# block 1

Block 1, a small window of the routed layout:
Window x 90 to 115, y 90 to 115 µm. Cells in grey, sequential cells in the stronger grey; small squares are vias.
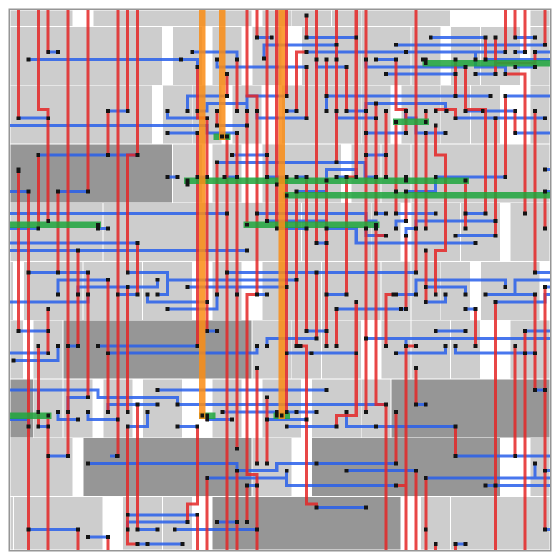
$ cat src/rtl/mig_if_pkg.sv
// Shared definitions for blocks that talk to the DDR controller user interface.
// Command codes, default widths and the write-back FSM state type.
package mig_if_pkg;

    localparam logic [2:0] CMD_WRITE = 3'b000;
    localparam logic [2:0] CMD_READ  = 3'b001;

    localparam int ADDR_W_DEF = 27;
    localparam int DATA_W_DEF = 128;

    typedef enum logic {
        IDLE  = 1'b0,
        ISSUE = 1'b1
    } wb_state_e;

endpackage

$ cat src/rtl/mig_wb_writer.sv
// Drains evicted cache lines from the write-back FIFO into the DDR controller,
// one command plus one full-line data beat per line, with sticky error flags.
module mig_wb_writer
    import mig_if_pkg::*;
#(
    parameter int ADDR_W  = ADDR_W_DEF,
    parameter int DATA_W  = DATA_W_DEF,
    parameter int TIMEOUT = 1024,
    parameter int CNT_W   = 16
) (
    input  logic                clk,
    input  logic                rst,
    input  logic                wr_en,
    input  logic [ADDR_W-1:0]   wr_addr,
    input  logic [DATA_W-1:0]   wr_data,
    output logic                wr_busy,
    input  logic                init_calib_complete,
    output logic [ADDR_W-1:0]   app_addr,
    output logic [2:0]          app_cmd,
    output logic                app_en,
    input  logic                app_rdy,
    output logic [DATA_W-1:0]   app_wdf_data,
    output logic                app_wdf_wren,
    output logic                app_wdf_end,
    output logic [DATA_W/8-1:0] app_wdf_mask,
    input  logic                app_wdf_rdy,
    output logic [CNT_W-1:0]    wr_count,
    output logic                ovf_err,
    output logic                timeout_err
);

    localparam int TMO_W = $clog2(TIMEOUT + 1);
    localparam logic [TMO_W-1:0] TMO_MAX  = TMO_W'(TIMEOUT);
    localparam logic [TMO_W-1:0] TMO_LAST = TMO_W'(TIMEOUT - 1);

    wb_state_e           state_q, state_d;
    logic                cmd_pend_q, cmd_pend_d;
    logic                dat_pend_q, dat_pend_d;
    logic [ADDR_W-1:0]   addr_q, addr_d;
    logic [DATA_W-1:0]   data_q, data_d;
    logic [CNT_W-1:0]    count_q, count_d;
    logic                ovf_q, ovf_d;
    logic                tmo_err_q, tmo_err_d;
    logic [TMO_W-1:0]    tmo_cnt_q, tmo_cnt_d;

    always_comb begin
        state_d    = state_q;
        cmd_pend_d = cmd_pend_q;
        dat_pend_d = dat_pend_q;
        addr_d     = addr_q;
        data_d     = data_q;
        count_d    = count_q;
        ovf_d      = ovf_q;
        tmo_err_d  = tmo_err_q;
        tmo_cnt_d  = tmo_cnt_q;

        case (state_q)
            IDLE: begin
                if (wr_en) begin
                    if (init_calib_complete) begin
                        addr_d     = wr_addr;
                        data_d     = wr_data;
                        cmd_pend_d = 1'b1;
                        dat_pend_d = 1'b1;
                        tmo_cnt_d  = '0;
                        state_d    = ISSUE;
                    end else begin
                        ovf_d = 1'b1;
                    end
                end
            end

            ISSUE: begin
                // A line offered now has nowhere to go; the transfer in flight is untouched.
                if (wr_en) begin
                    ovf_d = 1'b1;
                end
                cmd_pend_d = cmd_pend_q & ~app_rdy;
                dat_pend_d = dat_pend_q & ~app_wdf_rdy;
                if (tmo_cnt_q != TMO_MAX) begin
                    tmo_cnt_d = tmo_cnt_q + 1'b1;
                    if (tmo_cnt_q == TMO_LAST) begin
                        tmo_err_d = 1'b1;
                    end
                end
                if (!cmd_pend_d && !dat_pend_d) begin
                    count_d = count_q + 1'b1;
                    state_d = IDLE;
                end
            end

            default: state_d = IDLE;
        endcase
    end

    always_ff @(posedge clk) begin
        if (rst) begin
            state_q    <= IDLE;
            cmd_pend_q <= 1'b0;
            dat_pend_q <= 1'b0;
            addr_q     <= '0;
            data_q     <= '0;
            count_q    <= '0;
            ovf_q      <= 1'b0;
            tmo_err_q  <= 1'b0;
            tmo_cnt_q  <= '0;
        end else begin
            state_q    <= state_d;
            cmd_pend_q <= cmd_pend_d;
            dat_pend_q <= dat_pend_d;
            addr_q     <= addr_d;
            data_q     <= data_d;
            count_q    <= count_d;
            ovf_q      <= ovf_d;
            tmo_err_q  <= tmo_err_d;
            tmo_cnt_q  <= tmo_cnt_d;
        end
    end

    // The wr_en term stops the FIFO launching another line on the capture edge.
    assign wr_busy      = ~init_calib_complete | (state_q != IDLE) | wr_en;

    assign app_addr     = addr_q;
    assign app_cmd      = CMD_WRITE;
    assign app_en       = cmd_pend_q;
    assign app_wdf_data = data_q;
    assign app_wdf_wren = dat_pend_q;
    assign app_wdf_end  = dat_pend_q;
    assign app_wdf_mask = '0;
    assign wr_count     = count_q;
    assign ovf_err      = ovf_q;
    assign timeout_err  = tmo_err_q;

endmodule

$ cat config.mk
export PLATFORM = sky130hd
export DESIGN_NAME = mig_wb_writer
export DESIGN_NICKNAME = d
export VERILOG_FILES = /design/src/rtl/mig_if_pkg.sv /design/src/rtl/mig_wb_writer.sv
export SDC_FILE = /design/constraint.sdc
export NUM_CORES = 1
export LEC_CHECK = 0
export ABC_AREA = 1
export CORE_MARGIN = 2
export CORE_UTILIZATION = 40
export CTS_CLUSTER_SIZE = 25
export DETAILED_ROUTE_END_ITERATION = 6
export HOLD_SLACK_MARGIN = 0.02
export PLACE_DENSITY = 0.8
export SETUP_SLACK_MARGIN = 0.4
export SLEW_MARGIN = 0
export SYNTH_ARGS = -nofsm -noshare
export SYNTH_HDL_FRONTEND = slang
export SYNTH_SLANG_ARGS = --single-unit
$ cat constraint.sdc
create_clock -name clk -period 1.8 [get_ports clk]
set_clock_uncertainty 0.15 [all_clocks]
set_input_delay 0.45 -clock clk [delete_from_list [all_inputs] [get_ports clk]]
set_output_delay 0.45 -clock clk [all_outputs]
set_load 0.1 [all_outputs]
==> results.txt <==
fresh numbers from the pnr run: Post-CTS Hold Buffers=0, Hold Path Depth=2, Log Warnings=30, die width=137 µm, Residual DRC=0, first-pass GRT wire length=40.6 mm, Top Layout Cells=nor2_1 (330), buf_12 (185), clkdlybuf4s50_1 (158), final setup margin=-0.0836 ns, mux frac, synth=0, layout-stage area growth over the synthesis result=97.1%, Setup-failing EPs final=1, Non-Clock Buffer Count=402, crit path to=wr_busy, clock latency (worst-skew pair)=0.43 ns, H-tree depth=4, Fillers=990, Max power group=registers, failing checks=setup timing, Vias/cell=5.08, Crit Reg-Reg Endpoint=app_addr[15], placement-stage cell area=0.0129 mm², leakage=5.82 nW, Reg2Reg Depth=7, largest net degree at the start of global routing=65, crit path DRT=1.20 ns, run status=complete, but fails checks, Logic pwr share=0.341
Notes on 'a small window of the routed layout' of block 1 above:
legend:
  met1:
    colour: blue
  met3:
    colour: green
  met4:
    colour: orange
  met2:
    colour: red
cells with their middle in the window: 68
sequential cells in the window: 6
netlist names of flops here include: wr_count (6)
most frequent: nand2_1 (13), inv_1 (9), nor2_1 (8)

-- registers in the layout (all words and copies together) (netlist names) --
signal,count
state_q,1
app_wdf_data,128
wr_count,16
ovf_err,1
app_wdf_end,1
app_addr,27
timeout_err,1
app_en,1
tmo_cnt_q,11
-- worst min-delay path, cell delays in order (launching register included) --
cell and delay, ns:
dfxtp_2 0.34, inv_1 0.05, a21oi_1 0.05
-- repair_timing --
| action | in CTS | in global routing |
|---|---|---|
| endpoints found under the setup margin | 358 | 360 |
| gates resized | 44 | 26 |
| setup buffers | 15 | 11 |
| cloned | 5 | 0 |
| pin swaps | 9 | 11 |

# block 2

==> config.mk <==
export PLATFORM = sky130hd
export DESIGN_NAME = mem_stage_flat
export DESIGN_NICKNAME = d
export VERILOG_FILES = /design/src/rtl/mem_stage_pkg.sv /design/src/rtl/mem_stage_if.sv /design/src/rtl/mem_stage_wait_timer.sv /design/src/rtl/mem_stage.sv /design/src/flat_wrapper.sv
export SDC_FILE = /design/constraint.sdc
export NUM_CORES = 1
export LEC_CHECK = 0
export ABC_AREA = 1
export CAP_MARGIN = 20
export CORE_MARGIN = 10
export CORE_UTILIZATION = 47
export DETAILED_ROUTE_END_ITERATION = 10
export HOLD_SLACK_MARGIN = 0.06
export PLACE_DENSITY = 0.86
export SYNTH_ARGS = -nofsm -noshare
export SYNTH_HDL_FRONTEND = slang
export SYNTH_SLANG_ARGS = --single-unit
export TNS_END_PERCENT = 100
==> constraint.sdc <==
create_clock -name clk -period 3.9 [get_ports clk]
set_input_delay 0.78 -clock clk [delete_from_list [all_inputs] [get_ports clk]]
set_output_delay 0.78 -clock clk [all_outputs]
set_load 0.01 [all_outputs]
==> src/rtl/mem_stage_pkg.sv <==
// Shared types and defaults for the memory stage.
// Imported by the stage, its timer and its memory interface.
package mem_stage_pkg;

  localparam int DEF_DATA_W   = 16;
  localparam int DEF_REG_W    = 3;
  localparam int DEF_MAX_WAIT = 16;

  localparam logic [1:0] S_IDLE   = 2'd0;
  localparam logic [1:0] S_ACCESS = 2'd1;
  localparam logic [1:0] S_ERR    = 2'd2;

  typedef enum logic [1:0] {
    IDLE   = S_IDLE,
    ACCESS = S_ACCESS,
    ERR    = S_ERR
  } state_t;

endpackage

==> src/rtl/mem_stage_if.sv <==
// Data memory req/ack bus between the memory stage and memory.
// Request side is the master; memory is the slave.
interface mem_stage_if
  import mem_stage_pkg::*;
#(
  parameter int DATA_W = DEF_DATA_W
);

  logic              mem_req;
  logic              mem_wr;
  logic [DATA_W-1:0] mem_addr;
  logic [DATA_W-1:0] mem_wdata;
  logic [DATA_W-1:0] mem_rdata;
  logic              mem_ack;

  modport master (
    output mem_req,
    output mem_wr,
    output mem_addr,
    output mem_wdata,
    input  mem_rdata,
    input  mem_ack
  );

  modport slave (
    input  mem_req,
    input  mem_wr,
    input  mem_addr,
    input  mem_wdata,
    output mem_rdata,
    output mem_ack
  );

endinterface

==> src/rtl/mem_stage_wait_timer.sv <==
// Counts ACCESS cycles without ack; saturates at MAX_WAIT-1.
// expired marks the last cycle allowed before a timeout.
module mem_wait_timer
  import mem_stage_pkg::*;
#(
  parameter int MAX_WAIT = DEF_MAX_WAIT
) (
  input  logic clk,
  input  logic rst,
  input  logic clear,
  input  logic enable,
  output logic expired
);

  localparam int W = (MAX_WAIT > 2) ? $clog2(MAX_WAIT) : 1;

  logic [W-1:0] cnt;

  assign expired = (cnt == W'(MAX_WAIT - 1));

  always_ff @(posedge clk or posedge rst) begin
    if (rst) begin
      cnt <= '0;
    end else if (clear) begin
      cnt <= '0;
    end else if (enable && !expired) begin
      cnt <= cnt + 1'b1;
    end
  end

endmodule

==> src/rtl/mem_stage.sv <==
// Memory stage: load/store over a req/ack bus, MEM/WB register,
// upstream stall and forwarding value back to execute.
module mem_stage
  import mem_stage_pkg::*;
#(
  parameter int DATA_W   = DEF_DATA_W,
  parameter int REG_W    = DEF_REG_W,
  parameter int MAX_WAIT = DEF_MAX_WAIT
) (
  input  logic              clk,
  input  logic              rst,
  input  logic              ex_valid,
  input  logic              ex_mem_read,
  input  logic              ex_mem_write,
  input  logic [DATA_W-1:0] ex_alu_out,
  input  logic [DATA_W-1:0] ex_write_data,
  input  logic [REG_W-1:0]  ex_wr_reg,
  input  logic              ex_reg_write,
  input  logic              ex_halt,
  mem_stage_if.master       mem,
  output logic              stall,
  output logic              wb_valid,
  output logic              wb_reg_write,
  output logic              wb_halt,
  output logic              wb_mem_to_reg,
  output logic [REG_W-1:0]  wb_wr_reg,
  output logic [DATA_W-1:0] wb_alu,
  output logic [DATA_W-1:0] wb_rdata,
  output logic [DATA_W-1:0] fwd_data,
  output logic              err
);

  typedef struct packed {
    logic              valid;
    logic              reg_write;
    logic              halt;
    logic              mem_to_reg;
    logic [REG_W-1:0]  wr_reg;
    logic [DATA_W-1:0] alu;
    logic [DATA_W-1:0] rdata;
  } wb_t;

  function automatic wb_t bubble(wb_t w);
    wb_t b;
    b           = w;
    b.valid     = 1'b0;
    b.reg_write = 1'b0;
    b.halt      = 1'b0;
    return b;
  endfunction

  state_t            state_q, state_d;
  wb_t               wb_q, wb_d, ex_pass;
  logic              err_q, err_d;
  logic              wr_q, wr_d;
  logic [DATA_W-1:0] addr_q, addr_d;
  logic [DATA_W-1:0] wdata_q, wdata_d;
  logic              access, mis;
  logic              stall_c;
  logic              tmr_clear, tmr_en, tmr_expired;

  assign access = ex_valid & (ex_mem_read | ex_mem_write);
  assign mis    = access & ex_alu_out[0];

  assign ex_pass = '{
    valid:      ex_valid,
    reg_write:  ex_reg_write,
    halt:       ex_halt,
    mem_to_reg: 1'b0,
    wr_reg:     ex_wr_reg,
    alu:        ex_alu_out,
    rdata:      wb_q.rdata
  };

  mem_wait_timer #(
    .MAX_WAIT(MAX_WAIT)
  ) u_timer (
    .clk    (clk),
    .rst    (rst),
    .clear  (tmr_clear),
    .enable (tmr_en),
    .expired(tmr_expired)
  );

  always_comb begin
    state_d   = state_q;
    err_d     = err_q;
    wr_d      = wr_q;
    addr_d    = addr_q;
    wdata_d   = wdata_q;
    wb_d      = wb_q;
    stall_c   = 1'b0;
    tmr_clear = 1'b1;
    tmr_en    = 1'b0;
    unique case (1'b1)
      (state_q == IDLE): begin
        stall_c = access;
        if (mis) begin
          err_d   = 1'b1;
          state_d = ERR;
          wb_d    = bubble(wb_q);
        end else if (access) begin
          addr_d  = ex_alu_out;
          wdata_d = ex_write_data;
          wr_d    = ex_mem_write;
          state_d = ACCESS;
          wb_d    = bubble(wb_q);
        end else begin
          wb_d = ex_pass;
        end
      end
      (state_q == ACCESS): begin
        stall_c   = !mem.mem_ack;
        tmr_clear = 1'b0;
        if (mem.mem_ack) begin
          wb_d            = ex_pass;
          wb_d.rdata      = mem.mem_rdata;
          wb_d.mem_to_reg = ex_mem_read;
          state_d         = IDLE;
        end else begin
          wb_d   = bubble(wb_q);
          tmr_en = 1'b1;
          if (tmr_expired) begin
            err_d   = 1'b1;
            state_d = ERR;
          end
        end
      end
      default: begin
        // ERR (and the unused encoding) park here until reset
        stall_c = 1'b1;
        wb_d    = bubble(wb_q);
        state_d = ERR;
      end
    endcase
  end

  always_ff @(posedge clk or posedge rst) begin
    if (rst) begin
      state_q <= IDLE;
      err_q   <= 1'b0;
      wr_q    <= 1'b0;
      addr_q  <= '0;
      wdata_q <= '0;
      wb_q    <= '0;
    end else begin
      state_q <= state_d;
      err_q   <= err_d;
      wr_q    <= wr_d;
      addr_q  <= addr_d;
      wdata_q <= wdata_d;
      wb_q    <= wb_d;
    end
  end

  assign mem.mem_req   = (state_q == ACCESS);
  assign mem.mem_wr    = wr_q;
  assign mem.mem_addr  = addr_q;
  assign mem.mem_wdata = wdata_q;

  assign stall         = stall_c & ~rst;
  assign err           = err_q;
  assign wb_valid      = wb_q.valid;
  assign wb_reg_write  = wb_q.reg_write;
  assign wb_halt       = wb_q.halt;
  assign wb_mem_to_reg = wb_q.mem_to_reg;
  assign wb_wr_reg     = wb_q.wr_reg;
  assign wb_alu        = wb_q.alu;
  assign wb_rdata      = wb_q.rdata;
  assign fwd_data      = wb_q.mem_to_reg ? wb_q.rdata : wb_q.alu;

endmodule
==> src/flat_wrapper.sv <==
// flat-port wrapper written by rule: the top's interface ports become plain ports
module mem_stage_flat import mem_stage_pkg::*;
#(
  parameter int DATA_W   = DEF_DATA_W,
  parameter int REG_W    = DEF_REG_W,
  parameter int MAX_WAIT = DEF_MAX_WAIT
)
  (clk, rst, ex_valid, ex_mem_read, ex_mem_write, ex_alu_out, ex_write_data, ex_wr_reg, ex_reg_write, ex_halt, stall, wb_valid, wb_reg_write, wb_halt, wb_mem_to_reg, wb_wr_reg, wb_alu, wb_rdata, fwd_data, err, mem_mem_req, mem_mem_wr, mem_mem_addr, mem_mem_wdata, mem_mem_rdata, mem_mem_ack);
  mem_stage_if #(.DATA_W(DATA_W)) mem_i ();
  input  logic clk;
  input  logic rst;
  input  logic ex_valid;
  input  logic ex_mem_read;
  input  logic ex_mem_write;
  input  logic [DATA_W-1:0] ex_alu_out;
  input  logic [DATA_W-1:0] ex_write_data;
  input  logic [REG_W-1:0] ex_wr_reg;
  input  logic ex_reg_write;
  input  logic ex_halt;
  output logic stall;
  output logic wb_valid;
  output logic wb_reg_write;
  output logic wb_halt;
  output logic wb_mem_to_reg;
  output logic [REG_W-1:0] wb_wr_reg;
  output logic [DATA_W-1:0] wb_alu;
  output logic [DATA_W-1:0] wb_rdata;
  output logic [DATA_W-1:0] fwd_data;
  output logic err;
  output wire logic [$bits(mem_i.mem_req)-1:0] mem_mem_req;
  output wire logic [$bits(mem_i.mem_wr)-1:0] mem_mem_wr;
  output wire logic [$bits(mem_i.mem_addr)-1:0] mem_mem_addr;
  output wire logic [$bits(mem_i.mem_wdata)-1:0] mem_mem_wdata;
  input wire logic [$bits(mem_i.mem_rdata)-1:0] mem_mem_rdata;
  input wire logic [$bits(mem_i.mem_ack)-1:0] mem_mem_ack;
  assign mem_mem_req = mem_i.mem_req;
  assign mem_mem_wr = mem_i.mem_wr;
  assign mem_mem_addr = mem_i.mem_addr;
  assign mem_mem_wdata = mem_i.mem_wdata;
  assign mem_i.mem_rdata = mem_mem_rdata;
  assign mem_i.mem_ack = mem_mem_ack;
  mem_stage #(.DATA_W(DATA_W), .REG_W(REG_W), .MAX_WAIT(MAX_WAIT)) u_core (.clk(clk), .rst(rst), .ex_valid(ex_valid), .ex_mem_read(ex_mem_read), .ex_mem_write(ex_mem_write), .ex_alu_out(ex_alu_out), .ex_write_data(ex_write_data), .ex_wr_reg(ex_wr_reg), .ex_reg_write(ex_reg_write), .ex_halt(ex_halt), .mem(mem_i), .stall(stall), .wb_valid(wb_valid), .wb_reg_write(wb_reg_write), .wb_halt(wb_halt), .wb_mem_to_reg(wb_mem_to_reg), .wb_wr_reg(wb_wr_reg), .wb_alu(wb_alu), .wb_rdata(wb_rdata), .fwd_data(fwd_data), .err(err));
endmodule
==> results.txt <==
fresh numbers from the pnr run: run status=completed, synth warn=0, clock sinks=79, WL met1=4.70 mm, Adder Area Share=0.00342, Synth Seq Share=0.540, non-clk buf share=0.289, initial antenna violation count=0, critical path's slowest cell=clkdlybuf4s50_1, CTS max path bufs=2, die width=108 µm, CTS tree=yes, Registers, synthesis=79, syn_area_per_cell=8.66 µm², FP Core Util=0.479, postcts setup bufs=0, hpwl dp=8.73 mm, Crit path buffers/inverters=2, setup TNS=0 ns, Power Density=302 mW/mm², maximum VDD drop=0.000174 V, Switch Pwr=0.391 mW, largest net degree at the start of global routing=44
-- per-stage QoR --
stage | setup slack (ns) | hold slack, ns | area (µm²) | util | cells
2_1_floorplan | 1.10 | 0.486 | 3660 | - | 423
3_3_place_gp | 0.804 | 0.448 | 5200 | 0.680 | 654
3_5_place_dp | 0.800 | 0.459 | 5200 | 0.680 | 654
4_1_cts | 0.790 | 0.479 | 5400 | 0.706 | 670
5_1_grt | 0.717 | 0.500 | 5400 | 0.706 | 670
6_report | 0.784 | 0.478 | 5400 | 0.706 | 670
Block 2, routing congestion:
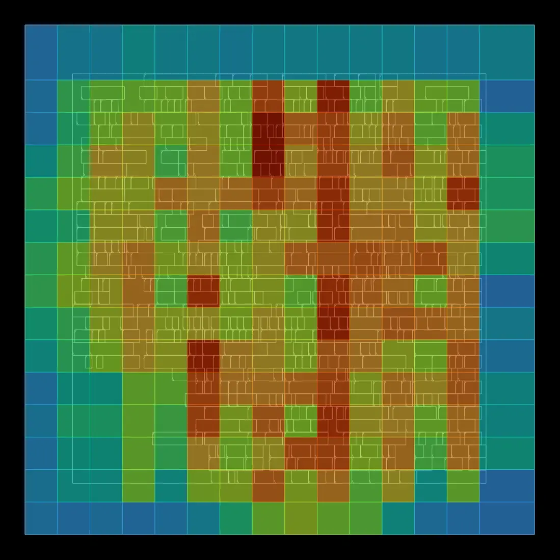
mean routed wirelength per cell: 17.8 µm
GRT Total Usage: 0.197

Block 2, register map, names as in the netlist:
Scale: 4 px per µm. Other sequential cells in the stronger grey, the rest of the logic in the fainter grey.
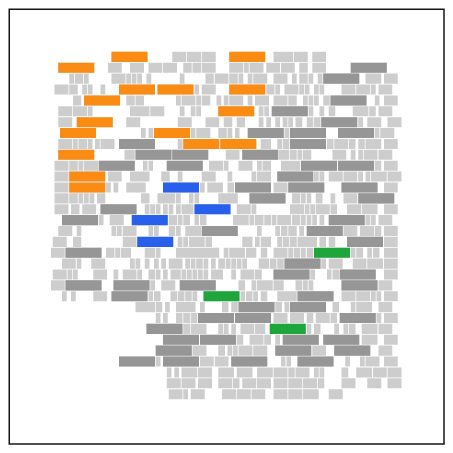
legend:
  u_core.wb_wr_reg:
    colour: green
    flops: 3
  u_core.u_timer.cnt:
    colour: blue
    flops: 4
  u_core.mem.mem_wdata:
    colour: orange
    flops: 16
not coloured: 56

Block 2, a small window of the routed layout:
Window x 69 to 94, y 69 to 94 µm. Cells in grey, sequential cells in the stronger grey; small squares are vias.
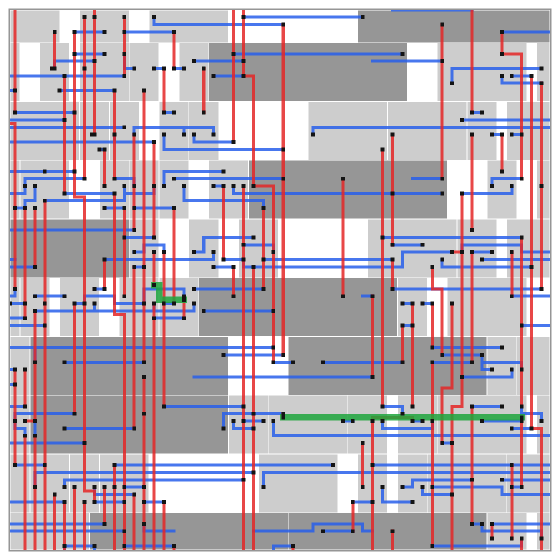
legend:
  met3:
    colour: green
  met1:
    colour: blue
  met2:
    colour: red
netlist names of flops here include: u_core.mem.mem_addr (4), u_core.wb_alu (3), u_core.wb_rdata (3)
most frequent: nand2_1 (16), nand3_1 (12), clkdlybuf4s50_1 (12)
sequential cells in the window: 10
cells with their middle in the window: 63


# block 3

Block 3, register map, names as in the netlist:
Scale: 2 px per µm. Other sequential cells in the stronger grey, the rest of the logic in the fainter grey.
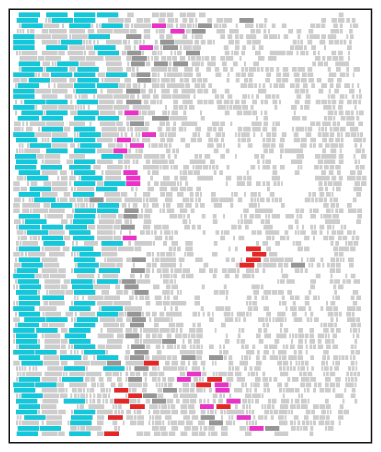
### config.mk
export PLATFORM = sky130hd
export DESIGN_NAME = alu_sequencer
export DESIGN_NICKNAME = d
export VERILOG_FILES = /design/src/rtl/alu_pkg.sv /design/src/rtl/alu_datapath.sv /design/src/rtl/alu_sequencer.sv
export SDC_FILE = /design/constraint.sdc
export NUM_CORES = 1
export LEC_CHECK = 0
export CAP_MARGIN = 0
export CORE_ASPECT_RATIO = 1.2
export CORE_UTILIZATION = 53
export DETAILED_ROUTE_END_ITERATION = 16
export GPL_TIMING_DRIVEN = 1
export PLACE_DENSITY = 0.74
export SYNTH_ARGS = -nofsm -noshare
export SYNTH_HDL_FRONTEND = slang
export SYNTH_SLANG_ARGS = --single-unit
### constraint.sdc
create_clock -name clk -period 4.25 [get_ports clk]
set_input_delay 0.425 -clock clk [delete_from_list [all_inputs] [get_ports clk]]
set_output_delay 0.425 -clock clk [all_outputs]
set_load 0.05 [all_outputs]
### src/rtl/alu_pkg.sv
// Shared widths, opcode encoding, FSM state encoding and bus payload types
// for the ALU sequencer and its datapath.
package alu_pkg;

  localparam int unsigned DATA_W  = 20;
  localparam int unsigned ADDR_W  = 3;
  localparam int unsigned OP_W    = 4;
  localparam int unsigned SHAMT_W = 4;

  typedef enum logic [OP_W-1:0] {
    ALU_OP_NOT  = 4'd0,
    ALU_OP_AND  = 4'd1,
    ALU_OP_OR   = 4'd2,
    ALU_OP_XOR  = 4'd3,
    ALU_OP_SHL  = 4'd4,
    ALU_OP_SHR  = 4'd5,
    ALU_OP_ROTL = 4'd6,
    ALU_OP_ROTR = 4'd7,
    ALU_OP_SWAP = 4'd8,
    ALU_OP_INC  = 4'd9,
    ALU_OP_DEC  = 4'd10,
    ALU_OP_ADD  = 4'd11,
    ALU_OP_ADDC = 4'd12,
    ALU_OP_SUB  = 4'd13,
    ALU_OP_EQ   = 4'd14,
    ALU_OP_LT   = 4'd15
  } alu_op_e;

  typedef logic [2:0] state_t;

  localparam state_t ST_IDLE   = 3'd0;
  localparam state_t ST_READ   = 3'd1;
  localparam state_t ST_EXEC   = 3'd2;
  localparam state_t ST_WRITE  = 3'd3;
  localparam state_t ST_WRITE2 = 3'd4;

  typedef struct packed {
    logic zero;
    logic sign;
    logic carry;
  } alu_flags_t;

  typedef struct packed {
    alu_op_e             op;
    logic [ADDR_W-1:0]   rd;
    logic [ADDR_W-1:0]   rs;
    logic [SHAMT_W-1:0]  shamt;
  } alu_instr_t;

  // Compare ops only update flags; every other op writes rd.
  function automatic logic op_writes_rd(input alu_op_e op);
    return !((op == ALU_OP_EQ) || (op == ALU_OP_LT));
  endfunction

endpackage

### src/rtl/alu_datapath.sv
// Combinational op evaluation: produces the result word and the next flag
// values from the latched operands and the current flags.
module alu_datapath
  import alu_pkg::*;
(
  input  alu_op_e             op,
  input  logic [DATA_W-1:0]   a,
  input  logic [DATA_W-1:0]   b,
  input  logic [SHAMT_W-1:0]  shamt,
  input  alu_flags_t          flags_in,
  output logic [DATA_W-1:0]   result_c,
  output alu_flags_t          flags_c
);

  localparam int unsigned SUM_W = DATA_W + 1;

  logic [SUM_W-1:0] sum_c;

  always_comb begin
    result_c = '0;
    flags_c  = flags_in;
    sum_c    = '0;

    case (op)
      ALU_OP_NOT:  result_c = ~a;
      ALU_OP_AND:  result_c = a & b;
      ALU_OP_OR:   result_c = a | b;
      ALU_OP_XOR:  result_c = a ^ b;
      ALU_OP_SHL:  result_c = a << shamt;
      ALU_OP_SHR:  result_c = a >> shamt;
      ALU_OP_ROTL: result_c = {a[DATA_W-2:0], a[DATA_W-1]};
      ALU_OP_ROTR: result_c = {a[0], a[DATA_W-1:1]};
      ALU_OP_SWAP: result_c = b;
      ALU_OP_INC:  result_c = a + DATA_W'(1);
      ALU_OP_DEC:  result_c = a - DATA_W'(1);
      ALU_OP_ADD: begin
        sum_c         = SUM_W'(a) + SUM_W'(b);
        result_c      = sum_c[DATA_W-1:0];
        flags_c.carry = sum_c[DATA_W];
      end
      ALU_OP_ADDC: begin
        sum_c         = SUM_W'(a) + SUM_W'(b) + SUM_W'(flags_in.carry);
        result_c      = sum_c[DATA_W-1:0];
        flags_c.carry = sum_c[DATA_W];
      end
      ALU_OP_SUB: begin
        result_c      = a - b;
        flags_c.carry = (a < b);
      end
      ALU_OP_EQ:   result_c = a ^ b;
      ALU_OP_LT:   result_c = a - b;
      default:     result_c = '0;
    endcase

    // Compares report on the operands; writing ops report on the result.
    if (op == ALU_OP_EQ) begin
      flags_c.zero = (a == b);
    end else if (op == ALU_OP_LT) begin
      flags_c.zero = (a == b);
      flags_c.sign = (a < b);
    end else begin
      flags_c.zero = (result_c == '0);
      flags_c.sign = result_c[DATA_W-1];
    end
  end

endmodule

### src/rtl/alu_sequencer.sv
// Multi-cycle ALU sequencer: instruction handshake, register file, flag
// registers and the IDLE/READ/EXEC/WRITE/WRITE2 control FSM.
module alu_sequencer
  import alu_pkg::*;
#(
  parameter int unsigned REG_COUNT = 8
) (
  input  logic                clk,
  input  logic                rst_n,
  input  logic                instr_valid,
  output logic                instr_ready,
  input  logic [OP_W-1:0]     instr_op,
  input  logic [ADDR_W-1:0]   instr_rd,
  input  logic [ADDR_W-1:0]   instr_rs,
  input  logic [SHAMT_W-1:0]  instr_shamt,
  input  logic                ld_en,
  input  logic [ADDR_W-1:0]   ld_addr,
  input  logic [DATA_W-1:0]   ld_data,
  input  logic [ADDR_W-1:0]   rd_addr,
  output logic [DATA_W-1:0]   rd_data,
  output logic [DATA_W-1:0]   result,
  output logic                flag_zero,
  output logic                flag_sign,
  output logic                flag_carry,
  output logic                done
);

  state_t             state_q;
  state_t             state_d;
  alu_instr_t         instr_q;
  logic [DATA_W-1:0]  a_q;
  logic [DATA_W-1:0]  b_q;
  logic [DATA_W-1:0]  result_q;
  alu_flags_t         flags_q;
  logic               done_q;
  logic               done_d;
  logic [DATA_W-1:0]  regs [REG_COUNT];

  logic               handshake_c;
  logic               reg_we_c;
  logic [ADDR_W-1:0]  reg_waddr_c;
  logic [DATA_W-1:0]  reg_wdata_c;
  logic [DATA_W-1:0]  alu_result_c;
  alu_flags_t         alu_flags_c;

  assign instr_ready = (state_q == ST_IDLE) && !ld_en;
  assign handshake_c = instr_valid && instr_ready;

  alu_datapath u_datapath (
    .op       (instr_q.op),
    .a        (a_q),
    .b        (b_q),
    .shamt    (instr_q.shamt),
    .flags_in (flags_q),
    .result_c (alu_result_c),
    .flags_c  (alu_flags_c)
  );

  always_ff @(posedge clk) begin
    if (!rst_n) begin
      state_q <= ST_IDLE;
    end else begin
      state_q <= state_d;
    end
  end

  // Next state, done pulse and the single register-file write port.
  always_comb begin
    state_d     = state_q;
    done_d      = 1'b0;
    reg_we_c    = 1'b0;
    reg_waddr_c = '0;
    reg_wdata_c = '0;

    case (state_q)
      ST_IDLE: begin
        if (ld_en) begin
          reg_we_c    = 1'b1;
          reg_waddr_c = ld_addr;
          reg_wdata_c = ld_data;
        end
        if (handshake_c) state_d = ST_READ;
      end
      ST_READ: state_d = ST_EXEC;
      ST_EXEC: begin
        state_d = ST_WRITE;
        done_d  = (instr_q.op != ALU_OP_SWAP);
      end
      ST_WRITE: begin
        reg_we_c    = op_writes_rd(instr_q.op);
        reg_waddr_c = instr_q.rd;
        reg_wdata_c = result_q;
        if (instr_q.op == ALU_OP_SWAP) begin
          state_d = ST_WRITE2;
          done_d  = 1'b1;
        end else begin
          state_d = ST_IDLE;
        end
      end
      ST_WRITE2: begin
        reg_we_c    = 1'b1;
        reg_waddr_c = instr_q.rs;
        reg_wdata_c = a_q;
        state_d     = ST_IDLE;
      end
      default: state_d = ST_IDLE;
    endcase
  end

  always_ff @(posedge clk) begin
    if (!rst_n) begin
      instr_q  <= '0;
      a_q      <= '0;
      b_q      <= '0;
      result_q <= '0;
      flags_q  <= '0;
      done_q   <= 1'b0;
      for (int i = 0; i < REG_COUNT; i++) regs[i] <= '0;
    end else begin
      done_q <= done_d;
      if (handshake_c) begin
        instr_q <= '{op: alu_op_e'(instr_op), rd: instr_rd, rs: instr_rs, shamt: instr_shamt};
      end
      if (state_q == ST_READ) begin
        a_q <= regs[instr_q.rd];
        b_q <= regs[instr_q.rs];
      end
      if (state_q == ST_EXEC) begin
        result_q <= alu_result_c;
        flags_q  <= alu_flags_c;
      end
      if (reg_we_c) regs[reg_waddr_c] <= reg_wdata_c;
    end
  end

  assign rd_data    = regs[rd_addr];
  assign result     = result_q;
  assign flag_zero  = flags_q.zero;
  assign flag_sign  = flags_q.sign;
  assign flag_carry = flags_q.carry;
  assign done       = done_q;

endmodule
==> results.txt <==
fresh numbers from the pnr run: failing checks=setup timing, cell internal pwr=5.15 mW, clock network area share=0.0293, clock sinks=241, crit path DAT=4.76 ns, Pwr Total=8.31 mW, Core Area=0.0377 mm², met1 GRT Util=0.536, Vias=20000, max cap viols=0, final setup margin=-0.0274 ns, Gates resized, CTS repair=37, Setup-failing EPs final=1, maximum VDD drop=0.000387 V, share of cells above drive strength 1=0.258, run status=complete, but fails checks, Synth Seq Share=0.318
About 'register map, names as in the netlist' of block 3:
legend:
  instr_q:
    colour: red
    flops: 14
    where: south
  result:
    colour: magenta
    flops: 20
  regs:
    colour: cyan
    flops: 160
    where: a column on the left

## cells in the mapped netlist (16+ instances only)
cell and n:
nor2_1 319, a222oi_1 24, buf_1 32, nor2b_1 24, a22oi_1 16, mux2_2 44
mux2i_1 82, xnor2_1 31, mux4_2 134, nand3_1 43, buf_2 33, o211ai_1 17
o21ai_0 70, a211oi_1 64, nand2_1 147, nor3_1 40, a21oi_1 126, inv_1 76
clkbuf_1 130, a31oi_1 23, dfxtp_1 81, edfxtp_1 160, o22ai_1 25, ha_1 80

# block 4

`src/rtl/mem_axi_bridge.sv`:
```
// mem_axi_bridge: turns one single-beat MMU memory request into a single
// AXI4-Lite master transaction and returns a one-cycle completion pulse.
// Only one transaction is outstanding at a time.
module mem_axi_bridge #(
   parameter int ADDR_WIDTH = 32,
   parameter int DATA_WIDTH = 32
) (
   input  logic                      clk,
   input  logic                      rstn,
   // MMU request side
   input  logic                      request_enable,
   input  logic                      req_mode,
   input  logic [ADDR_WIDTH-1:0]     req_addr,
   input  logic [DATA_WIDTH-1:0]     req_wdata,
   input  logic [DATA_WIDTH/8-1:0]   req_wstrb,
   // MMU response side
   output logic                      response_enable,
   output logic [DATA_WIDTH-1:0]     resp_data,
   output logic                      bus_error,
   // AXI write-address channel
   output logic [ADDR_WIDTH-1:0]     m_axi_awaddr,
   output logic [2:0]                m_axi_awprot,
   output logic                      m_axi_awvalid,
   input  logic                      m_axi_awready,
   // AXI write-data channel
   output logic [DATA_WIDTH-1:0]     m_axi_wdata,
   output logic [DATA_WIDTH/8-1:0]   m_axi_wstrb,
   output logic                      m_axi_wvalid,
   input  logic                      m_axi_wready,
   // AXI write-response channel
   input  logic [1:0]                m_axi_bresp,
   input  logic                      m_axi_bvalid,
   output logic                      m_axi_bready,
   // AXI read-address channel
   output logic [ADDR_WIDTH-1:0]     m_axi_araddr,
   output logic [2:0]                m_axi_arprot,
   output logic                      m_axi_arvalid,
   input  logic                      m_axi_arready,
   // AXI read-data channel
   input  logic [DATA_WIDTH-1:0]     m_axi_rdata,
   input  logic [1:0]                m_axi_rresp,
   input  logic                      m_axi_rvalid,
   output logic                      m_axi_rready
);

   localparam int STRB_WIDTH = DATA_WIDTH / 8;

   typedef enum logic [2:0] {
      S_IDLE    = 3'd0,
      S_RD_ADDR = 3'd1,
      S_RD_DATA = 3'd2,
      S_WR      = 3'd3,
      S_WR_RESP = 3'd4,
      S_DONE    = 3'd5
   } state_t;

   state_t                  state_q, state_d;
   logic [ADDR_WIDTH-1:0]   addr_q, addr_d;
   logic [DATA_WIDTH-1:0]   wdata_q, wdata_d;
   logic [STRB_WIDTH-1:0]   wstrb_q, wstrb_d;
   logic                    arvalid_q, arvalid_d;
   logic                    rready_q, rready_d;
   logic                    awvalid_q, awvalid_d;
   logic                    wvalid_q, wvalid_d;
   logic                    bready_q, bready_d;
   logic                    aw_done_q, aw_done_d;
   logic                    w_done_q, w_done_d;
   logic [DATA_WIDTH-1:0]   resp_data_q, resp_data_d;
   logic                    bus_error_q, bus_error_d;
   logic                    response_enable_q, response_enable_d;

   logic                    aw_hs_s;
   logic                    w_hs_s;

   // Handshake strobes for the two independent write channels.
   always_comb begin
      aw_hs_s = awvalid_q & m_axi_awready;
      w_hs_s  = wvalid_q & m_axi_wready;
   end

   // Next-state and registered-output computation for the transaction FSM.
   always_comb begin
      state_d           = state_q;
      addr_d            = addr_q;
      wdata_d           = wdata_q;
      wstrb_d           = wstrb_q;
      arvalid_d         = arvalid_q;
      rready_d          = rready_q;
      awvalid_d         = awvalid_q;
      wvalid_d          = wvalid_q;
      bready_d          = bready_q;
      aw_done_d         = aw_done_q;
      w_done_d          = w_done_q;
      resp_data_d       = resp_data_q;
      // completion pulse and error flag are only ever high for one cycle
      bus_error_d       = 1'b0;
      response_enable_d = 1'b0;

      case (state_q)
         S_IDLE: begin
            if (request_enable) begin
               addr_d  = req_addr;
               wdata_d = req_wdata;
               wstrb_d = req_wstrb;
               if (req_mode) begin
                  state_d   = S_WR;
                  awvalid_d = 1'b1;
                  wvalid_d  = 1'b1;
                  aw_done_d = 1'b0;
                  w_done_d  = 1'b0;
               end else begin
                  state_d   = S_RD_ADDR;
                  arvalid_d = 1'b1;
               end
            end else begin
               state_d = S_IDLE;
            end
         end

         S_RD_ADDR: begin
            if (arvalid_q && m_axi_arready) begin
               arvalid_d = 1'b0;
               rready_d  = 1'b1;
               state_d   = S_RD_DATA;
            end else begin
               state_d = S_RD_ADDR;
            end
         end

         S_RD_DATA: begin
            if (m_axi_rvalid && rready_q) begin
               resp_data_d       = m_axi_rdata;
               bus_error_d       = (m_axi_rresp != 2'b00);
               rready_d          = 1'b0;
               response_enable_d = 1'b1;
               state_d           = S_DONE;
            end else begin
               state_d = S_RD_DATA;
            end
         end

         S_WR: begin
            // each channel drops its valid after its own handshake
            if (aw_hs_s) begin
               awvalid_d = 1'b0;
               aw_done_d = 1'b1;
            end else begin
               aw_done_d = aw_done_q;
            end
            if (w_hs_s) begin
               wvalid_d = 1'b0;
               w_done_d = 1'b1;
            end else begin
               w_done_d = w_done_q;
            end
            // both channels finished, possibly on this very edge
            if ((aw_done_q || aw_hs_s) && (w_done_q || w_hs_s)) begin
               bready_d  = 1'b1;
               aw_done_d = 1'b0;
               w_done_d  = 1'b0;
               state_d   = S_WR_RESP;
            end else begin
               state_d = S_WR;
            end
         end

         S_WR_RESP: begin
            if (m_axi_bvalid && bready_q) begin
               resp_data_d       = {DATA_WIDTH{1'b0}};
               bus_error_d       = (m_axi_bresp != 2'b00);
               bready_d          = 1'b0;
               response_enable_d = 1'b1;
               state_d           = S_DONE;
            end else begin
               state_d = S_WR_RESP;
            end
         end

         S_DONE: begin
            state_d = S_IDLE;
         end

         default: begin
            state_d   = S_IDLE;
            arvalid_d = 1'b0;
            rready_d  = 1'b0;
            awvalid_d = 1'b0;
            wvalid_d  = 1'b0;
            bready_d  = 1'b0;
            aw_done_d = 1'b0;
            w_done_d  = 1'b0;
         end
      endcase
   end

   // State and output registers; reset drops every valid/ready immediately.
   always_ff @(posedge clk or negedge rstn) begin
      if (!rstn) begin
         state_q           <= S_IDLE;
         addr_q            <= {ADDR_WIDTH{1'b0}};
         wdata_q           <= {DATA_WIDTH{1'b0}};
         wstrb_q           <= {STRB_WIDTH{1'b0}};
         arvalid_q         <= 1'b0;
         rready_q          <= 1'b0;
         awvalid_q         <= 1'b0;
         wvalid_q          <= 1'b0;
         bready_q          <= 1'b0;
         aw_done_q         <= 1'b0;
         w_done_q          <= 1'b0;
         resp_data_q       <= {DATA_WIDTH{1'b0}};
         bus_error_q       <= 1'b0;
         response_enable_q <= 1'b0;
      end else begin
         state_q           <= state_d;
         addr_q            <= addr_d;
         wdata_q           <= wdata_d;
         wstrb_q           <= wstrb_d;
         arvalid_q         <= arvalid_d;
         rready_q          <= rready_d;
         awvalid_q         <= awvalid_d;
         wvalid_q          <= wvalid_d;
         bready_q          <= bready_d;
         aw_done_q         <= aw_done_d;
         w_done_q          <= w_done_d;
         resp_data_q       <= resp_data_d;
         bus_error_q       <= bus_error_d;
         response_enable_q <= response_enable_d;
      end
   end

   // Outputs come straight from registers; protection bits are fixed.
   always_comb begin
      response_enable = response_enable_q;
      resp_data       = resp_data_q;
      bus_error       = bus_error_q;
      m_axi_awaddr    = addr_q;
      m_axi_awprot    = 3'b000;
      m_axi_awvalid   = awvalid_q;
      m_axi_wdata     = wdata_q;
      m_axi_wstrb     = wstrb_q;
      m_axi_wvalid    = wvalid_q;
      m_axi_bready    = bready_q;
      m_axi_araddr    = addr_q;
      m_axi_arprot    = 3'b000;
      m_axi_arvalid   = arvalid_q;
      m_axi_rready    = rready_q;
   end

endmodule

```
`config.mk`:
```
export PLATFORM = sky130hd
export DESIGN_NAME = mem_axi_bridge
export DESIGN_NICKNAME = d
export VERILOG_FILES = /design/src/rtl/mem_axi_bridge.sv
export SDC_FILE = /design/constraint.sdc
export NUM_CORES = 1
export LEC_CHECK = 0
export CAP_MARGIN = 0
export CORE_ASPECT_RATIO = 1.75
export CORE_MARGIN = 4
export CORE_UTILIZATION = 44
export DETAILED_ROUTE_END_ITERATION = 7
export GPL_ROUTABILITY_DRIVEN = 0
export PLACE_DENSITY = 0.87
export SYNTH_ARGS = -nofsm -noshare
export SYNTH_HDL_FRONTEND = slang
export SYNTH_SLANG_ARGS = --single-unit
```
`constraint.sdc`:
```
create_clock -name clk -period 3.12 [get_ports clk]
set_clock_uncertainty 0.1 [all_clocks]
set_input_delay 0.468 -clock clk [delete_from_list [all_inputs] [get_ports clk]]
set_output_delay 0.468 -clock clk [all_outputs]
set_load 0.05 [all_outputs]
```
==> results.txt <==
fresh numbers from the pnr run: ys async rst share=1.00, cell type with the largest total area=dfrtp_1, Sequential Area=0.00280 mm², Registers, synthesis=112, logic share of the area=0.233, distinct lib cells=35, clock network area share=0.0389, top cells by count, synth=dfrtp_1 (112), mux2_4 (67), buf_4 (43), Core Area=0.0115 mm², Worst Hold Class=in2async, crit path DAT=1.61 ns, Max Fclk=459 MHz, placement-stage cell area=0.00749 mm², run status=completed, Inverters=39, Logic area=0.00182 mm², Post-Place Setup Slack=0.672 ns, root buf cell=clkbuf_16, Final Cell Area=0.00779 mm²
per-layer routing:
metal | vias to the layer above | global-route usage | wire length [µm]
li1 | 1678 | - | -
met1 | 1833 | 0.217 | 5030
met2 | 163 | 0.385 | 8020
met3 | 26 | 0.0403 | 732
met4 | 0 | 0.0890 | 473
met5 | - | 0 | 0
worst reg2reg max path, delay by kind of cell, from the launching register on:
kind                   cells  cell delay [ns]
AND-OR/OR-AND              1             0.21
multiplexers               1             0.30
buffers and inverters      1             0.46
AND/OR/NAND/NOR            1             0.39
flip-flops                 1             0.59
Block 4, gate-type map:
Scale: 2 px per µm.
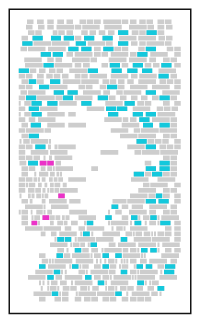
legend:
  multiplexers:
    colour: cyan
    cells: 100
    where: widely spread
  AND-OR and OR-AND gates:
    colour: magenta
    cells: 5
    where: west


# block 5

$ cat config.mk
export PLATFORM = sky130hd
export DESIGN_NAME = if_fetch_stage_flat
export DESIGN_NICKNAME = d
export VERILOG_FILES = /design/src/rtl/if_fetch_stage_if.sv /design/src/rtl/if_fetch_stage.sv /design/src/flat_wrapper.sv
export SDC_FILE = /design/constraint.sdc
export NUM_CORES = 1
export LEC_CHECK = 0
export CAP_MARGIN = 5
export CORE_MARGIN = 1
export CORE_UTILIZATION = 40
export DETAILED_ROUTE_END_ITERATION = 10
export PLACE_DENSITY = 0.76
export SLEW_MARGIN = 10
export SYNTH_ARGS = -nofsm -noshare
export SYNTH_HDL_FRONTEND = slang
export SYNTH_SLANG_ARGS = --single-unit
$ cat constraint.sdc
create_clock -name clk -period 3.1 [get_ports clk]
set_clock_uncertainty 0.2 [all_clocks]
set_input_delay 0.31 -clock clk [delete_from_list [all_inputs] [get_ports clk]]
set_output_delay 0.31 -clock clk [all_outputs]
set_load 0.05 [all_outputs]
$ cat src/rtl/if_fetch_stage_if.sv
// ============================================================================
// Module   : if_fetch_stage_if
// Brief    : Fetch-stage bundle: decode handshake/redirect plus inst SRAM port.
// Revision : 1.0
// ============================================================================
`default_nettype none

interface if_fetch_stage_if;
    logic        ds_allow_in;
    logic        br_taken_cancel;
    logic [31:0] br_target;
    logic        inst_sram_en;
    logic [3:0]  inst_sram_we;
    logic [31:0] inst_sram_addr;
    logic [31:0] inst_sram_wdata;
    logic [31:0] inst_sram_rdata;
    logic        fs_to_ds_valid;
    logic [31:0] fs_pc;
    logic [31:0] fs_inst;
    logic        fs_adef;

    modport master (
        input  ds_allow_in, br_taken_cancel, br_target, inst_sram_rdata,
        output inst_sram_en, inst_sram_we, inst_sram_addr, inst_sram_wdata,
        output fs_to_ds_valid, fs_pc, fs_inst, fs_adef
    );

    modport slave (
        output ds_allow_in, br_taken_cancel, br_target, inst_sram_rdata,
        input  inst_sram_en, inst_sram_we, inst_sram_addr, inst_sram_wdata,
        input  fs_to_ds_valid, fs_pc, fs_inst, fs_adef
    );
endinterface

`default_nettype wire

$ cat src/rtl/if_fetch_stage.sv
// ============================================================================
// Module   : if_fetch_stage
// Brief    : LA32R pre-IF/IF stage with 1-entry skid buffer and ADEF detection.
// Revision : 1.0
// ============================================================================
`default_nettype none

module if_fetch_stage #(
    parameter logic [31:0] RESET_PC = 32'h1c00_0000
) (
    input  wire logic         clk,
    input  wire logic         reset,
    if_fetch_stage_if.master  bus
);

    logic        r_started;
    logic        r_fs_valid;
    logic [31:0] r_fs_pc;
    logic        r_fs_adef;
    logic        r_buf_valid;
    logic [31:0] r_inst_buf;

    logic        w_fs_allow_in;
    logic [31:0] w_nextpc;
    logic        w_misalign;
    logic        w_advance;
    logic        w_capture;

    // A redirect is always accepted, even against a stalled decode stage.
    assign w_fs_allow_in = !r_fs_valid || bus.ds_allow_in || bus.br_taken_cancel;
    assign w_nextpc      = bus.br_taken_cancel ? bus.br_target : (r_fs_pc + 32'd4);
    assign w_misalign    = |w_nextpc[1:0];
    assign w_advance     = r_started && w_fs_allow_in;
    // rdata is only guaranteed in the first stall cycle, so grab it there.
    assign w_capture     = !w_advance && r_fs_valid && !bus.ds_allow_in
                           && !r_buf_valid && !r_fs_adef;

    always_ff @(posedge clk or posedge reset) begin
        if (reset) begin
            r_started   <= 1'b0;
            r_fs_valid  <= 1'b0;
            r_fs_pc     <= RESET_PC - 32'd4;
            r_fs_adef   <= 1'b0;
            r_buf_valid <= 1'b0;
            r_inst_buf  <= 32'd0;
        end else begin
            r_started <= 1'b1;
            if (w_advance) begin
                r_fs_pc     <= w_nextpc;
                r_fs_valid  <= 1'b1;
                r_fs_adef   <= w_misalign;
                r_buf_valid <= 1'b0;
            end else if (w_capture) begin
                r_inst_buf  <= bus.inst_sram_rdata;
                r_buf_valid <= 1'b1;
            end
        end
    end

    assign bus.inst_sram_en    = r_started && w_fs_allow_in && !w_misalign;
    assign bus.inst_sram_we    = 4'b0000;
    assign bus.inst_sram_addr  = w_nextpc;
    assign bus.inst_sram_wdata = 32'd0;

    assign bus.fs_to_ds_valid = r_fs_valid && !bus.br_taken_cancel;
    assign bus.fs_pc          = r_fs_pc;
    assign bus.fs_adef        = r_fs_adef;
    assign bus.fs_inst        = r_fs_adef   ? 32'd0 :
                                r_buf_valid ? r_inst_buf : bus.inst_sram_rdata;

endmodule

`default_nettype wire

$ cat src/flat_wrapper.sv
// flat-port wrapper written by rule: the top's interface ports become plain ports
module if_fetch_stage_flat 
#(
    parameter logic [31:0] RESET_PC = 32'h1c00_0000
)
  (clk, reset, bus_ds_allow_in, bus_br_taken_cancel, bus_br_target, bus_inst_sram_rdata, bus_inst_sram_en, bus_inst_sram_we, bus_inst_sram_addr, bus_inst_sram_wdata, bus_fs_to_ds_valid, bus_fs_pc, bus_fs_inst, bus_fs_adef);
  if_fetch_stage_if bus_i ();
  input  wire logic clk;
  input  wire logic reset;
  input wire logic [$bits(bus_i.ds_allow_in)-1:0] bus_ds_allow_in;
  input wire logic [$bits(bus_i.br_taken_cancel)-1:0] bus_br_taken_cancel;
  input wire logic [$bits(bus_i.br_target)-1:0] bus_br_target;
  input wire logic [$bits(bus_i.inst_sram_rdata)-1:0] bus_inst_sram_rdata;
  output wire logic [$bits(bus_i.inst_sram_en)-1:0] bus_inst_sram_en;
  output wire logic [$bits(bus_i.inst_sram_we)-1:0] bus_inst_sram_we;
  output wire logic [$bits(bus_i.inst_sram_addr)-1:0] bus_inst_sram_addr;
  output wire logic [$bits(bus_i.inst_sram_wdata)-1:0] bus_inst_sram_wdata;
  output wire logic [$bits(bus_i.fs_to_ds_valid)-1:0] bus_fs_to_ds_valid;
  output wire logic [$bits(bus_i.fs_pc)-1:0] bus_fs_pc;
  output wire logic [$bits(bus_i.fs_inst)-1:0] bus_fs_inst;
  output wire logic [$bits(bus_i.fs_adef)-1:0] bus_fs_adef;
  assign bus_i.ds_allow_in = bus_ds_allow_in;
  assign bus_i.br_taken_cancel = bus_br_taken_cancel;
  assign bus_i.br_target = bus_br_target;
  assign bus_i.inst_sram_rdata = bus_inst_sram_rdata;
  assign bus_inst_sram_en = bus_i.inst_sram_en;
  assign bus_inst_sram_we = bus_i.inst_sram_we;
  assign bus_inst_sram_addr = bus_i.inst_sram_addr;
  assign bus_inst_sram_wdata = bus_i.inst_sram_wdata;
  assign bus_fs_to_ds_valid = bus_i.fs_to_ds_valid;
  assign bus_fs_pc = bus_i.fs_pc;
  assign bus_fs_inst = bus_i.fs_inst;
  assign bus_fs_adef = bus_i.fs_adef;
  if_fetch_stage #(.RESET_PC(RESET_PC)) u_core (.clk(clk), .reset(reset), .bus(bus_i));
endmodule
Block 5, gate-type map:
Scale: 2 px per µm.
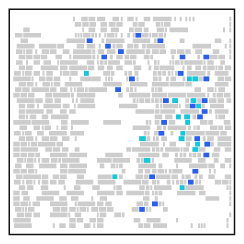
legend:
  AND-OR and OR-AND gates:
    colour: cyan
    cells: 17
    where: east
  XOR/XNOR gates:
    colour: blue
    cells: 27

Block 5, clock wires, drivers and flops:
Scale: 2 px per µm.
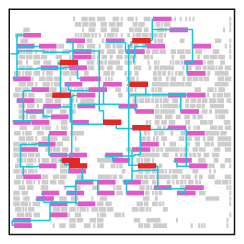
legend:
  flip-flops:
    colour: magenta
    count: 68
  clock wires:
    colour: cyan
    length: 989 µm
  cells driving clock nets:
    colour: red
    count: 9
routed clock nets: 10

==> results.txt <==
fresh numbers from the pnr run: run status=complete, but fails checks, failing checks=DRC, clock sinks=68, largest net degree at the start of global routing=46, Residual DRC=16, Clock Buffer Count=11, Seq pwr share=0.326, CP Capture Type=output port, xor/xnor share=0.0489, first-pass GRT wire length=21.4 mm, Log Warnings=26, Critical R2R Launch=u_core.bus.fs_pc[2], hpwl dp=9.47 mm, mux frac, synth=0.185, Vias=4175, syn_area_per_cell=9.61 µm²
metal layers:
metal / vias up / GRT usage
met5: - / 0
met4: 0 / 0.0802
met3: 19 / 0.0621
met2: 179 / 0.343
met1: 1951 / 0.268
li1: 2026 / -
what timing repair did:
item                       CTS  global route
hold buffers                 0             0
pin swaps                    0             3
setup endpoints to repair    1             8
gates resized                1             5
buffers inserted             0             2

# block 6

Block 6, routing congestion:
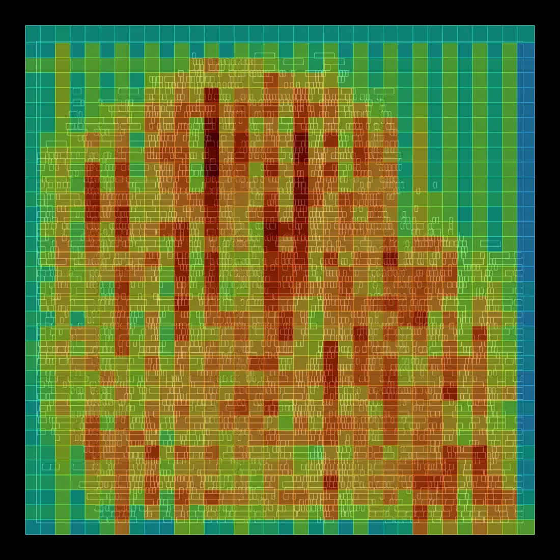
Block 6, a small window of the routed layout:
Window x 164 to 189, y 164 to 189 µm. Cells in grey, sequential cells in the stronger grey; small squares are vias.
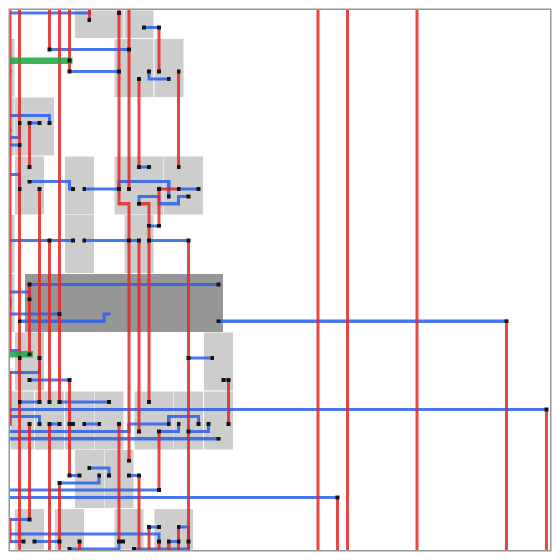
$ cat src/rtl/muldiv_pkg.sv
// rtl/muldiv_pkg.sv - shared op codes, state encodings and iteration constants for muldiv
package muldiv_pkg;

    localparam logic [1:0] MULDIV_OP_MULT  = 2'd0;
    localparam logic [1:0] MULDIV_OP_MULTU = 2'd1;
    localparam logic [1:0] MULDIV_OP_DIV   = 2'd2;
    localparam logic [1:0] MULDIV_OP_DIVU  = 2'd3;

    localparam int MULDIV_ITER  = 32;
    localparam int MULDIV_CNT_W = $clog2(MULDIV_ITER);

    typedef enum logic [1:0] {
        MULDIV_IDLE = 2'd0,
        MULDIV_PREP = 2'd1,
        MULDIV_CALC = 2'd2,
        MULDIV_FIX  = 2'd3
    } muldiv_state_t;

endpackage

$ cat src/rtl/muldiv_negate.sv
// rtl/muldiv_negate.sv - two's-complement conditional negate
module muldiv_negate #(
    parameter int WIDTH = 32
) (
    input  logic             neg,
    input  logic [WIDTH-1:0] x,
    output logic [WIDTH-1:0] y
);

    // Pass-through or two's-complement negation, selected by neg
    always_comb begin
        y = neg ? (~x + {{(WIDTH-1){1'b0}}, 1'b1}) : x;
    end

endmodule

$ cat src/rtl/muldiv.sv
// rtl/muldiv.sv - iterative MULT/MULTU/DIV/DIVU unit owning HI/LO; MULDIV_FAST_MUL_EN selects a single-cycle multiplier
module muldiv
    import muldiv_pkg::*;
#(
    parameter int WIDTH = 32
) (
    input  logic             clk,
    input  logic             rst,
    input  logic             start,
    input  logic [1:0]       op,
    input  logic [WIDTH-1:0] a,
    input  logic [WIDTH-1:0] b,
    input  logic             cancel,
    input  logic             hi_we,
    input  logic             lo_we,
    input  logic [WIDTH-1:0] wdata,
    output logic             busy,
    output logic             done,
    output logic [WIDTH-1:0] hi,
    output logic [WIDTH-1:0] lo
);

    muldiv_state_t state, next_state;

    // Latched operation context
    logic [WIDTH-1:0]        a_q, b_q;
    logic                    sign_a, sign_b;
    logic                    is_div;
    logic                    b_zero;

    // Datapath: acc holds the product for multiplies, {remainder, quotient} for divides
    logic [2*WIDTH-1:0]      acc;
    logic [WIDTH-1:0]        opb;
    logic [MULDIV_CNT_W-1:0] cnt;

    logic                    accept;
    logic                    fix_we;
    logic                    signed_op;

    logic [WIDTH-1:0]        abs_a, abs_b;
    logic [WIDTH:0]          r_shift;
    logic                    r_ge;
    logic [WIDTH-1:0]        r_sub;
    logic [WIDTH:0]          mul_sum;
    logic [2*WIDTH-1:0]      div_step, mul_step;

    logic [2*WIDTH-1:0]      res_in, res_out;
    logic                    res_neg;
    logic [WIDTH-1:0]        rem_out;
    logic [WIDTH-1:0]        fix_hi, fix_lo;

    // Operand magnitudes; the sign flags are zero for unsigned ops
    muldiv_negate #(.WIDTH(WIDTH)) u_abs_a (.neg(sign_a), .x(a_q), .y(abs_a));
    muldiv_negate #(.WIDTH(WIDTH)) u_abs_b (.neg(sign_b), .x(b_q), .y(abs_b));

    // Result sign correction: full product or quotient in the low half, remainder separately
    muldiv_negate #(.WIDTH(2*WIDTH)) u_res (.neg(res_neg), .x(res_in), .y(res_out));
    muldiv_negate #(.WIDTH(WIDTH))   u_rem (.neg(sign_a), .x(acc[2*WIDTH-1:WIDTH]), .y(rem_out));

    // State register
    always_ff @(posedge clk or posedge rst) begin
        if (rst) begin
            state <= MULDIV_IDLE;
        end else begin
            state <= next_state;
        end
    end

    // Next-state logic; cancel aborts any non-idle state
    always_comb begin
        next_state = state;
        if (state != MULDIV_IDLE && cancel) begin
            next_state = MULDIV_IDLE;
        end else begin
            case (state)
                MULDIV_IDLE: if (start) next_state = MULDIV_PREP;
                MULDIV_PREP: begin
`ifdef MULDIV_FAST_MUL_EN
                    next_state = is_div ? MULDIV_CALC : MULDIV_FIX;
`else
                    next_state = MULDIV_CALC;
`endif
                end
                MULDIV_CALC: if (cnt == '0) next_state = MULDIV_FIX;
                MULDIV_FIX:  next_state = MULDIV_IDLE;
                default:     next_state = MULDIV_IDLE;
            endcase
        end
    end

    // FSM outputs decoded from the state register
    always_comb begin
        busy   = (state != MULDIV_IDLE);
        accept = (state == MULDIV_IDLE) && start;
        fix_we = (state == MULDIV_FIX) && !cancel;
    end

    // One iteration of restoring division and shift-add multiplication
    always_comb begin
        signed_op = (op == MULDIV_OP_MULT) || (op == MULDIV_OP_DIV);
        r_shift   = {acc[2*WIDTH-1:WIDTH], acc[WIDTH-1]};
        r_ge      = (r_shift >= {1'b0, opb});
        r_sub     = r_shift[WIDTH-1:0] - opb;
        div_step  = r_ge ? {r_sub, acc[WIDTH-2:0], 1'b1}
                         : {r_shift[WIDTH-1:0], acc[WIDTH-2:0], 1'b0};
        mul_sum   = {1'b0, acc[2*WIDTH-1:WIDTH]} + (acc[0] ? {1'b0, opb} : {(WIDTH+1){1'b0}});
        mul_step  = {mul_sum, acc[WIDTH-1:1]};
    end

    // Final result assembly; a zero divisor keeps the all-ones quotient unsigned
    always_comb begin
        res_in  = is_div ? {{WIDTH{1'b0}}, acc[WIDTH-1:0]} : acc;
        res_neg = is_div ? ((sign_a ^ sign_b) && !b_zero) : (sign_a ^ sign_b);
        fix_hi  = is_div ? rem_out : res_out[2*WIDTH-1:WIDTH];
        fix_lo  = res_out[WIDTH-1:0];
    end

    // Operand latch, datapath load and iteration
    always_ff @(posedge clk or posedge rst) begin
        if (rst) begin
            a_q    <= '0;
            b_q    <= '0;
            sign_a <= 1'b0;
            sign_b <= 1'b0;
            is_div <= 1'b0;
            b_zero <= 1'b0;
            acc    <= '0;
            opb    <= '0;
            cnt    <= '0;
        end else begin
            case (state)
                MULDIV_IDLE: begin
                    if (accept) begin
                        a_q    <= a;
                        b_q    <= b;
                        sign_a <= signed_op && a[WIDTH-1];
                        sign_b <= signed_op && b[WIDTH-1];
                        is_div <= (op == MULDIV_OP_DIV) || (op == MULDIV_OP_DIVU);
                        b_zero <= (b == '0);
                    end
                end
                MULDIV_PREP: begin
                    opb <= abs_b;
                    cnt <= MULDIV_CNT_W'(MULDIV_ITER - 1);
`ifdef MULDIV_FAST_MUL_EN
                    if (is_div) begin
                        acc <= {{WIDTH{1'b0}}, abs_a};
                    end else begin
                        acc <= {{WIDTH{1'b0}}, abs_a} * {{WIDTH{1'b0}}, abs_b};
                    end
`else
                    acc <= {{WIDTH{1'b0}}, abs_a};
`endif
                end
                MULDIV_CALC: begin
                    cnt <= cnt - 1'b1;
                    acc <= is_div ? div_step : mul_step;
                end
                default: begin
                end
            endcase
        end
    end

    // HI/LO writeback from FIX or from MTHI/MTLO while idle, plus the done pulse
    always_ff @(posedge clk or posedge rst) begin
        if (rst) begin
            hi   <= '0;
            lo   <= '0;
            done <= 1'b0;
        end else begin
            done <= fix_we;
            if (fix_we) begin
                hi <= fix_hi;
                lo <= fix_lo;
            end else if (state == MULDIV_IDLE) begin
                if (hi_we) hi <= wdata;
                if (lo_we) lo <= wdata;
            end
        end
    end

endmodule
$ cat config.mk
export PLATFORM = sky130hd
export DESIGN_NAME = muldiv
export DESIGN_NICKNAME = d
export VERILOG_FILES = /design/src/rtl/muldiv_pkg.sv /design/src/rtl/muldiv_negate.sv /design/src/rtl/muldiv.sv
export SDC_FILE = /design/constraint.sdc
export NUM_CORES = 1
export LEC_CHECK = 0
export ABC_AREA = 1
export CORE_MARGIN = 5
export CORE_UTILIZATION = 39
export DETAILED_ROUTE_END_ITERATION = 7
export HOLD_SLACK_MARGIN = 0.1
export PLACE_DENSITY = 0.62
export SLEW_MARGIN = 30
export SYNTH_ARGS = -nofsm -noshare
export SYNTH_HDL_FRONTEND = slang
export SYNTH_SLANG_ARGS = --single-unit
$ cat constraint.sdc
create_clock -name clk -period 15.6 [get_ports clk]
set_input_delay 2.34 -clock clk [delete_from_list [all_inputs] [get_ports clk]]
set_output_delay 2.34 -clock clk [all_outputs]
set_load 0.02 [all_outputs]
==> results.txt <==
fresh numbers from the pnr run: run status=completed, Fillers=5368, max layer used=met4, mean routed wirelength per cell=18.9 µm, maximum VDD drop=0.000111 V, Vias/cell=5.34, post-synthesis compound-gate area fraction=0.152, Post-Synthesis Cell Area=0.0199 mm², Logic pwr share=0.627, yosys stat chip area=0.0199 mm², clock latency (worst-skew pair)=0.56 ns, Seq pwr share=0.229, cell internal pwr=2.54 mW, FF+latch count=236, Top Layout Cells=nand2_1 (963), inv_1 (444), nand3_1 (320), Worst Hold Class=reg2reg, distinct lib cells=54
Notes on 'routing congestion' of block 6 above:
met1 GRT Util: 0.391
met3 Usage GRT: 0.0417
GR peak layer: met2
met2 usage: 0.402
GRT Total Usage: 0.263

Notes on 'a small window of the routed layout' of block 6 above:
legend:
  met3:
    colour: green
  met1:
    colour: blue
  met2:
    colour: red
netlist names of flops here include: acc (1)
most frequent: nand2_1 (11), inv_1 (6), nand3_1 (3)
cells with their middle in the window: 25
sequential cells in the window: 1

## power by group through the flow
stage	combinational [mW]	clock [mW]	sequential (mW)
detailed placement	3.49	0	1.29
global placement	3.48	0	1.29
CTS	3.50	0.833	1.28
global route	3.92	0.856	1.32
finish	3.55	0.819	1.29
floorplan	2.40	0	1.20
## worst paths after layout
check,from,to,depth (start not counted)
max reg2reg,acc[47],acc[49],11
min reg2reg,cnt[4],cnt[4],2
max,state[0],busy,4
max in group asynchronous,rst,is_div,3
min in group asynchronous,rst,a_q[25],2
min,cnt[4],cnt[4],2

# block 7

$ cat config.mk
export PLATFORM = sky130hd
export DESIGN_NAME = riscv_decode_stage
export DESIGN_NICKNAME = d
export VERILOG_FILES = /design/src/rtl/riscv_decode_stage.sv
export SDC_FILE = /design/constraint.sdc
export NUM_CORES = 1
export LEC_CHECK = 0
export CAP_MARGIN = 40
export CORE_ASPECT_RATIO = 0.8
export CORE_UTILIZATION = 45
export CTS_BUF_LIST = sky130_fd_sc_hd__clkbuf_2
export DETAILED_ROUTE_END_ITERATION = 16
export PLACE_DENSITY_LB_ADDON = 0.1
export SYNTH_ARGS = -nofsm -noshare
export SYNTH_HDL_FRONTEND = slang
export SYNTH_SLANG_ARGS = --single-unit
$ cat constraint.sdc
create_clock -name clk -period 5.55 [get_ports clk]
set_input_delay 1.11 -clock clk [delete_from_list [all_inputs] [get_ports clk]]
set_output_delay 1.11 -clock clk [all_outputs]
set_load 0.01 [all_outputs]
$ cat src/rtl/riscv_decode_stage.sv
// ============================================================================
// Module   : riscv_decode_stage
// Brief    : Pipelined RV32I decoder with valid/ready handshake, illegal flag
//            and saturating illegal-instruction counter. Optional macro
//            RISCV_DECODE_SKID_EN adds a 2-entry skid buffer (registered ready).
// Revision : 1.0 - initial release
// ============================================================================
`default_nettype none

module riscv_decode_stage #(
    parameter int XLEN      = 32,
    parameter int ILL_CNT_W = 16
) (
    input  logic                 clk,
    input  logic                 rst,
    input  logic                 flush,
    input  logic                 in_valid,
    output logic                 in_ready,
    input  logic [31:0]          in_instr,
    input  logic [XLEN-1:0]      in_pc,
    output logic                 out_valid,
    input  logic                 out_ready,
    output logic [XLEN-1:0]      out_pc,
    output logic [4:0]           out_rd,
    output logic [4:0]           out_rs1,
    output logic [4:0]           out_rs2,
    output logic [2:0]           out_funct3,
    output logic [6:0]           out_funct7,
    output logic [2:0]           out_fmt,
    output logic [XLEN-1:0]      out_imm,
    output logic                 out_reg_write,
    output logic                 out_is_load,
    output logic                 out_is_store,
    output logic                 out_is_branch,
    output logic                 out_is_jal,
    output logic                 out_is_jalr,
    output logic                 out_alu_sub,
    output logic                 out_illegal,
    output logic [ILL_CNT_W-1:0] ill_cnt
);

    localparam logic [6:0] c_op_r      = 7'b0110011;
    localparam logic [6:0] c_op_imm    = 7'b0010011;
    localparam logic [6:0] c_op_load   = 7'b0000011;
    localparam logic [6:0] c_op_store  = 7'b0100011;
    localparam logic [6:0] c_op_branch = 7'b1100011;
    localparam logic [6:0] c_op_jal    = 7'b1101111;
    localparam logic [6:0] c_op_jalr   = 7'b1100111;
    localparam logic [6:0] c_op_lui    = 7'b0110111;
    localparam logic [6:0] c_op_auipc  = 7'b0010111;

    localparam logic [2:0] c_fmt_r    = 3'd0;
    localparam logic [2:0] c_fmt_i    = 3'd1;
    localparam logic [2:0] c_fmt_s    = 3'd2;
    localparam logic [2:0] c_fmt_b    = 3'd3;
    localparam logic [2:0] c_fmt_u    = 3'd4;
    localparam logic [2:0] c_fmt_j    = 3'd5;
    localparam logic [2:0] c_fmt_none = 3'd7;

    localparam logic [6:0] c_f7_zero = 7'b0000000;
    localparam logic [6:0] c_f7_alt  = 7'b0100000;

    typedef struct packed {
        logic [XLEN-1:0] pc;
        logic [4:0]      rd;
        logic [4:0]      rs1;
        logic [4:0]      rs2;
        logic [2:0]      funct3;
        logic [6:0]      funct7;
        logic [2:0]      fmt;
        logic [XLEN-1:0] imm;
        logic            reg_write;
        logic            is_load;
        logic            is_store;
        logic            is_branch;
        logic            is_jal;
        logic            is_jalr;
        logic            alu_sub;
        logic            illegal;
    } dec_t;

    logic [6:0]      w_opcode;
    logic [2:0]      w_f3;
    logic [6:0]      w_f7;
    logic [XLEN-1:0] w_imm_i;
    logic [XLEN-1:0] w_imm_s;
    logic [XLEN-1:0] w_imm_b;
    logic [XLEN-1:0] w_imm_j;
    logic [XLEN-1:0] w_imm_u;
    logic            w_legal;
    logic [2:0]      w_fmt;
    logic [XLEN-1:0] w_imm;
    logic            w_is_load;
    logic            w_is_store;
    logic            w_is_branch;
    logic            w_is_jal;
    logic            w_is_jalr;
    logic            w_alu_sub;
    dec_t            w_dec;
    logic            w_accept;

    dec_t                 r_out;
    logic                 r_out_valid;
    logic [ILL_CNT_W-1:0] r_ill_cnt;

    assign w_opcode = in_instr[6:0];
    assign w_f3     = in_instr[14:12];
    assign w_f7     = in_instr[31:25];

    assign w_imm_i = {{(XLEN-12){in_instr[31]}}, in_instr[31:20]};
    assign w_imm_s = {{(XLEN-12){in_instr[31]}}, in_instr[31:25], in_instr[11:7]};
    assign w_imm_b = {{(XLEN-13){in_instr[31]}}, in_instr[31], in_instr[7],
                      in_instr[30:25], in_instr[11:8], 1'b0};
    assign w_imm_j = {{(XLEN-21){in_instr[31]}}, in_instr[31], in_instr[19:12],
                      in_instr[20], in_instr[30:21], 1'b0};
    assign w_imm_u = XLEN'({in_instr[31:12], 12'b0});

    // Opcodes all end in 2'b11, so a non-32-bit encoding falls into default.
    always_comb begin
        w_legal     = 1'b0;
        w_fmt       = c_fmt_none;
        w_imm       = '0;
        w_is_load   = 1'b0;
        w_is_store  = 1'b0;
        w_is_branch = 1'b0;
        w_is_jal    = 1'b0;
        w_is_jalr   = 1'b0;
        w_alu_sub   = 1'b0;
        case (w_opcode)
            c_op_r: begin
                w_fmt     = c_fmt_r;
                w_legal   = (w_f7 == c_f7_zero) ||
                            ((w_f7 == c_f7_alt) && ((w_f3 == 3'b000) || (w_f3 == 3'b101)));
                w_alu_sub = (w_f3 == 3'b000) && (w_f7 == c_f7_alt);
            end
            c_op_imm: begin
                w_fmt = c_fmt_i;
                w_imm = w_imm_i;
                if (w_f3 == 3'b001)
                    w_legal = (w_f7 == c_f7_zero);
                else if (w_f3 == 3'b101)
                    w_legal = (w_f7 == c_f7_zero) || (w_f7 == c_f7_alt);
                else
                    w_legal = 1'b1;
            end
            c_op_load: begin
                w_fmt     = c_fmt_i;
                w_imm     = w_imm_i;
                w_is_load = 1'b1;
                w_legal   = !((w_f3 == 3'b011) || (w_f3 == 3'b110) || (w_f3 == 3'b111));
            end
            c_op_store: begin
                w_fmt      = c_fmt_s;
                w_imm      = w_imm_s;
                w_is_store = 1'b1;
                w_legal    = (w_f3 < 3'b011);
            end
            c_op_branch: begin
                w_fmt       = c_fmt_b;
                w_imm       = w_imm_b;
                w_is_branch = 1'b1;
                w_legal     = (w_f3 != 3'b010) && (w_f3 != 3'b011);
            end
            c_op_jal: begin
                w_fmt    = c_fmt_j;
                w_imm    = w_imm_j;
                w_is_jal = 1'b1;
                w_legal  = 1'b1;
            end
            c_op_jalr: begin
                w_fmt     = c_fmt_i;
                w_imm     = w_imm_i;
                w_is_jalr = 1'b1;
                w_legal   = (w_f3 == 3'b000);
            end
            c_op_lui, c_op_auipc: begin
                w_fmt   = c_fmt_u;
                w_imm   = w_imm_u;
                w_legal = 1'b1;
            end
            default: w_legal = 1'b0;
        endcase

        w_dec        = '0;
        w_dec.pc     = in_pc;
        w_dec.rd     = in_instr[11:7];
        w_dec.rs1    = in_instr[19:15];
        w_dec.rs2    = in_instr[24:20];
        w_dec.funct3 = w_f3;
        w_dec.funct7 = w_f7;
        if (w_legal) begin
            w_dec.fmt       = w_fmt;
            w_dec.imm       = w_imm;
            w_dec.reg_write = (w_fmt != c_fmt_s) && (w_fmt != c_fmt_b) && (in_instr[11:7] != 5'd0);
            w_dec.is_load   = w_is_load;
            w_dec.is_store  = w_is_store;
            w_dec.is_branch = w_is_branch;
            w_dec.is_jal    = w_is_jal;
            w_dec.is_jalr   = w_is_jalr;
            w_dec.alu_sub   = w_alu_sub;
        end else begin
            w_dec.fmt     = c_fmt_none;
            w_dec.illegal = 1'b1;
        end
    end

    assign w_accept = in_valid & in_ready & ~flush;

`ifdef RISCV_DECODE_SKID_EN
    dec_t r_skid;
    logic r_skid_valid;
    logic r_in_ready;

    assign in_ready = r_in_ready;

    // r_out is the head entry; r_skid holds one instruction caught after a stall.
    always_ff @(posedge clk) begin
        if (rst) begin
            r_out_valid  <= 1'b0;
            r_skid_valid <= 1'b0;
            r_in_ready   <= 1'b1;
            r_out        <= '0;
            r_out.fmt    <= c_fmt_none;
            r_skid       <= '0;
            r_skid.fmt   <= c_fmt_none;
        end else if (flush) begin
            r_out_valid  <= 1'b0;
            r_skid_valid <= 1'b0;
            r_in_ready   <= 1'b1;
        end else if (!r_out_valid || out_ready) begin
            if (r_skid_valid) begin
                r_out        <= r_skid;
                r_out_valid  <= 1'b1;
                r_skid_valid <= 1'b0;
                r_in_ready   <= 1'b1;
            end else begin
                r_out_valid <= w_accept;
                if (w_accept)
                    r_out <= w_dec;
            end
        end else if (w_accept) begin
            r_skid       <= w_dec;
            r_skid_valid <= 1'b1;
            r_in_ready   <= 1'b0;
        end
    end
`else
    assign in_ready = ~r_out_valid | out_ready;

    always_ff @(posedge clk) begin
        if (rst) begin
            r_out_valid <= 1'b0;
            r_out       <= '0;
            r_out.fmt   <= c_fmt_none;
        end else if (flush) begin
            r_out_valid <= 1'b0;
        end else if (w_accept) begin
            r_out       <= w_dec;
            r_out_valid <= 1'b1;
        end else if (out_ready) begin
            r_out_valid <= 1'b0;
        end
    end
`endif

    always_ff @(posedge clk) begin
        if (rst)
            r_ill_cnt <= '0;
        else if (w_accept && w_dec.illegal && (r_ill_cnt != {ILL_CNT_W{1'b1}}))
            r_ill_cnt <= r_ill_cnt + 1'b1;
    end

    assign out_valid     = r_out_valid;
    assign out_pc        = r_out.pc;
    assign out_rd        = r_out.rd;
    assign out_rs1       = r_out.rs1;
    assign out_rs2       = r_out.rs2;
    assign out_funct3    = r_out.funct3;
    assign out_funct7    = r_out.funct7;
    assign out_fmt       = r_out.fmt;
    assign out_imm       = r_out.imm;
    assign out_reg_write = r_out.reg_write;
    assign out_is_load   = r_out.is_load;
    assign out_is_store  = r_out.is_store;
    assign out_is_branch = r_out.is_branch;
    assign out_is_jal    = r_out.is_jal;
    assign out_is_jalr   = r_out.is_jalr;
    assign out_alu_sub   = r_out.alu_sub;
    assign out_illegal   = r_out.illegal;
    assign ill_cnt       = r_ill_cnt;

endmodule

`default_nettype wire

Block 7, metal 1:
Scale: 2 px per µm.
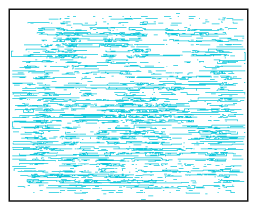
longest straight run: 45.1 µm
wire length on this layer: 6800 µm
nets with wire on the layer: 752

Block 7, gate-type map:
Scale: 2 px per µm.
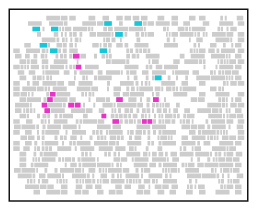
legend:
  multiplexers:
    colour: cyan
    cells: 9
  AND-OR and OR-AND gates:
    colour: magenta
    cells: 14

Block 7, register map, names as in the netlist:
Scale: 4 px per µm. Other sequential cells in the stronger grey, the rest of the logic in the fainter grey.
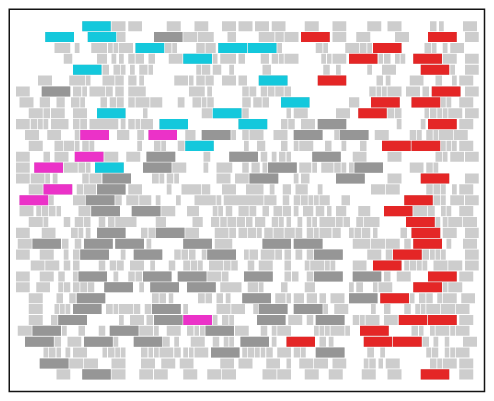
legend:
  ill_cnt:
    colour: cyan
    flops: 16
  out_funct7:
    colour: magenta
    flops: 7
    where: west
  out_pc:
    colour: red
    flops: 32
    where: a column on the right
not coloured: 62

==> results.txt <==
fresh numbers from the pnr run: run status=completed, Final min period=3.41 ns, max layer used=met4, mux frac, synth=0.0205, Crit Reg-Reg Endpoint=out_imm[13], clock latency (worst-skew pair)=0.63 ns, Top Layout Cells=clkdlybuf4s50_1 (185), nand2_1 (163), dfxtp_1 (117), Residual DRC=0, Setup-failing EPs final=0, Dominant comb cell=simple AND/OR/NAND/NOR gates, GRT Total Usage=0.261, io pins=187, Sequential Area=0.00234 mm², Critical R2R Launch=out_valid, postcts setup bufs=0, Worst Max-Slew Pin Slew=0.766 ns, Final Cell Area=0.00694 mm²
==> how the worst min path moves through the flow <==
stage | from | to | slack, ns | depth (start not counted)
finish | out_imm[18] | out_imm[18] | 0.46 | 2
global route | out_illegal | out_illegal | 0.49 | 2
CTS | out_imm[18] | out_imm[18] | 0.46 | 2
detailed placement | out_imm[14] | out_imm[14] | 0.44 | 2
global placement | out_imm[12] | out_imm[12] | 0.44 | 2
floorplan | out_imm[18] | out_imm[18] | 0.47 | 2

# block 8

Block 8, a small window of the routed layout:
Window x 160 to 185, y 160 to 185 µm. Cells in grey, sequential cells in the stronger grey; small squares are vias.
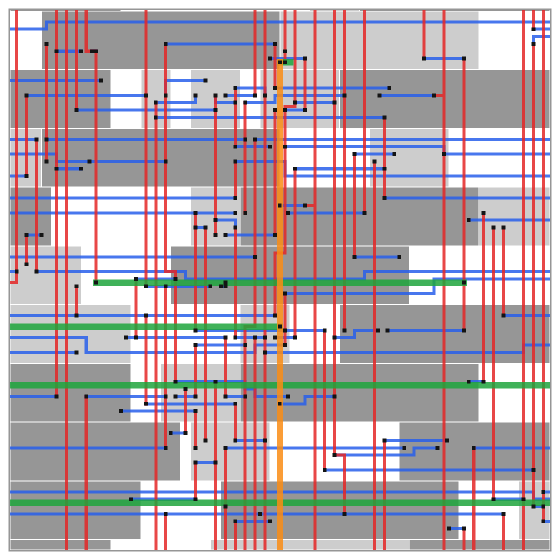
Block 8, metal 1:
Scale: 1 px per µm.
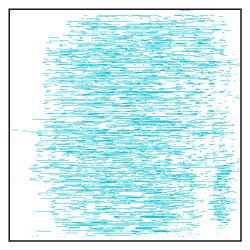
File: config.mk
export PLATFORM = sky130hd
export DESIGN_NAME = sdram_responder
export DESIGN_NICKNAME = d
export VERILOG_FILES = /design/src/rtl/sdram_pkg.sv /design/src/rtl/sdram_responder_mem.sv /design/src/rtl/sdram_responder.sv
export SDC_FILE = /design/constraint.sdc
export NUM_CORES = 1
export LEC_CHECK = 0
export ABC_CLOCK_PERIOD_IN_PS = 5200
export CORE_MARGIN = 2
export CORE_UTILIZATION = 45
export CTS_CLUSTER_DIAMETER = 100
export DETAILED_ROUTE_END_ITERATION = 16
export GPL_TIMING_DRIVEN = 1
export PLACE_DENSITY = 0.58
export SYNTH_ARGS = -nofsm -noshare
export SYNTH_HDL_FRONTEND = slang
export SYNTH_SLANG_ARGS = --single-unit
File: constraint.sdc
create_clock -name clk -period 5.2 [get_ports clk]
set_input_delay 1.04 -clock clk [delete_from_list [all_inputs] [get_ports clk]]
set_output_delay 1.04 -clock clk [all_outputs]
set_load 0.005 [all_outputs]
File: src/rtl/sdram_pkg.sv
// Shared SDRAM definitions: command encodings, responder states and mode-register fields.
// Used by both the responder model and the controller.
package sdram_pkg;

  // Encoding is {cs_n, ras_n, cas_n, we_n}
  typedef enum logic [3:0] {
    CMD_LOAD_MODE = 4'b0000,
    CMD_REFRESH   = 4'b0001,
    CMD_PRECHARGE = 4'b0010,
    CMD_ACTIVE    = 4'b0011,
    CMD_WRITE     = 4'b0100,
    CMD_READ      = 4'b0101,
    CMD_NOP       = 4'b0111
  } sdram_cmd_e;

  typedef enum logic [2:0] {
    ST_UNINIT,
    ST_IDLE,
    ST_ACTIVATING,
    ST_ACTIVE,
    ST_REFRESH
  } sdram_state_e;

  localparam int SDRAM_ADDR_W = 12;
  localparam int MODE_BL_LSB  = 0;
  localparam int MODE_BL_MSB  = 2;
  localparam int MODE_CL_LSB  = 4;
  localparam int MODE_CL_MSB  = 6;
  localparam int ADDR_AP_BIT  = 10;

  // Deselect and burst-terminate both behave as NOP for a burst-length-1 device
  function automatic sdram_cmd_e decode_cmd(input logic [3:0] pins);
    sdram_cmd_e cmd;
    case (pins)
      4'b0000: cmd = CMD_LOAD_MODE;
      4'b0001: cmd = CMD_REFRESH;
      4'b0010: cmd = CMD_PRECHARGE;
      4'b0011: cmd = CMD_ACTIVE;
      4'b0100: cmd = CMD_WRITE;
      4'b0101: cmd = CMD_READ;
      default: cmd = CMD_NOP;
    endcase
    return cmd;
  endfunction

  function automatic logic mode_ok(input logic [MODE_CL_MSB:0] mode);
    logic [2:0] cl;
    cl = mode[MODE_CL_MSB:MODE_CL_LSB];
    return ((cl == 3'd2) || (cl == 3'd3)) && (mode[MODE_BL_MSB:MODE_BL_LSB] == 3'd0);
  endfunction

endpackage

File: src/rtl/sdram_responder_mem.sv
// Responder storage array: one RAM per byte lane, synchronous write, combinational read.
module sdram_responder_mem #(
  parameter int DATA_W = 16,
  parameter int AW     = 5
) (
  input  logic              clk_i,
  input  logic              we_i,
  input  logic [1:0]        lane_en_i,
  input  logic [AW-1:0]     addr_i,
  input  logic [DATA_W-1:0] wdata_i,
  output logic [DATA_W-1:0] rdata_o
);

  localparam int LANE_W = DATA_W / 2;

  generate
    for (genvar gi = 0; gi < 2; gi++) begin : g_lane
      logic [LANE_W-1:0] lane_mem [2**AW];

      always_ff @(posedge clk_i) begin
        if (we_i && lane_en_i[gi]) begin
          lane_mem[addr_i] <= wdata_i[gi*LANE_W +: LANE_W];
        end
      end

      assign rdata_o[gi*LANE_W +: LANE_W] = lane_mem[addr_i];
    end
  endgenerate

endmodule

File: src/rtl/sdram_responder.sv
// Behavioural SDRAM device responder: command FSM, protocol checking and a
// fixed-depth read pipeline whose insertion point selects the CAS latency.
module sdram_responder
  import sdram_pkg::*;
#(
  parameter int DATA_W   = 16,
  parameter int ROW_BITS = 2,
  parameter int COL_BITS = 3,
  parameter int TRCD     = 2,
  parameter int TRFC     = 4
) (
  input  logic                    clk,
  input  logic                    rst_n,
  input  logic                    cs_n,
  input  logic                    ras_n,
  input  logic                    cas_n,
  input  logic                    we_n,
  input  logic [SDRAM_ADDR_W-1:0] addr,
  input  logic [1:0]              dqm,
  input  logic [DATA_W-1:0]       dq_in,
  output logic [DATA_W-1:0]       dq_out,
  output logic                    dq_oe,
  output logic                    row_open,
  output logic [1:0]              mode_cl,
  output logic                    protocol_error
);

  localparam int MEM_AW = ROW_BITS + COL_BITS;
  localparam int CNT_W  = 8;
  localparam int PIPE_D = 3;
  localparam int LANE_W = DATA_W / 2;

  sdram_state_e         state_q, state_d;
  sdram_cmd_e           cmd;
  logic [ROW_BITS-1:0]  row_q, row_d;
  logic [CNT_W-1:0]     cnt_q, cnt_d;
  logic [1:0]           mode_cl_q, mode_cl_d;
  logic                 err_q, err_d;
  logic [PIPE_D-1:0]    pipe_vld_q, pipe_vld_d;
  logic [DATA_W-1:0]    pipe_dat_q [PIPE_D];
  logic [DATA_W-1:0]    pipe_dat_d [PIPE_D];
  logic                 dq_oe_q, dq_oe_d;
  logic [DATA_W-1:0]    dq_out_q, dq_out_d;
  logic                 mem_we;
  logic                 rd_issue;
  logic [MEM_AW-1:0]    mem_addr;
  logic [DATA_W-1:0]    rd_word;
  logic [DATA_W-1:0]    rd_masked;
  logic                 unused_addr_hi;

  // Address bits above the mode field and beside A10 carry no meaning here
  assign unused_addr_hi = ^{addr[11], addr[9:7]};

  assign cmd      = decode_cmd({cs_n, ras_n, cas_n, we_n});
  assign mem_addr = {row_q, addr[COL_BITS-1:0]};

  sdram_responder_mem #(
    .DATA_W (DATA_W),
    .AW     (MEM_AW)
  ) u_mem (
    .clk_i     (clk),
    .we_i      (mem_we),
    .lane_en_i (~dqm),
    .addr_i    (mem_addr),
    .wdata_i   (dq_in),
    .rdata_o   (rd_word)
  );

  generate
    for (genvar gi = 0; gi < 2; gi++) begin : g_rd_mask
      assign rd_masked[gi*LANE_W +: LANE_W] = dqm[gi] ? '0 : rd_word[gi*LANE_W +: LANE_W];
    end
  endgenerate

  always_comb begin
    state_d   = state_q;
    row_d     = row_q;
    cnt_d     = cnt_q;
    mode_cl_d = mode_cl_q;
    err_d     = err_q;
    mem_we    = 1'b0;
    rd_issue  = 1'b0;
    case (state_q)
      ST_UNINIT: begin
        case (cmd)
          CMD_NOP, CMD_PRECHARGE, CMD_REFRESH: ;
          CMD_LOAD_MODE: begin
            if (mode_ok(addr[MODE_CL_MSB:0])) begin
              mode_cl_d = addr[MODE_CL_LSB +: 2];
              state_d   = ST_IDLE;
            end else begin
              err_d = 1'b1;
            end
          end
          default: err_d = 1'b1;
        endcase
      end
      ST_IDLE: begin
        case (cmd)
          CMD_NOP, CMD_PRECHARGE: ;
          CMD_ACTIVE: begin
            row_d = addr[ROW_BITS-1:0];
            if (TRCD <= 1) begin
              state_d = ST_ACTIVE;
            end else begin
              cnt_d   = CNT_W'(TRCD - 1);
              state_d = ST_ACTIVATING;
            end
          end
          CMD_REFRESH: begin
            if (TRFC > 1) begin
              cnt_d   = CNT_W'(TRFC - 1);
              state_d = ST_REFRESH;
            end
          end
          CMD_LOAD_MODE: begin
            if (mode_ok(addr[MODE_CL_MSB:0])) begin
              mode_cl_d = addr[MODE_CL_LSB +: 2];
            end else begin
              err_d = 1'b1;
            end
          end
          default: err_d = 1'b1;
        endcase
      end
      ST_ACTIVATING: begin
        if (cmd == CMD_PRECHARGE) begin
          state_d = ST_IDLE;
        end else begin
          if (cmd != CMD_NOP) begin
            err_d = 1'b1;
          end
          if (cnt_q <= CNT_W'(1)) begin
            state_d = ST_ACTIVE;
          end else begin
            cnt_d = cnt_q - CNT_W'(1);
          end
        end
      end
      ST_ACTIVE: begin
        case (cmd)
          CMD_NOP: ;
          CMD_READ, CMD_WRITE: begin
            rd_issue = (cmd == CMD_READ);
            mem_we   = (cmd == CMD_WRITE);
            if (addr[ADDR_AP_BIT]) begin
              state_d = ST_IDLE;
            end
          end
          CMD_PRECHARGE: state_d = ST_IDLE;
          default:       err_d = 1'b1;
        endcase
      end
      ST_REFRESH: begin
        if (cmd != CMD_NOP) begin
          err_d = 1'b1;
        end
        if (cnt_q <= CNT_W'(1)) begin
          state_d = ST_IDLE;
        end else begin
          cnt_d = cnt_q - CNT_W'(1);
        end
      end
      default: state_d = ST_UNINIT;
    endcase
  end

  // Entries enter at stage PIPE_D-CL and all leave through the output register,
  // so a later mode change never retimes reads already in flight.
  always_comb begin
    pipe_vld_d[0] = 1'b0;
    pipe_dat_d[0] = '0;
    for (int i = 1; i < PIPE_D; i++) begin
      pipe_vld_d[i] = pipe_vld_q[i-1];
      pipe_dat_d[i] = pipe_dat_q[i-1];
    end
    if (rd_issue) begin
      if (mode_cl_q == 2'd2) begin
        pipe_vld_d[1] = 1'b1;
        pipe_dat_d[1] = rd_masked;
      end else begin
        pipe_vld_d[0] = 1'b1;
        pipe_dat_d[0] = rd_masked;
      end
    end
    dq_oe_d  = pipe_vld_q[PIPE_D-1];
    dq_out_d = pipe_vld_q[PIPE_D-1] ? pipe_dat_q[PIPE_D-1] : '0;
  end

  always_ff @(posedge clk or negedge rst_n) begin
    if (!rst_n) begin
      state_q    <= ST_UNINIT;
      row_q      <= '0;
      cnt_q      <= '0;
      mode_cl_q  <= '0;
      err_q      <= 1'b0;
      pipe_vld_q <= '0;
      for (int i = 0; i < PIPE_D; i++) begin
        pipe_dat_q[i] <= '0;
      end
      dq_oe_q    <= 1'b0;
      dq_out_q   <= '0;
    end else begin
      state_q    <= state_d;
      row_q      <= row_d;
      cnt_q      <= cnt_d;
      mode_cl_q  <= mode_cl_d;
      err_q      <= err_d;
      pipe_vld_q <= pipe_vld_d;
      for (int i = 0; i < PIPE_D; i++) begin
        pipe_dat_q[i] <= pipe_dat_d[i];
      end
      dq_oe_q    <= dq_oe_d;
      dq_out_q   <= dq_out_d;
    end
  end

  assign dq_out         = dq_out_q;
  assign dq_oe          = dq_oe_q;
  assign row_open       = (state_q == ST_ACTIVATING) || (state_q == ST_ACTIVE);
  assign mode_cl        = mode_cl_q;
  assign protocol_error = err_q;

endmodule

==> results.txt <==
fresh numbers from the pnr run: run status=completed, FP Core Util=0.458, die width=230 µm, critical path's slowest cell=nor2_1, Clk. pwr=4.35 mW, Comb power=0.336 mW, Critical R2R Launch=state_q[2], clock sinks=596, Crit path buffers/inverters=1, syn_nets=1390, Log Warnings=32, Pwr Total=9.88 mW, flip-flops with a built-in enable=512, RePlAce Congestion=0.794, Switch Pwr=2.00 mW, io pins=57, IO Port Bufs=51, first drt pass iteration count=6, GR peak layer=met2, final setup margin=1.49 ns, Final period util=0.714
Notes on 'a small window of the routed layout' of block 8 above:
legend:
  met2:
    colour: red
  met1:
    colour: blue
  met4:
    colour: orange
  met3:
    colour: green
sequential cells in the window: 12
cells with their middle in the window: 25
netlist names of flops here include: u_mem.g_lane.lane_mem (12)
most frequent: edfxtp_1 (12), mux2i_1 (6), o22ai_1 (3)

Notes on 'metal 1' of block 8 above:
main direction: horizontal
nets with wire on the layer: 1431

==> per-stage QoR <==
stage          instance area, µm²  std cells  utilization
3_5_place_dp                24600       2084        0.489
2_1_floorplan               23000       1352            -
4_1_cts                     26700       2194        0.529
6_report                    26700       2194        0.529
3_3_place_gp                24600       2084        0.489
5_1_grt                     26700       2194        0.529
==> layout make-up <==
type	instances	area [µm²]	share of cell area
inverters	6	22.5	0.000845
flip-flops and latches	596	17500	0.656
clock buffers	77	1680	0.0630
multi-input cells	675	5150	0.193
repair buffers	135	1160	0.0434
clock inverters	33	330	0.0124
well taps	672	841	0.0315

# block 9

Block 9, a small window of the routed layout:
Window x 84 to 109, y 84 to 109 µm. Cells in grey, sequential cells in the stronger grey; small squares are vias.
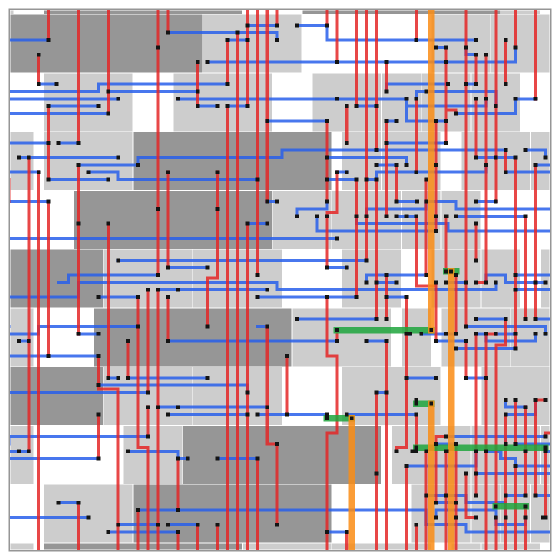
Block 9, register map, names as in the netlist:
Scale: 4 px per µm. Other sequential cells in the stronger grey, the rest of the logic in the fainter grey.
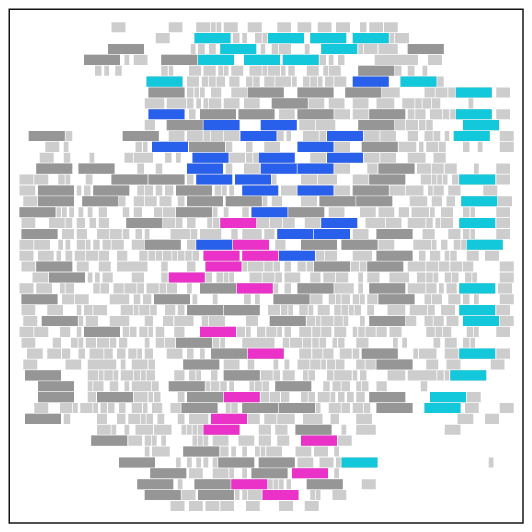
Block 9, routing congestion:
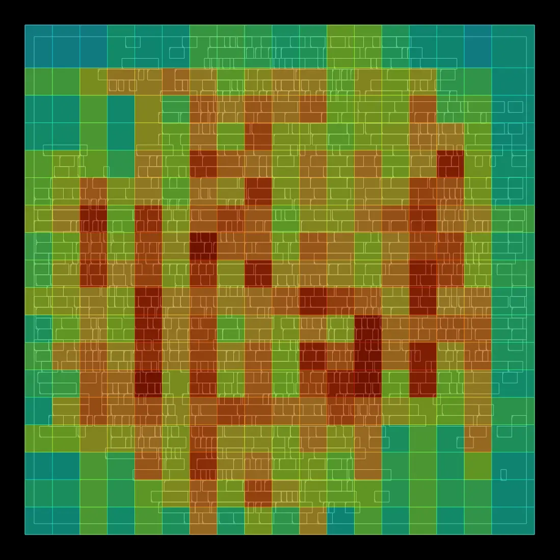
$ cat src/rtl/ml_accel_pkg.sv
// Shared definitions for the accelerator: the weight-loader FSM states,
// the loader status codes, the frame sync marker and the model dimensions
// that the inference FSM uses to lay out its parameter-RAM address map.
package ml_accel_pkg;

    typedef enum logic [2:0] {
        StWaitSync,
        StAddr,
        StCount,
        StDataLo,
        StDataHi,
        StWrite,
        StCheck
    } loader_state_t;

    localparam logic [1:0] ERR_NONE       = 2'd0;
    localparam logic [1:0] ERR_CHECKSUM   = 2'd1;
    localparam logic [1:0] ERR_OVERRUN    = 2'd2;
    localparam logic [1:0] ERR_ZERO_COUNT = 2'd3;

    localparam logic [7:0] SYNC_BYTE = 8'hA5;

    localparam int unsigned VOCAB_SIZE     = 256;
    localparam int unsigned EMBEDDING_SIZE = 32;
    localparam int unsigned LINEAR_SIZE    = 64;

endpackage

$ cat src/rtl/weight_loader_if.sv
// Byte-stream input and RAM write port of the weight loader.
//   rx_data/rx_valid          : byte strobe from the UART receiver
//   write_address/write_data  : RAM word address and word, stable while requesting
//   write_request/write_ack   : request held until the RAM controller acknowledges
// master: the loader side; slave: the UART/RAM-controller side.
interface weight_loader_if #(
    parameter int unsigned ADDR_WIDTH = 27,
    parameter int unsigned DATA_WIDTH = 16
);
    logic [7:0]            rx_data;
    logic                  rx_valid;
    logic [ADDR_WIDTH-1:0] write_address;
    logic [DATA_WIDTH-1:0] write_data;
    logic                  write_request;
    logic                  write_ack;

    modport master (
        input  rx_data,
        input  rx_valid,
        input  write_ack,
        output write_address,
        output write_data,
        output write_request
    );

    modport slave (
        output rx_data,
        output rx_valid,
        output write_ack,
        input  write_address,
        input  write_data,
        input  write_request
    );
endinterface

$ cat src/rtl/byte_skid_buffer.sv
// One-entry byte holding register used while the loader is stalled on a RAM write.
//   clk, reset : clock, asynchronous active-low reset
//   push, din  : store a byte
//   pop        : the held byte (dout) is consumed this cycle
//   flush      : discard any held byte (takes priority over push)
//   full       : a byte is held
//   overrun    : push while full without a pop; the pushed byte is dropped
module byte_skid_buffer (
    input  logic       clk,
    input  logic       reset,
    input  logic       push,
    input  logic       pop,
    input  logic       flush,
    input  logic [7:0] din,
    output logic [7:0] dout,
    output logic       full,
    output logic       overrun
);
    logic       full_q, full_d;
    logic [7:0] data_q, data_d;

    always_comb begin
        full_d  = full_q;
        data_d  = data_q;
        overrun = push && full_q && !pop;
        if (flush) begin
            full_d = 1'b0;
        end else if (push && (!full_q || pop)) begin
            full_d = 1'b1;
            data_d = din;
        end else if (pop) begin
            full_d = 1'b0;
        end
    end

    always_ff @(posedge clk or negedge reset) begin
        if (!reset) begin
            full_q <= 1'b0;
            data_q <= 8'h00;
        end else begin
            full_q <= full_d;
            data_q <= data_d;
        end
    end

    assign full = full_q;
    assign dout = data_q;
endmodule

$ cat src/rtl/weight_loader.sv
// Weight loader: parses framed bytes (sync, 4-byte base address, 2-byte word count,
// little-endian data words, XOR checksum) and writes the words to consecutive RAM
// addresses over a request/acknowledge port.
//   clk, reset    : clock, asynchronous active-low reset
//   bus           : byte input and RAM write port (master modport)
//   busy          : frame in progress
//   done          : one-cycle pulse on a frame with a good checksum
//   error_code    : sticky status, cleared by the next sync byte
//   words_written : words acknowledged in the current or last frame
module weight_loader #(
    parameter int unsigned ADDR_WIDTH  = 27,
    parameter int unsigned DATA_WIDTH  = 16,
    parameter int unsigned COUNT_WIDTH = 16,
    parameter logic [7:0]  SYNC_BYTE   = ml_accel_pkg::SYNC_BYTE
) (
    input  logic                   clk,
    input  logic                   reset,
    weight_loader_if.master        bus,
    output logic                   busy,
    output logic                   done,
    output logic [1:0]             error_code,
    output logic [COUNT_WIDTH-1:0] words_written
);
    import ml_accel_pkg::*;

    loader_state_t          state_q, state_d;
    logic [1:0]             idx_q, idx_d;
    logic [23:0]            addr_sr_q, addr_sr_d;
    logic [ADDR_WIDTH-1:0]  base_q, base_d;
    logic [COUNT_WIDTH-1:0] count_q, count_d;
    logic [7:0]             lo_q, lo_d;
    logic [7:0]             csum_q, csum_d;
    logic [ADDR_WIDTH-1:0]  address_q, address_d;
    logic [DATA_WIDTH-1:0]  data_q, data_d;
    logic                   request_q, request_d;
    logic                   busy_q, busy_d;
    logic                   done_q, done_d;
    logic                   overrun_q, overrun_d;
    logic [1:0]             error_q, error_d;
    logic [COUNT_WIDTH-1:0] written_q, written_d;

    logic       hold_full, hold_pop, hold_push, hold_overrun, hold_flush;
    logic [7:0] hold_data;
    logic       byte_valid;
    logic [7:0] byte_in;

    // A held byte always takes precedence over the live strobe; a live byte that
    // cannot be processed this cycle (stalled, or behind a held byte) is parked.
    assign hold_pop   = hold_full && (state_q != StWrite);
    assign hold_push  = bus.rx_valid && ((state_q == StWrite) || hold_full);
    assign byte_valid = hold_pop || (bus.rx_valid && !hold_full && (state_q != StWrite));
    assign byte_in    = hold_pop ? hold_data : bus.rx_data;

    byte_skid_buffer u_skid (
        .clk     (clk),
        .reset   (reset),
        .push    (hold_push),
        .pop     (hold_pop),
        .flush   (hold_flush),
        .din     (bus.rx_data),
        .dout    (hold_data),
        .full    (hold_full),
        .overrun (hold_overrun)
    );

    always_comb begin
        state_d    = state_q;
        idx_d      = idx_q;
        addr_sr_d  = addr_sr_q;
        base_d     = base_q;
        count_d    = count_q;
        lo_d       = lo_q;
        csum_d     = csum_q;
        address_d  = address_q;
        data_d     = data_q;
        request_d  = request_q;
        busy_d     = busy_q;
        done_d     = 1'b0;
        overrun_d  = overrun_q;
        error_d    = error_q;
        written_d  = written_q;
        hold_flush = 1'b0;

        // Checksum covers everything between the sync byte and the checksum byte.
        if (byte_valid && (state_q != StWaitSync) && (state_q != StCheck)) begin
            csum_d = csum_q ^ byte_in;
        end

        if (hold_overrun) begin
            error_d   = ERR_OVERRUN;
            overrun_d = 1'b1;
        end

        case (state_q)
            StWaitSync: begin
                if (byte_valid && (byte_in == SYNC_BYTE)) begin
                    error_d   = ERR_NONE;
                    written_d = '0;
                    csum_d    = 8'h00;
                    busy_d    = 1'b1;
                    idx_d     = 2'd0;
                    state_d   = StAddr;
                end
            end
            StAddr: begin
                if (byte_valid) begin
                    // Bytes arrive LSB first, so shift in from the top.
                    addr_sr_d = {byte_in, addr_sr_q[23:8]};
                    idx_d     = idx_q + 2'd1;
                    if (idx_q == 2'd3) begin
                        base_d  = ADDR_WIDTH'({byte_in, addr_sr_q});
                        state_d = StCount;
                    end
                end
            end
            StCount: begin
                if (byte_valid) begin
                    idx_d = idx_q + 2'd1;
                    if (idx_q == 2'd0) begin
                        lo_d = byte_in;
                    end else begin
                        count_d = COUNT_WIDTH'({byte_in, lo_q});
                        idx_d   = 2'd0;
                        if (count_d == '0) begin
                            error_d = ERR_ZERO_COUNT;
                            busy_d  = 1'b0;
                            state_d = StWaitSync;
                        end else begin
                            state_d = StDataLo;
                        end
                    end
                end
            end
            StDataLo: begin
                if (byte_valid) begin
                    lo_d    = byte_in;
                    state_d = StDataHi;
                end
            end
            StDataHi: begin
                if (byte_valid) begin
                    data_d    = DATA_WIDTH'({byte_in, lo_q});
                    address_d = base_q + ADDR_WIDTH'(written_q);
                    request_d = 1'b1;
                    state_d   = StWrite;
                end
            end
            StWrite: begin
                if (bus.write_ack) begin
                    request_d = 1'b0;
                    written_d = written_q + COUNT_WIDTH'(1);
                    if (overrun_q || hold_overrun) begin
                        // Frame is abandoned once a byte has been lost.
                        overrun_d  = 1'b0;
                        hold_flush = 1'b1;
                        busy_d     = 1'b0;
                        state_d    = StWaitSync;
                    end else if (written_d == count_q) begin
                        state_d = StCheck;
                    end else begin
                        state_d = StDataLo;
                    end
                end
            end
            StCheck: begin
                if (byte_valid) begin
                    if (byte_in == csum_q) begin
                        done_d = 1'b1;
                    end else begin
                        error_d = ERR_CHECKSUM;
                    end
                    busy_d  = 1'b0;
                    state_d = StWaitSync;
                end
            end
            default: begin
                state_d = StWaitSync;
            end
        endcase
    end

    always_ff @(posedge clk or negedge reset) begin
        if (!reset) begin
            state_q   <= StWaitSync;
            idx_q     <= 2'd0;
            addr_sr_q <= 24'h0;
            base_q    <= '0;
            count_q   <= '0;
            lo_q      <= 8'h00;
            csum_q    <= 8'h00;
            address_q <= '0;
            data_q    <= '0;
            request_q <= 1'b0;
            busy_q    <= 1'b0;
            done_q    <= 1'b0;
            overrun_q <= 1'b0;
            error_q   <= ERR_NONE;
            written_q <= '0;
        end else begin
            state_q   <= state_d;
            idx_q     <= idx_d;
            addr_sr_q <= addr_sr_d;
            base_q    <= base_d;
            count_q   <= count_d;
            lo_q      <= lo_d;
            csum_q    <= csum_d;
            address_q <= address_d;
            data_q    <= data_d;
            request_q <= request_d;
            busy_q    <= busy_d;
            done_q    <= done_d;
            overrun_q <= overrun_d;
            error_q   <= error_d;
            written_q <= written_d;
        end
    end

    assign bus.write_address = address_q;
    assign bus.write_data    = data_q;
    assign bus.write_request = request_q;
    assign busy              = busy_q;
    assign done              = done_q;
    assign error_code        = error_q;
    assign words_written     = written_q;
endmodule

$ cat src/flat_wrapper.sv
// flat-port wrapper written by rule: the top's interface ports become plain ports
module weight_loader_flat import ml_accel_pkg::*;
#(
    parameter int unsigned ADDR_WIDTH  = 27,
    parameter int unsigned DATA_WIDTH  = 16,
    parameter int unsigned COUNT_WIDTH = 16,
    parameter logic [7:0]  SYNC_BYTE   = ml_accel_pkg::SYNC_BYTE
)
  (clk, reset, busy, done, error_code, words_written, bus_rx_data, bus_rx_valid, bus_write_ack, bus_write_address, bus_write_data, bus_write_request);
  weight_loader_if #(.ADDR_WIDTH(ADDR_WIDTH), .DATA_WIDTH(DATA_WIDTH)) bus_i ();
  input  logic clk;
  input  logic reset;
  output logic busy;
  output logic done;
  output logic [1:0] error_code;
  output logic [COUNT_WIDTH-1:0] words_written;
  input wire logic [$bits(bus_i.rx_data)-1:0] bus_rx_data;
  input wire logic [$bits(bus_i.rx_valid)-1:0] bus_rx_valid;
  input wire logic [$bits(bus_i.write_ack)-1:0] bus_write_ack;
  output wire logic [$bits(bus_i.write_address)-1:0] bus_write_address;
  output wire logic [$bits(bus_i.write_data)-1:0] bus_write_data;
  output wire logic [$bits(bus_i.write_request)-1:0] bus_write_request;
  assign bus_i.rx_data = bus_rx_data;
  assign bus_i.rx_valid = bus_rx_valid;
  assign bus_i.write_ack = bus_write_ack;
  assign bus_write_address = bus_i.write_address;
  assign bus_write_data = bus_i.write_data;
  assign bus_write_request = bus_i.write_request;
  weight_loader #(.ADDR_WIDTH(ADDR_WIDTH), .DATA_WIDTH(DATA_WIDTH), .COUNT_WIDTH(COUNT_WIDTH), .SYNC_BYTE(SYNC_BYTE)) u_core (.clk(clk), .reset(reset), .bus(bus_i), .busy(busy), .done(done), .error_code(error_code), .words_written(words_written));
endmodule
$ cat config.mk
export PLATFORM = sky130hd
export DESIGN_NAME = weight_loader_flat
export DESIGN_NICKNAME = d
export VERILOG_FILES = /design/src/rtl/ml_accel_pkg.sv /design/src/rtl/weight_loader_if.sv /design/src/rtl/byte_skid_buffer.sv /design/src/rtl/weight_loader.sv /design/src/flat_wrapper.sv
export SDC_FILE = /design/constraint.sdc
export NUM_CORES = 1
export LEC_CHECK = 0
export CAP_MARGIN = 40
export CORE_MARGIN = 2
export CORE_UTILIZATION = 54
export CTS_BUF_LIST = sky130_fd_sc_hd__clkbuf_4 sky130_fd_sc_hd__clkbuf_8
export DETAILED_ROUTE_END_ITERATION = 7
export PLACE_DENSITY = 0.85
export RECOVER_POWER = 25
export SYNTH_ARGS = -nofsm -noshare
export SYNTH_HDL_FRONTEND = slang
export SYNTH_SLANG_ARGS = --single-unit
$ cat constraint.sdc
create_clock -name clk -period 6.2 [get_ports clk]
set_input_delay 1.24 -clock clk [delete_from_list [all_inputs] [get_ports clk]]
set_output_delay 1.24 -clock clk [all_outputs]
set_load 0.02 [all_outputs]
==> results.txt <==
fresh numbers from the pnr run: layout-stage area growth over the synthesis result=15.2%, Switch Pwr=1.63 mW, max cap viols=1, crit-path cells=and3b_1 > o211ai_1 > or4_1 > nor4_4 > nor2_2 > o21ai_1 > o41ai_1, first drt pass iteration count=5, Residual DRC=0, Hold Path Depth=2, crit path DRT=6.51 ns, clock skew=0.00877 ns, syn_nets=863, leakage=4.12 nW, syn_area_per_cell=10.0 µm², Critical Path Start Type=flip-flop, failing checks=capacitance limit, slew limit, r2r setup slk=2.23 ns, RePlAce Congestion=0.936, Hold Path End=u_core.bus.write_request, io pins=76, run status=complete, but fails checks, Slew Viols, Final=92
## Picture notes: 'a small window of the routed layout' of block 9
legend:
  met2:
    colour: red
  met1:
    colour: blue
  met4:
    colour: orange
  met3:
    colour: green
sequential cells in the window: 6
netlist names of flops here include: u_core.base_q (6)
cells with their middle in the window: 44
most frequent: mux2_2 (7), dfrtp_1 (6), ha_1 (4)

## Picture notes: 'register map, names as in the netlist' of block 9
legend:
  u_core.count_q:
    colour: magenta
    flops: 16
  u_core.bus.write_address:
    colour: cyan
    flops: 27
  u_core.addr_sr_q:
    colour: blue
    flops: 24
not coloured: 95

## Picture notes: 'routing congestion' of block 9
final core occ: 0.632
mean routed wirelength per cell: 17.5 µm

-- logic make-up (layout without fill, tap and decap cells) --
kind of cell	Yosys count	in the layout
simple gates	261	261
compound gates	211	211
flops	162	162
mux	60	60
buf+inv	58	133
xor+xnor	56	56
fa+ha+maj	22	22
-- final cells by class --
| cell class | instances | share of cell area |
|---|---|---|
| well taps | 188 | 0.0246 |
| clock buffers | 18 | 0.0259 |
| inverters | 15 | 0.00588 |
| flip-flops and latches | 162 | 0.423 |
| clock inverters | 14 | 0.0136 |
| multi-input cells | 610 | 0.420 |
| repair buffers | 86 | 0.0866 |

# block 10

Block 10, a small window of the routed layout:
Window x 27 to 52, y 45 to 70 µm. Cells in grey, sequential cells in the stronger grey; small squares are vias.
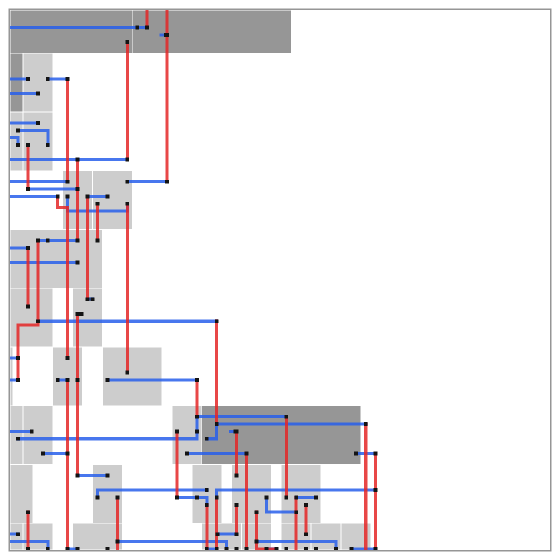
Block 10, metal 1:
Scale: 4 px per µm.
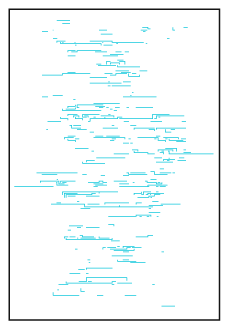
Block 10, gate-type map:
Scale: 4 px per µm.
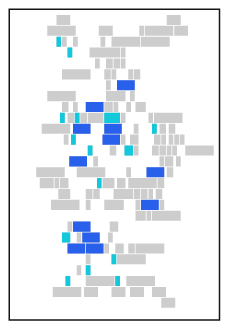
<file path="config.mk">
export PLATFORM = sky130hd
export DESIGN_NAME = mc6809_clk_seq
export DESIGN_NICKNAME = d
export VERILOG_FILES = /design/src/rtl/mc6809_clk_seq.sv
export SDC_FILE = /design/constraint.sdc
export NUM_CORES = 1
export LEC_CHECK = 0
export ABC_AREA = 1
export CAP_MARGIN = 20
export CORE_ASPECT_RATIO = 1.5
export CORE_UTILIZATION = 25
export DETAILED_ROUTE_END_ITERATION = 7
export GPL_TIMING_DRIVEN = 0
export HOLD_SLACK_MARGIN = 0.06
export PLACE_DENSITY = 0.46
export SLEW_MARGIN = 5
export SYNTH_ARGS = -nofsm -noshare
export SYNTH_HDL_FRONTEND = slang
export SYNTH_SLANG_ARGS = --single-unit
export TNS_END_PERCENT = 100
</file>
<file path="constraint.sdc">
create_clock -name CLK -period 1.7 [get_ports CLK]
set_input_delay 0.34 -clock CLK [delete_from_list [all_inputs] [get_ports CLK]]
set_output_delay 0.34 -clock CLK [all_outputs]
set_load 0.005 [all_outputs]
</file>
<file path="src/rtl/mc6809_clk_seq.sv">
// mc6809_clk_seq
//   Turns the fast PLL clock and the PLL lock flag into the 6809 E/Q
//   quadrature clock levels, their edge strobes, and the CPU reset.
//   The CPU stays in reset until the PLL is locked and RST_ECYCLES E cycles
//   have completed. Losing lock stops E/Q immediately and re-asserts reset.
//
// Parameters
//   DIV          CLK cycles per E/Q quarter-phase (>= 1); E period = 4*DIV
//   RST_ECYCLES  E falling edges that CPU reset is held after lock (>= 1)
//
// Ports
//   CLK        in   system clock (PLL output)
//   RESET      in   synchronous active-high reset
//   LOCKED     in   PLL lock, asynchronous to CLK
//   E, Q       out  registered 6809 clock levels (Q leads E by a quarter)
//   E_RISE     out  one-cycle pulse when E goes 0->1
//   E_FALL     out  one-cycle pulse when E goes 1->0
//   Q_RISE     out  one-cycle pulse when Q goes 0->1
//   Q_FALL     out  one-cycle pulse when Q goes 1->0
//   CPU_RESET  out  active-high reset to the CPU core
//   READY      out  high once the reset hold has finished
module mc6809_clk_seq #(
  parameter int DIV         = 4,
  parameter int RST_ECYCLES = 8
) (
  input  logic CLK,
  input  logic RESET,
  input  logic LOCKED,
  output logic E,
  output logic Q,
  output logic E_RISE,
  output logic E_FALL,
  output logic Q_RISE,
  output logic Q_FALL,
  output logic CPU_RESET,
  output logic READY
);

  localparam int QW = (DIV > 1) ? $clog2(DIV) : 1;
  localparam int EW = $clog2(RST_ECYCLES + 1);
  localparam logic [QW-1:0] QMAX  = QW'(DIV - 1);
  localparam logic [EW-1:0] EMAX  = EW'(RST_ECYCLES);
  localparam logic [EW-1:0] ELAST = EW'(RST_ECYCLES - 1);

  typedef enum logic [1:0] {
    WAIT_LOCK = 2'd0,
    RUN_HOLD  = 2'd1,
    RUN       = 2'd2
  } state_t;

  state_t        state, state_nxt;
  logic [1:0]    phase, phase_nxt;
  logic [QW-1:0] qcnt, qcnt_nxt;
  logic [EW-1:0] ecnt, ecnt_nxt;
  logic          sync_1, lock_s;
  logic          e_nxt, q_nxt;
  logic          e_rise_nxt, e_fall_nxt, q_rise_nxt, q_fall_nxt;
  logic          cpu_reset_nxt, ready_nxt;
  logic [1:0]    phase_adv;

  // State register plus the two-flop lock synchroniser. Every output is
  // registered here so E/Q and their strobes change on the same edge.
  always_ff @(posedge CLK) begin
    if (RESET) begin
      state     <= WAIT_LOCK;
      phase     <= 2'd0;
      qcnt      <= '0;
      ecnt      <= '0;
      sync_1    <= 1'b0;
      lock_s    <= 1'b0;
      E         <= 1'b0;
      Q         <= 1'b0;
      E_RISE    <= 1'b0;
      E_FALL    <= 1'b0;
      Q_RISE    <= 1'b0;
      Q_FALL    <= 1'b0;
      CPU_RESET <= 1'b1;
      READY     <= 1'b0;
    end else begin
      state     <= state_nxt;
      phase     <= phase_nxt;
      qcnt      <= qcnt_nxt;
      ecnt      <= ecnt_nxt;
      sync_1    <= LOCKED;
      lock_s    <= sync_1;
      E         <= e_nxt;
      Q         <= q_nxt;
      E_RISE    <= e_rise_nxt;
      E_FALL    <= e_fall_nxt;
      Q_RISE    <= q_rise_nxt;
      Q_FALL    <= q_fall_nxt;
      CPU_RESET <= cpu_reset_nxt;
      READY     <= ready_nxt;
    end
  end

  // Next-state and output decode. Lock loss wins over any phase step, so a
  // strobe that would have fired on that edge is simply not produced.
  always_comb begin
    state_nxt     = state;
    phase_nxt     = phase;
    qcnt_nxt      = qcnt;
    ecnt_nxt      = ecnt;
    e_nxt         = 1'b0;
    q_nxt         = 1'b0;
    e_rise_nxt    = 1'b0;
    e_fall_nxt    = 1'b0;
    q_rise_nxt    = 1'b0;
    q_fall_nxt    = 1'b0;
    cpu_reset_nxt = 1'b1;
    ready_nxt     = 1'b0;
    phase_adv     = phase + 2'd1;

    case (state)
      WAIT_LOCK: begin
        phase_nxt = 2'd0;
        qcnt_nxt  = '0;
        ecnt_nxt  = '0;
        if (lock_s) begin
          state_nxt = RUN_HOLD;
        end
      end

      RUN_HOLD, RUN: begin
        if (!lock_s) begin
          state_nxt = WAIT_LOCK;
          phase_nxt = 2'd0;
          qcnt_nxt  = '0;
          ecnt_nxt  = '0;
        end else begin
          if (state == RUN) begin
            cpu_reset_nxt = 1'b0;
            ready_nxt     = 1'b1;
          end
          if (qcnt == QMAX) begin
            // Quarter boundary: E is the phase MSB, Q is the Gray-code
            // XOR of the phase bits, so Q leads E by one quarter.
            qcnt_nxt  = '0;
            phase_nxt = phase_adv;
            e_nxt     = phase_adv[1];
            q_nxt     = phase_adv[1] ^ phase_adv[0];
            case (phase_adv)
              2'd1:    q_rise_nxt = 1'b1;
              2'd2:    e_rise_nxt = 1'b1;
              2'd3:    q_fall_nxt = 1'b1;
              default: e_fall_nxt = 1'b1;
            endcase
            // Count completed E cycles during the hold; release the CPU on
            // the very edge that produces the final E falling edge.
            if (phase_adv == 2'd0 && state == RUN_HOLD) begin
              if (ecnt != EMAX) begin
                ecnt_nxt = ecnt + EW'(1);
              end
              if (ecnt == ELAST) begin
                state_nxt     = RUN;
                cpu_reset_nxt = 1'b0;
                ready_nxt     = 1'b1;
              end
            end
          end else begin
            qcnt_nxt = qcnt + QW'(1);
            e_nxt    = E;
            q_nxt    = Q;
          end
        end
      end

      default: begin
        state_nxt = WAIT_LOCK;
      end
    endcase
  end

endmodule
</file>
==> results.txt <==
fresh numbers from the pnr run: Layout Cells excl Fill=178, Switch Pwr=0.226 mW, Worst Max-Slew Pin Slew=0.303 ns, final hold vios=0, dominant logic cell type in the layout=inv_1, synth warn=0, Clk. pwr=0.307 mW, crit path to=ecnt[2], run status=completed, DRT Wirelength=1.72 mm, Vias/cell=4.28, synth top area cells=dfxtp_1 (42%), ha_1 (16%), inv_1 (9.1%), nand2_1 (7.9%), a21oi_1 (5.3%), cell type with the largest total area=dfxtp_1, crit-path max FO=6, Comb power=0.0995 mW, yosys stat chip area=945 µm²
## Picture notes: 'a small window of the routed layout' of block 10
legend:
  met1:
    colour: blue
  met2:
    colour: red
sequential cells in the window: 3
most frequent: nand2_1 (6), dfxtp_1 (3), inv_1 (2)
cells with their middle in the window: 17

## Picture notes: 'metal 1' of block 10
longest straight run: 17.0 µm
nets with wire on the layer: 131
share of all routed wire: 44%
main direction: horizontal
wire length on this layer: 757 µm

## Picture notes: 'gate-type map' of block 10
legend:
  NOR gates:
    colour: cyan
    cells: 15
  adder and majority cells:
    colour: blue
    cells: 12

==> routing by layer <==
layer	vias to the layer above	track usage	share of wire	wire, µm
met1	347	0.103	0.44	756
met2	5	0.167	0.51	878
met4	0	0.0868	0.040	68
li1	405	-	-	-
met5	-	0	0	0
met3	4	0.0258	0.0099	17
==> timing repair <==
action                     CTS  global route
gates resized                0             4
setup buffers                0             2
setup endpoints to repair    0             3
==> cell type report <==
cell class                 count  area share
buffer                         1     0.00429
clock buffer                   3      0.0354
inverter                      23      0.0740
multi-input combinational     76       0.397
sequential                    20       0.344
tap                           43      0.0461
timing repair buffer          12      0.0987


==> notes/layouts.md <==
Pictures saved along the way, in no particular order.

Register map, names as in the netlist.
(a)
Scale: 4 px per µm. Other sequential cells in the stronger grey, the rest of the logic in the fainter grey.
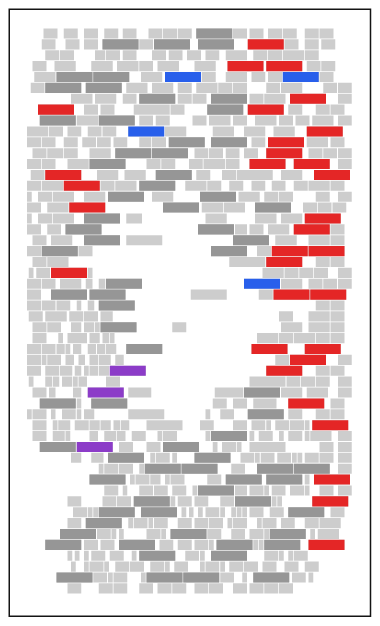
(b)
Scale: 2 px per µm. Other sequential cells in the stronger grey, the rest of the logic in the fainter grey.
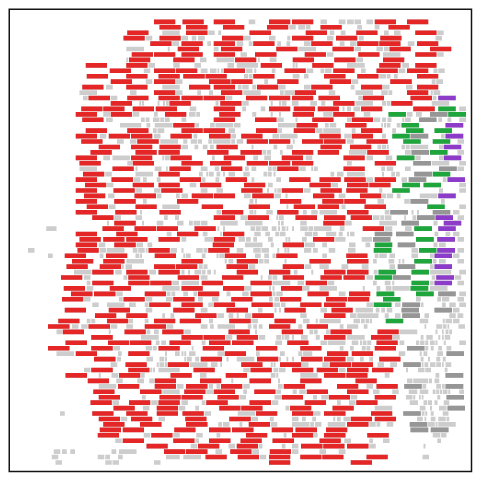
(c)
Scale: 6 px per µm. Other sequential cells in the stronger grey, the rest of the logic in the fainter grey.
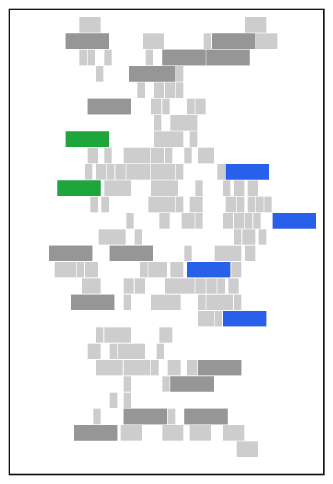
(d)
Scale: 2 px per µm. Other sequential cells in the stronger grey, the rest of the logic in the fainter grey.
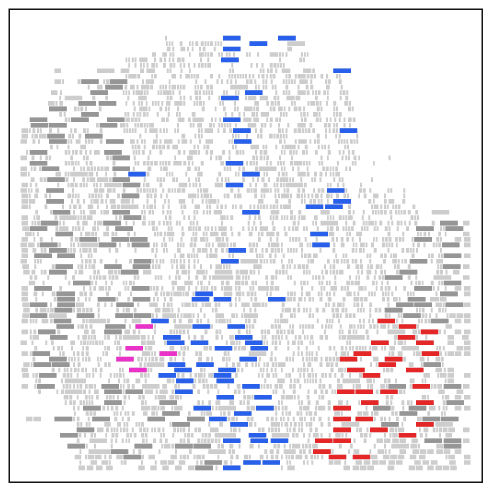
(e)
Scale: 3 px per µm. Other sequential cells in the stronger grey, the rest of the logic in the fainter grey.
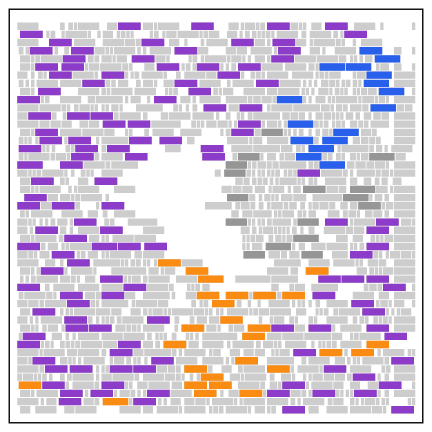
block 4: (a)
block 10: (c)
block 1: (e)
block 6: (d)
block 8: (b)
- most cells: (d)
- most sequential cells: (b)


==> layout pictures side by side <==
Gate-type map.
Scale: 2 px per µm.
Plate I
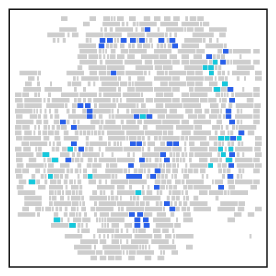
Plate II
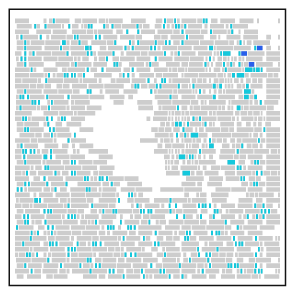
Plate III
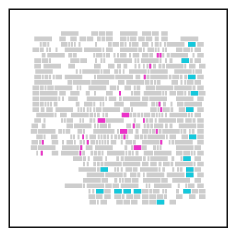
Of these, most cells: Plate II
Of these, fewest cells: Plate III
Plate I: block 9
Plate II: block 1
Plate III: block 2

Power and IR drop assume default switching activity.
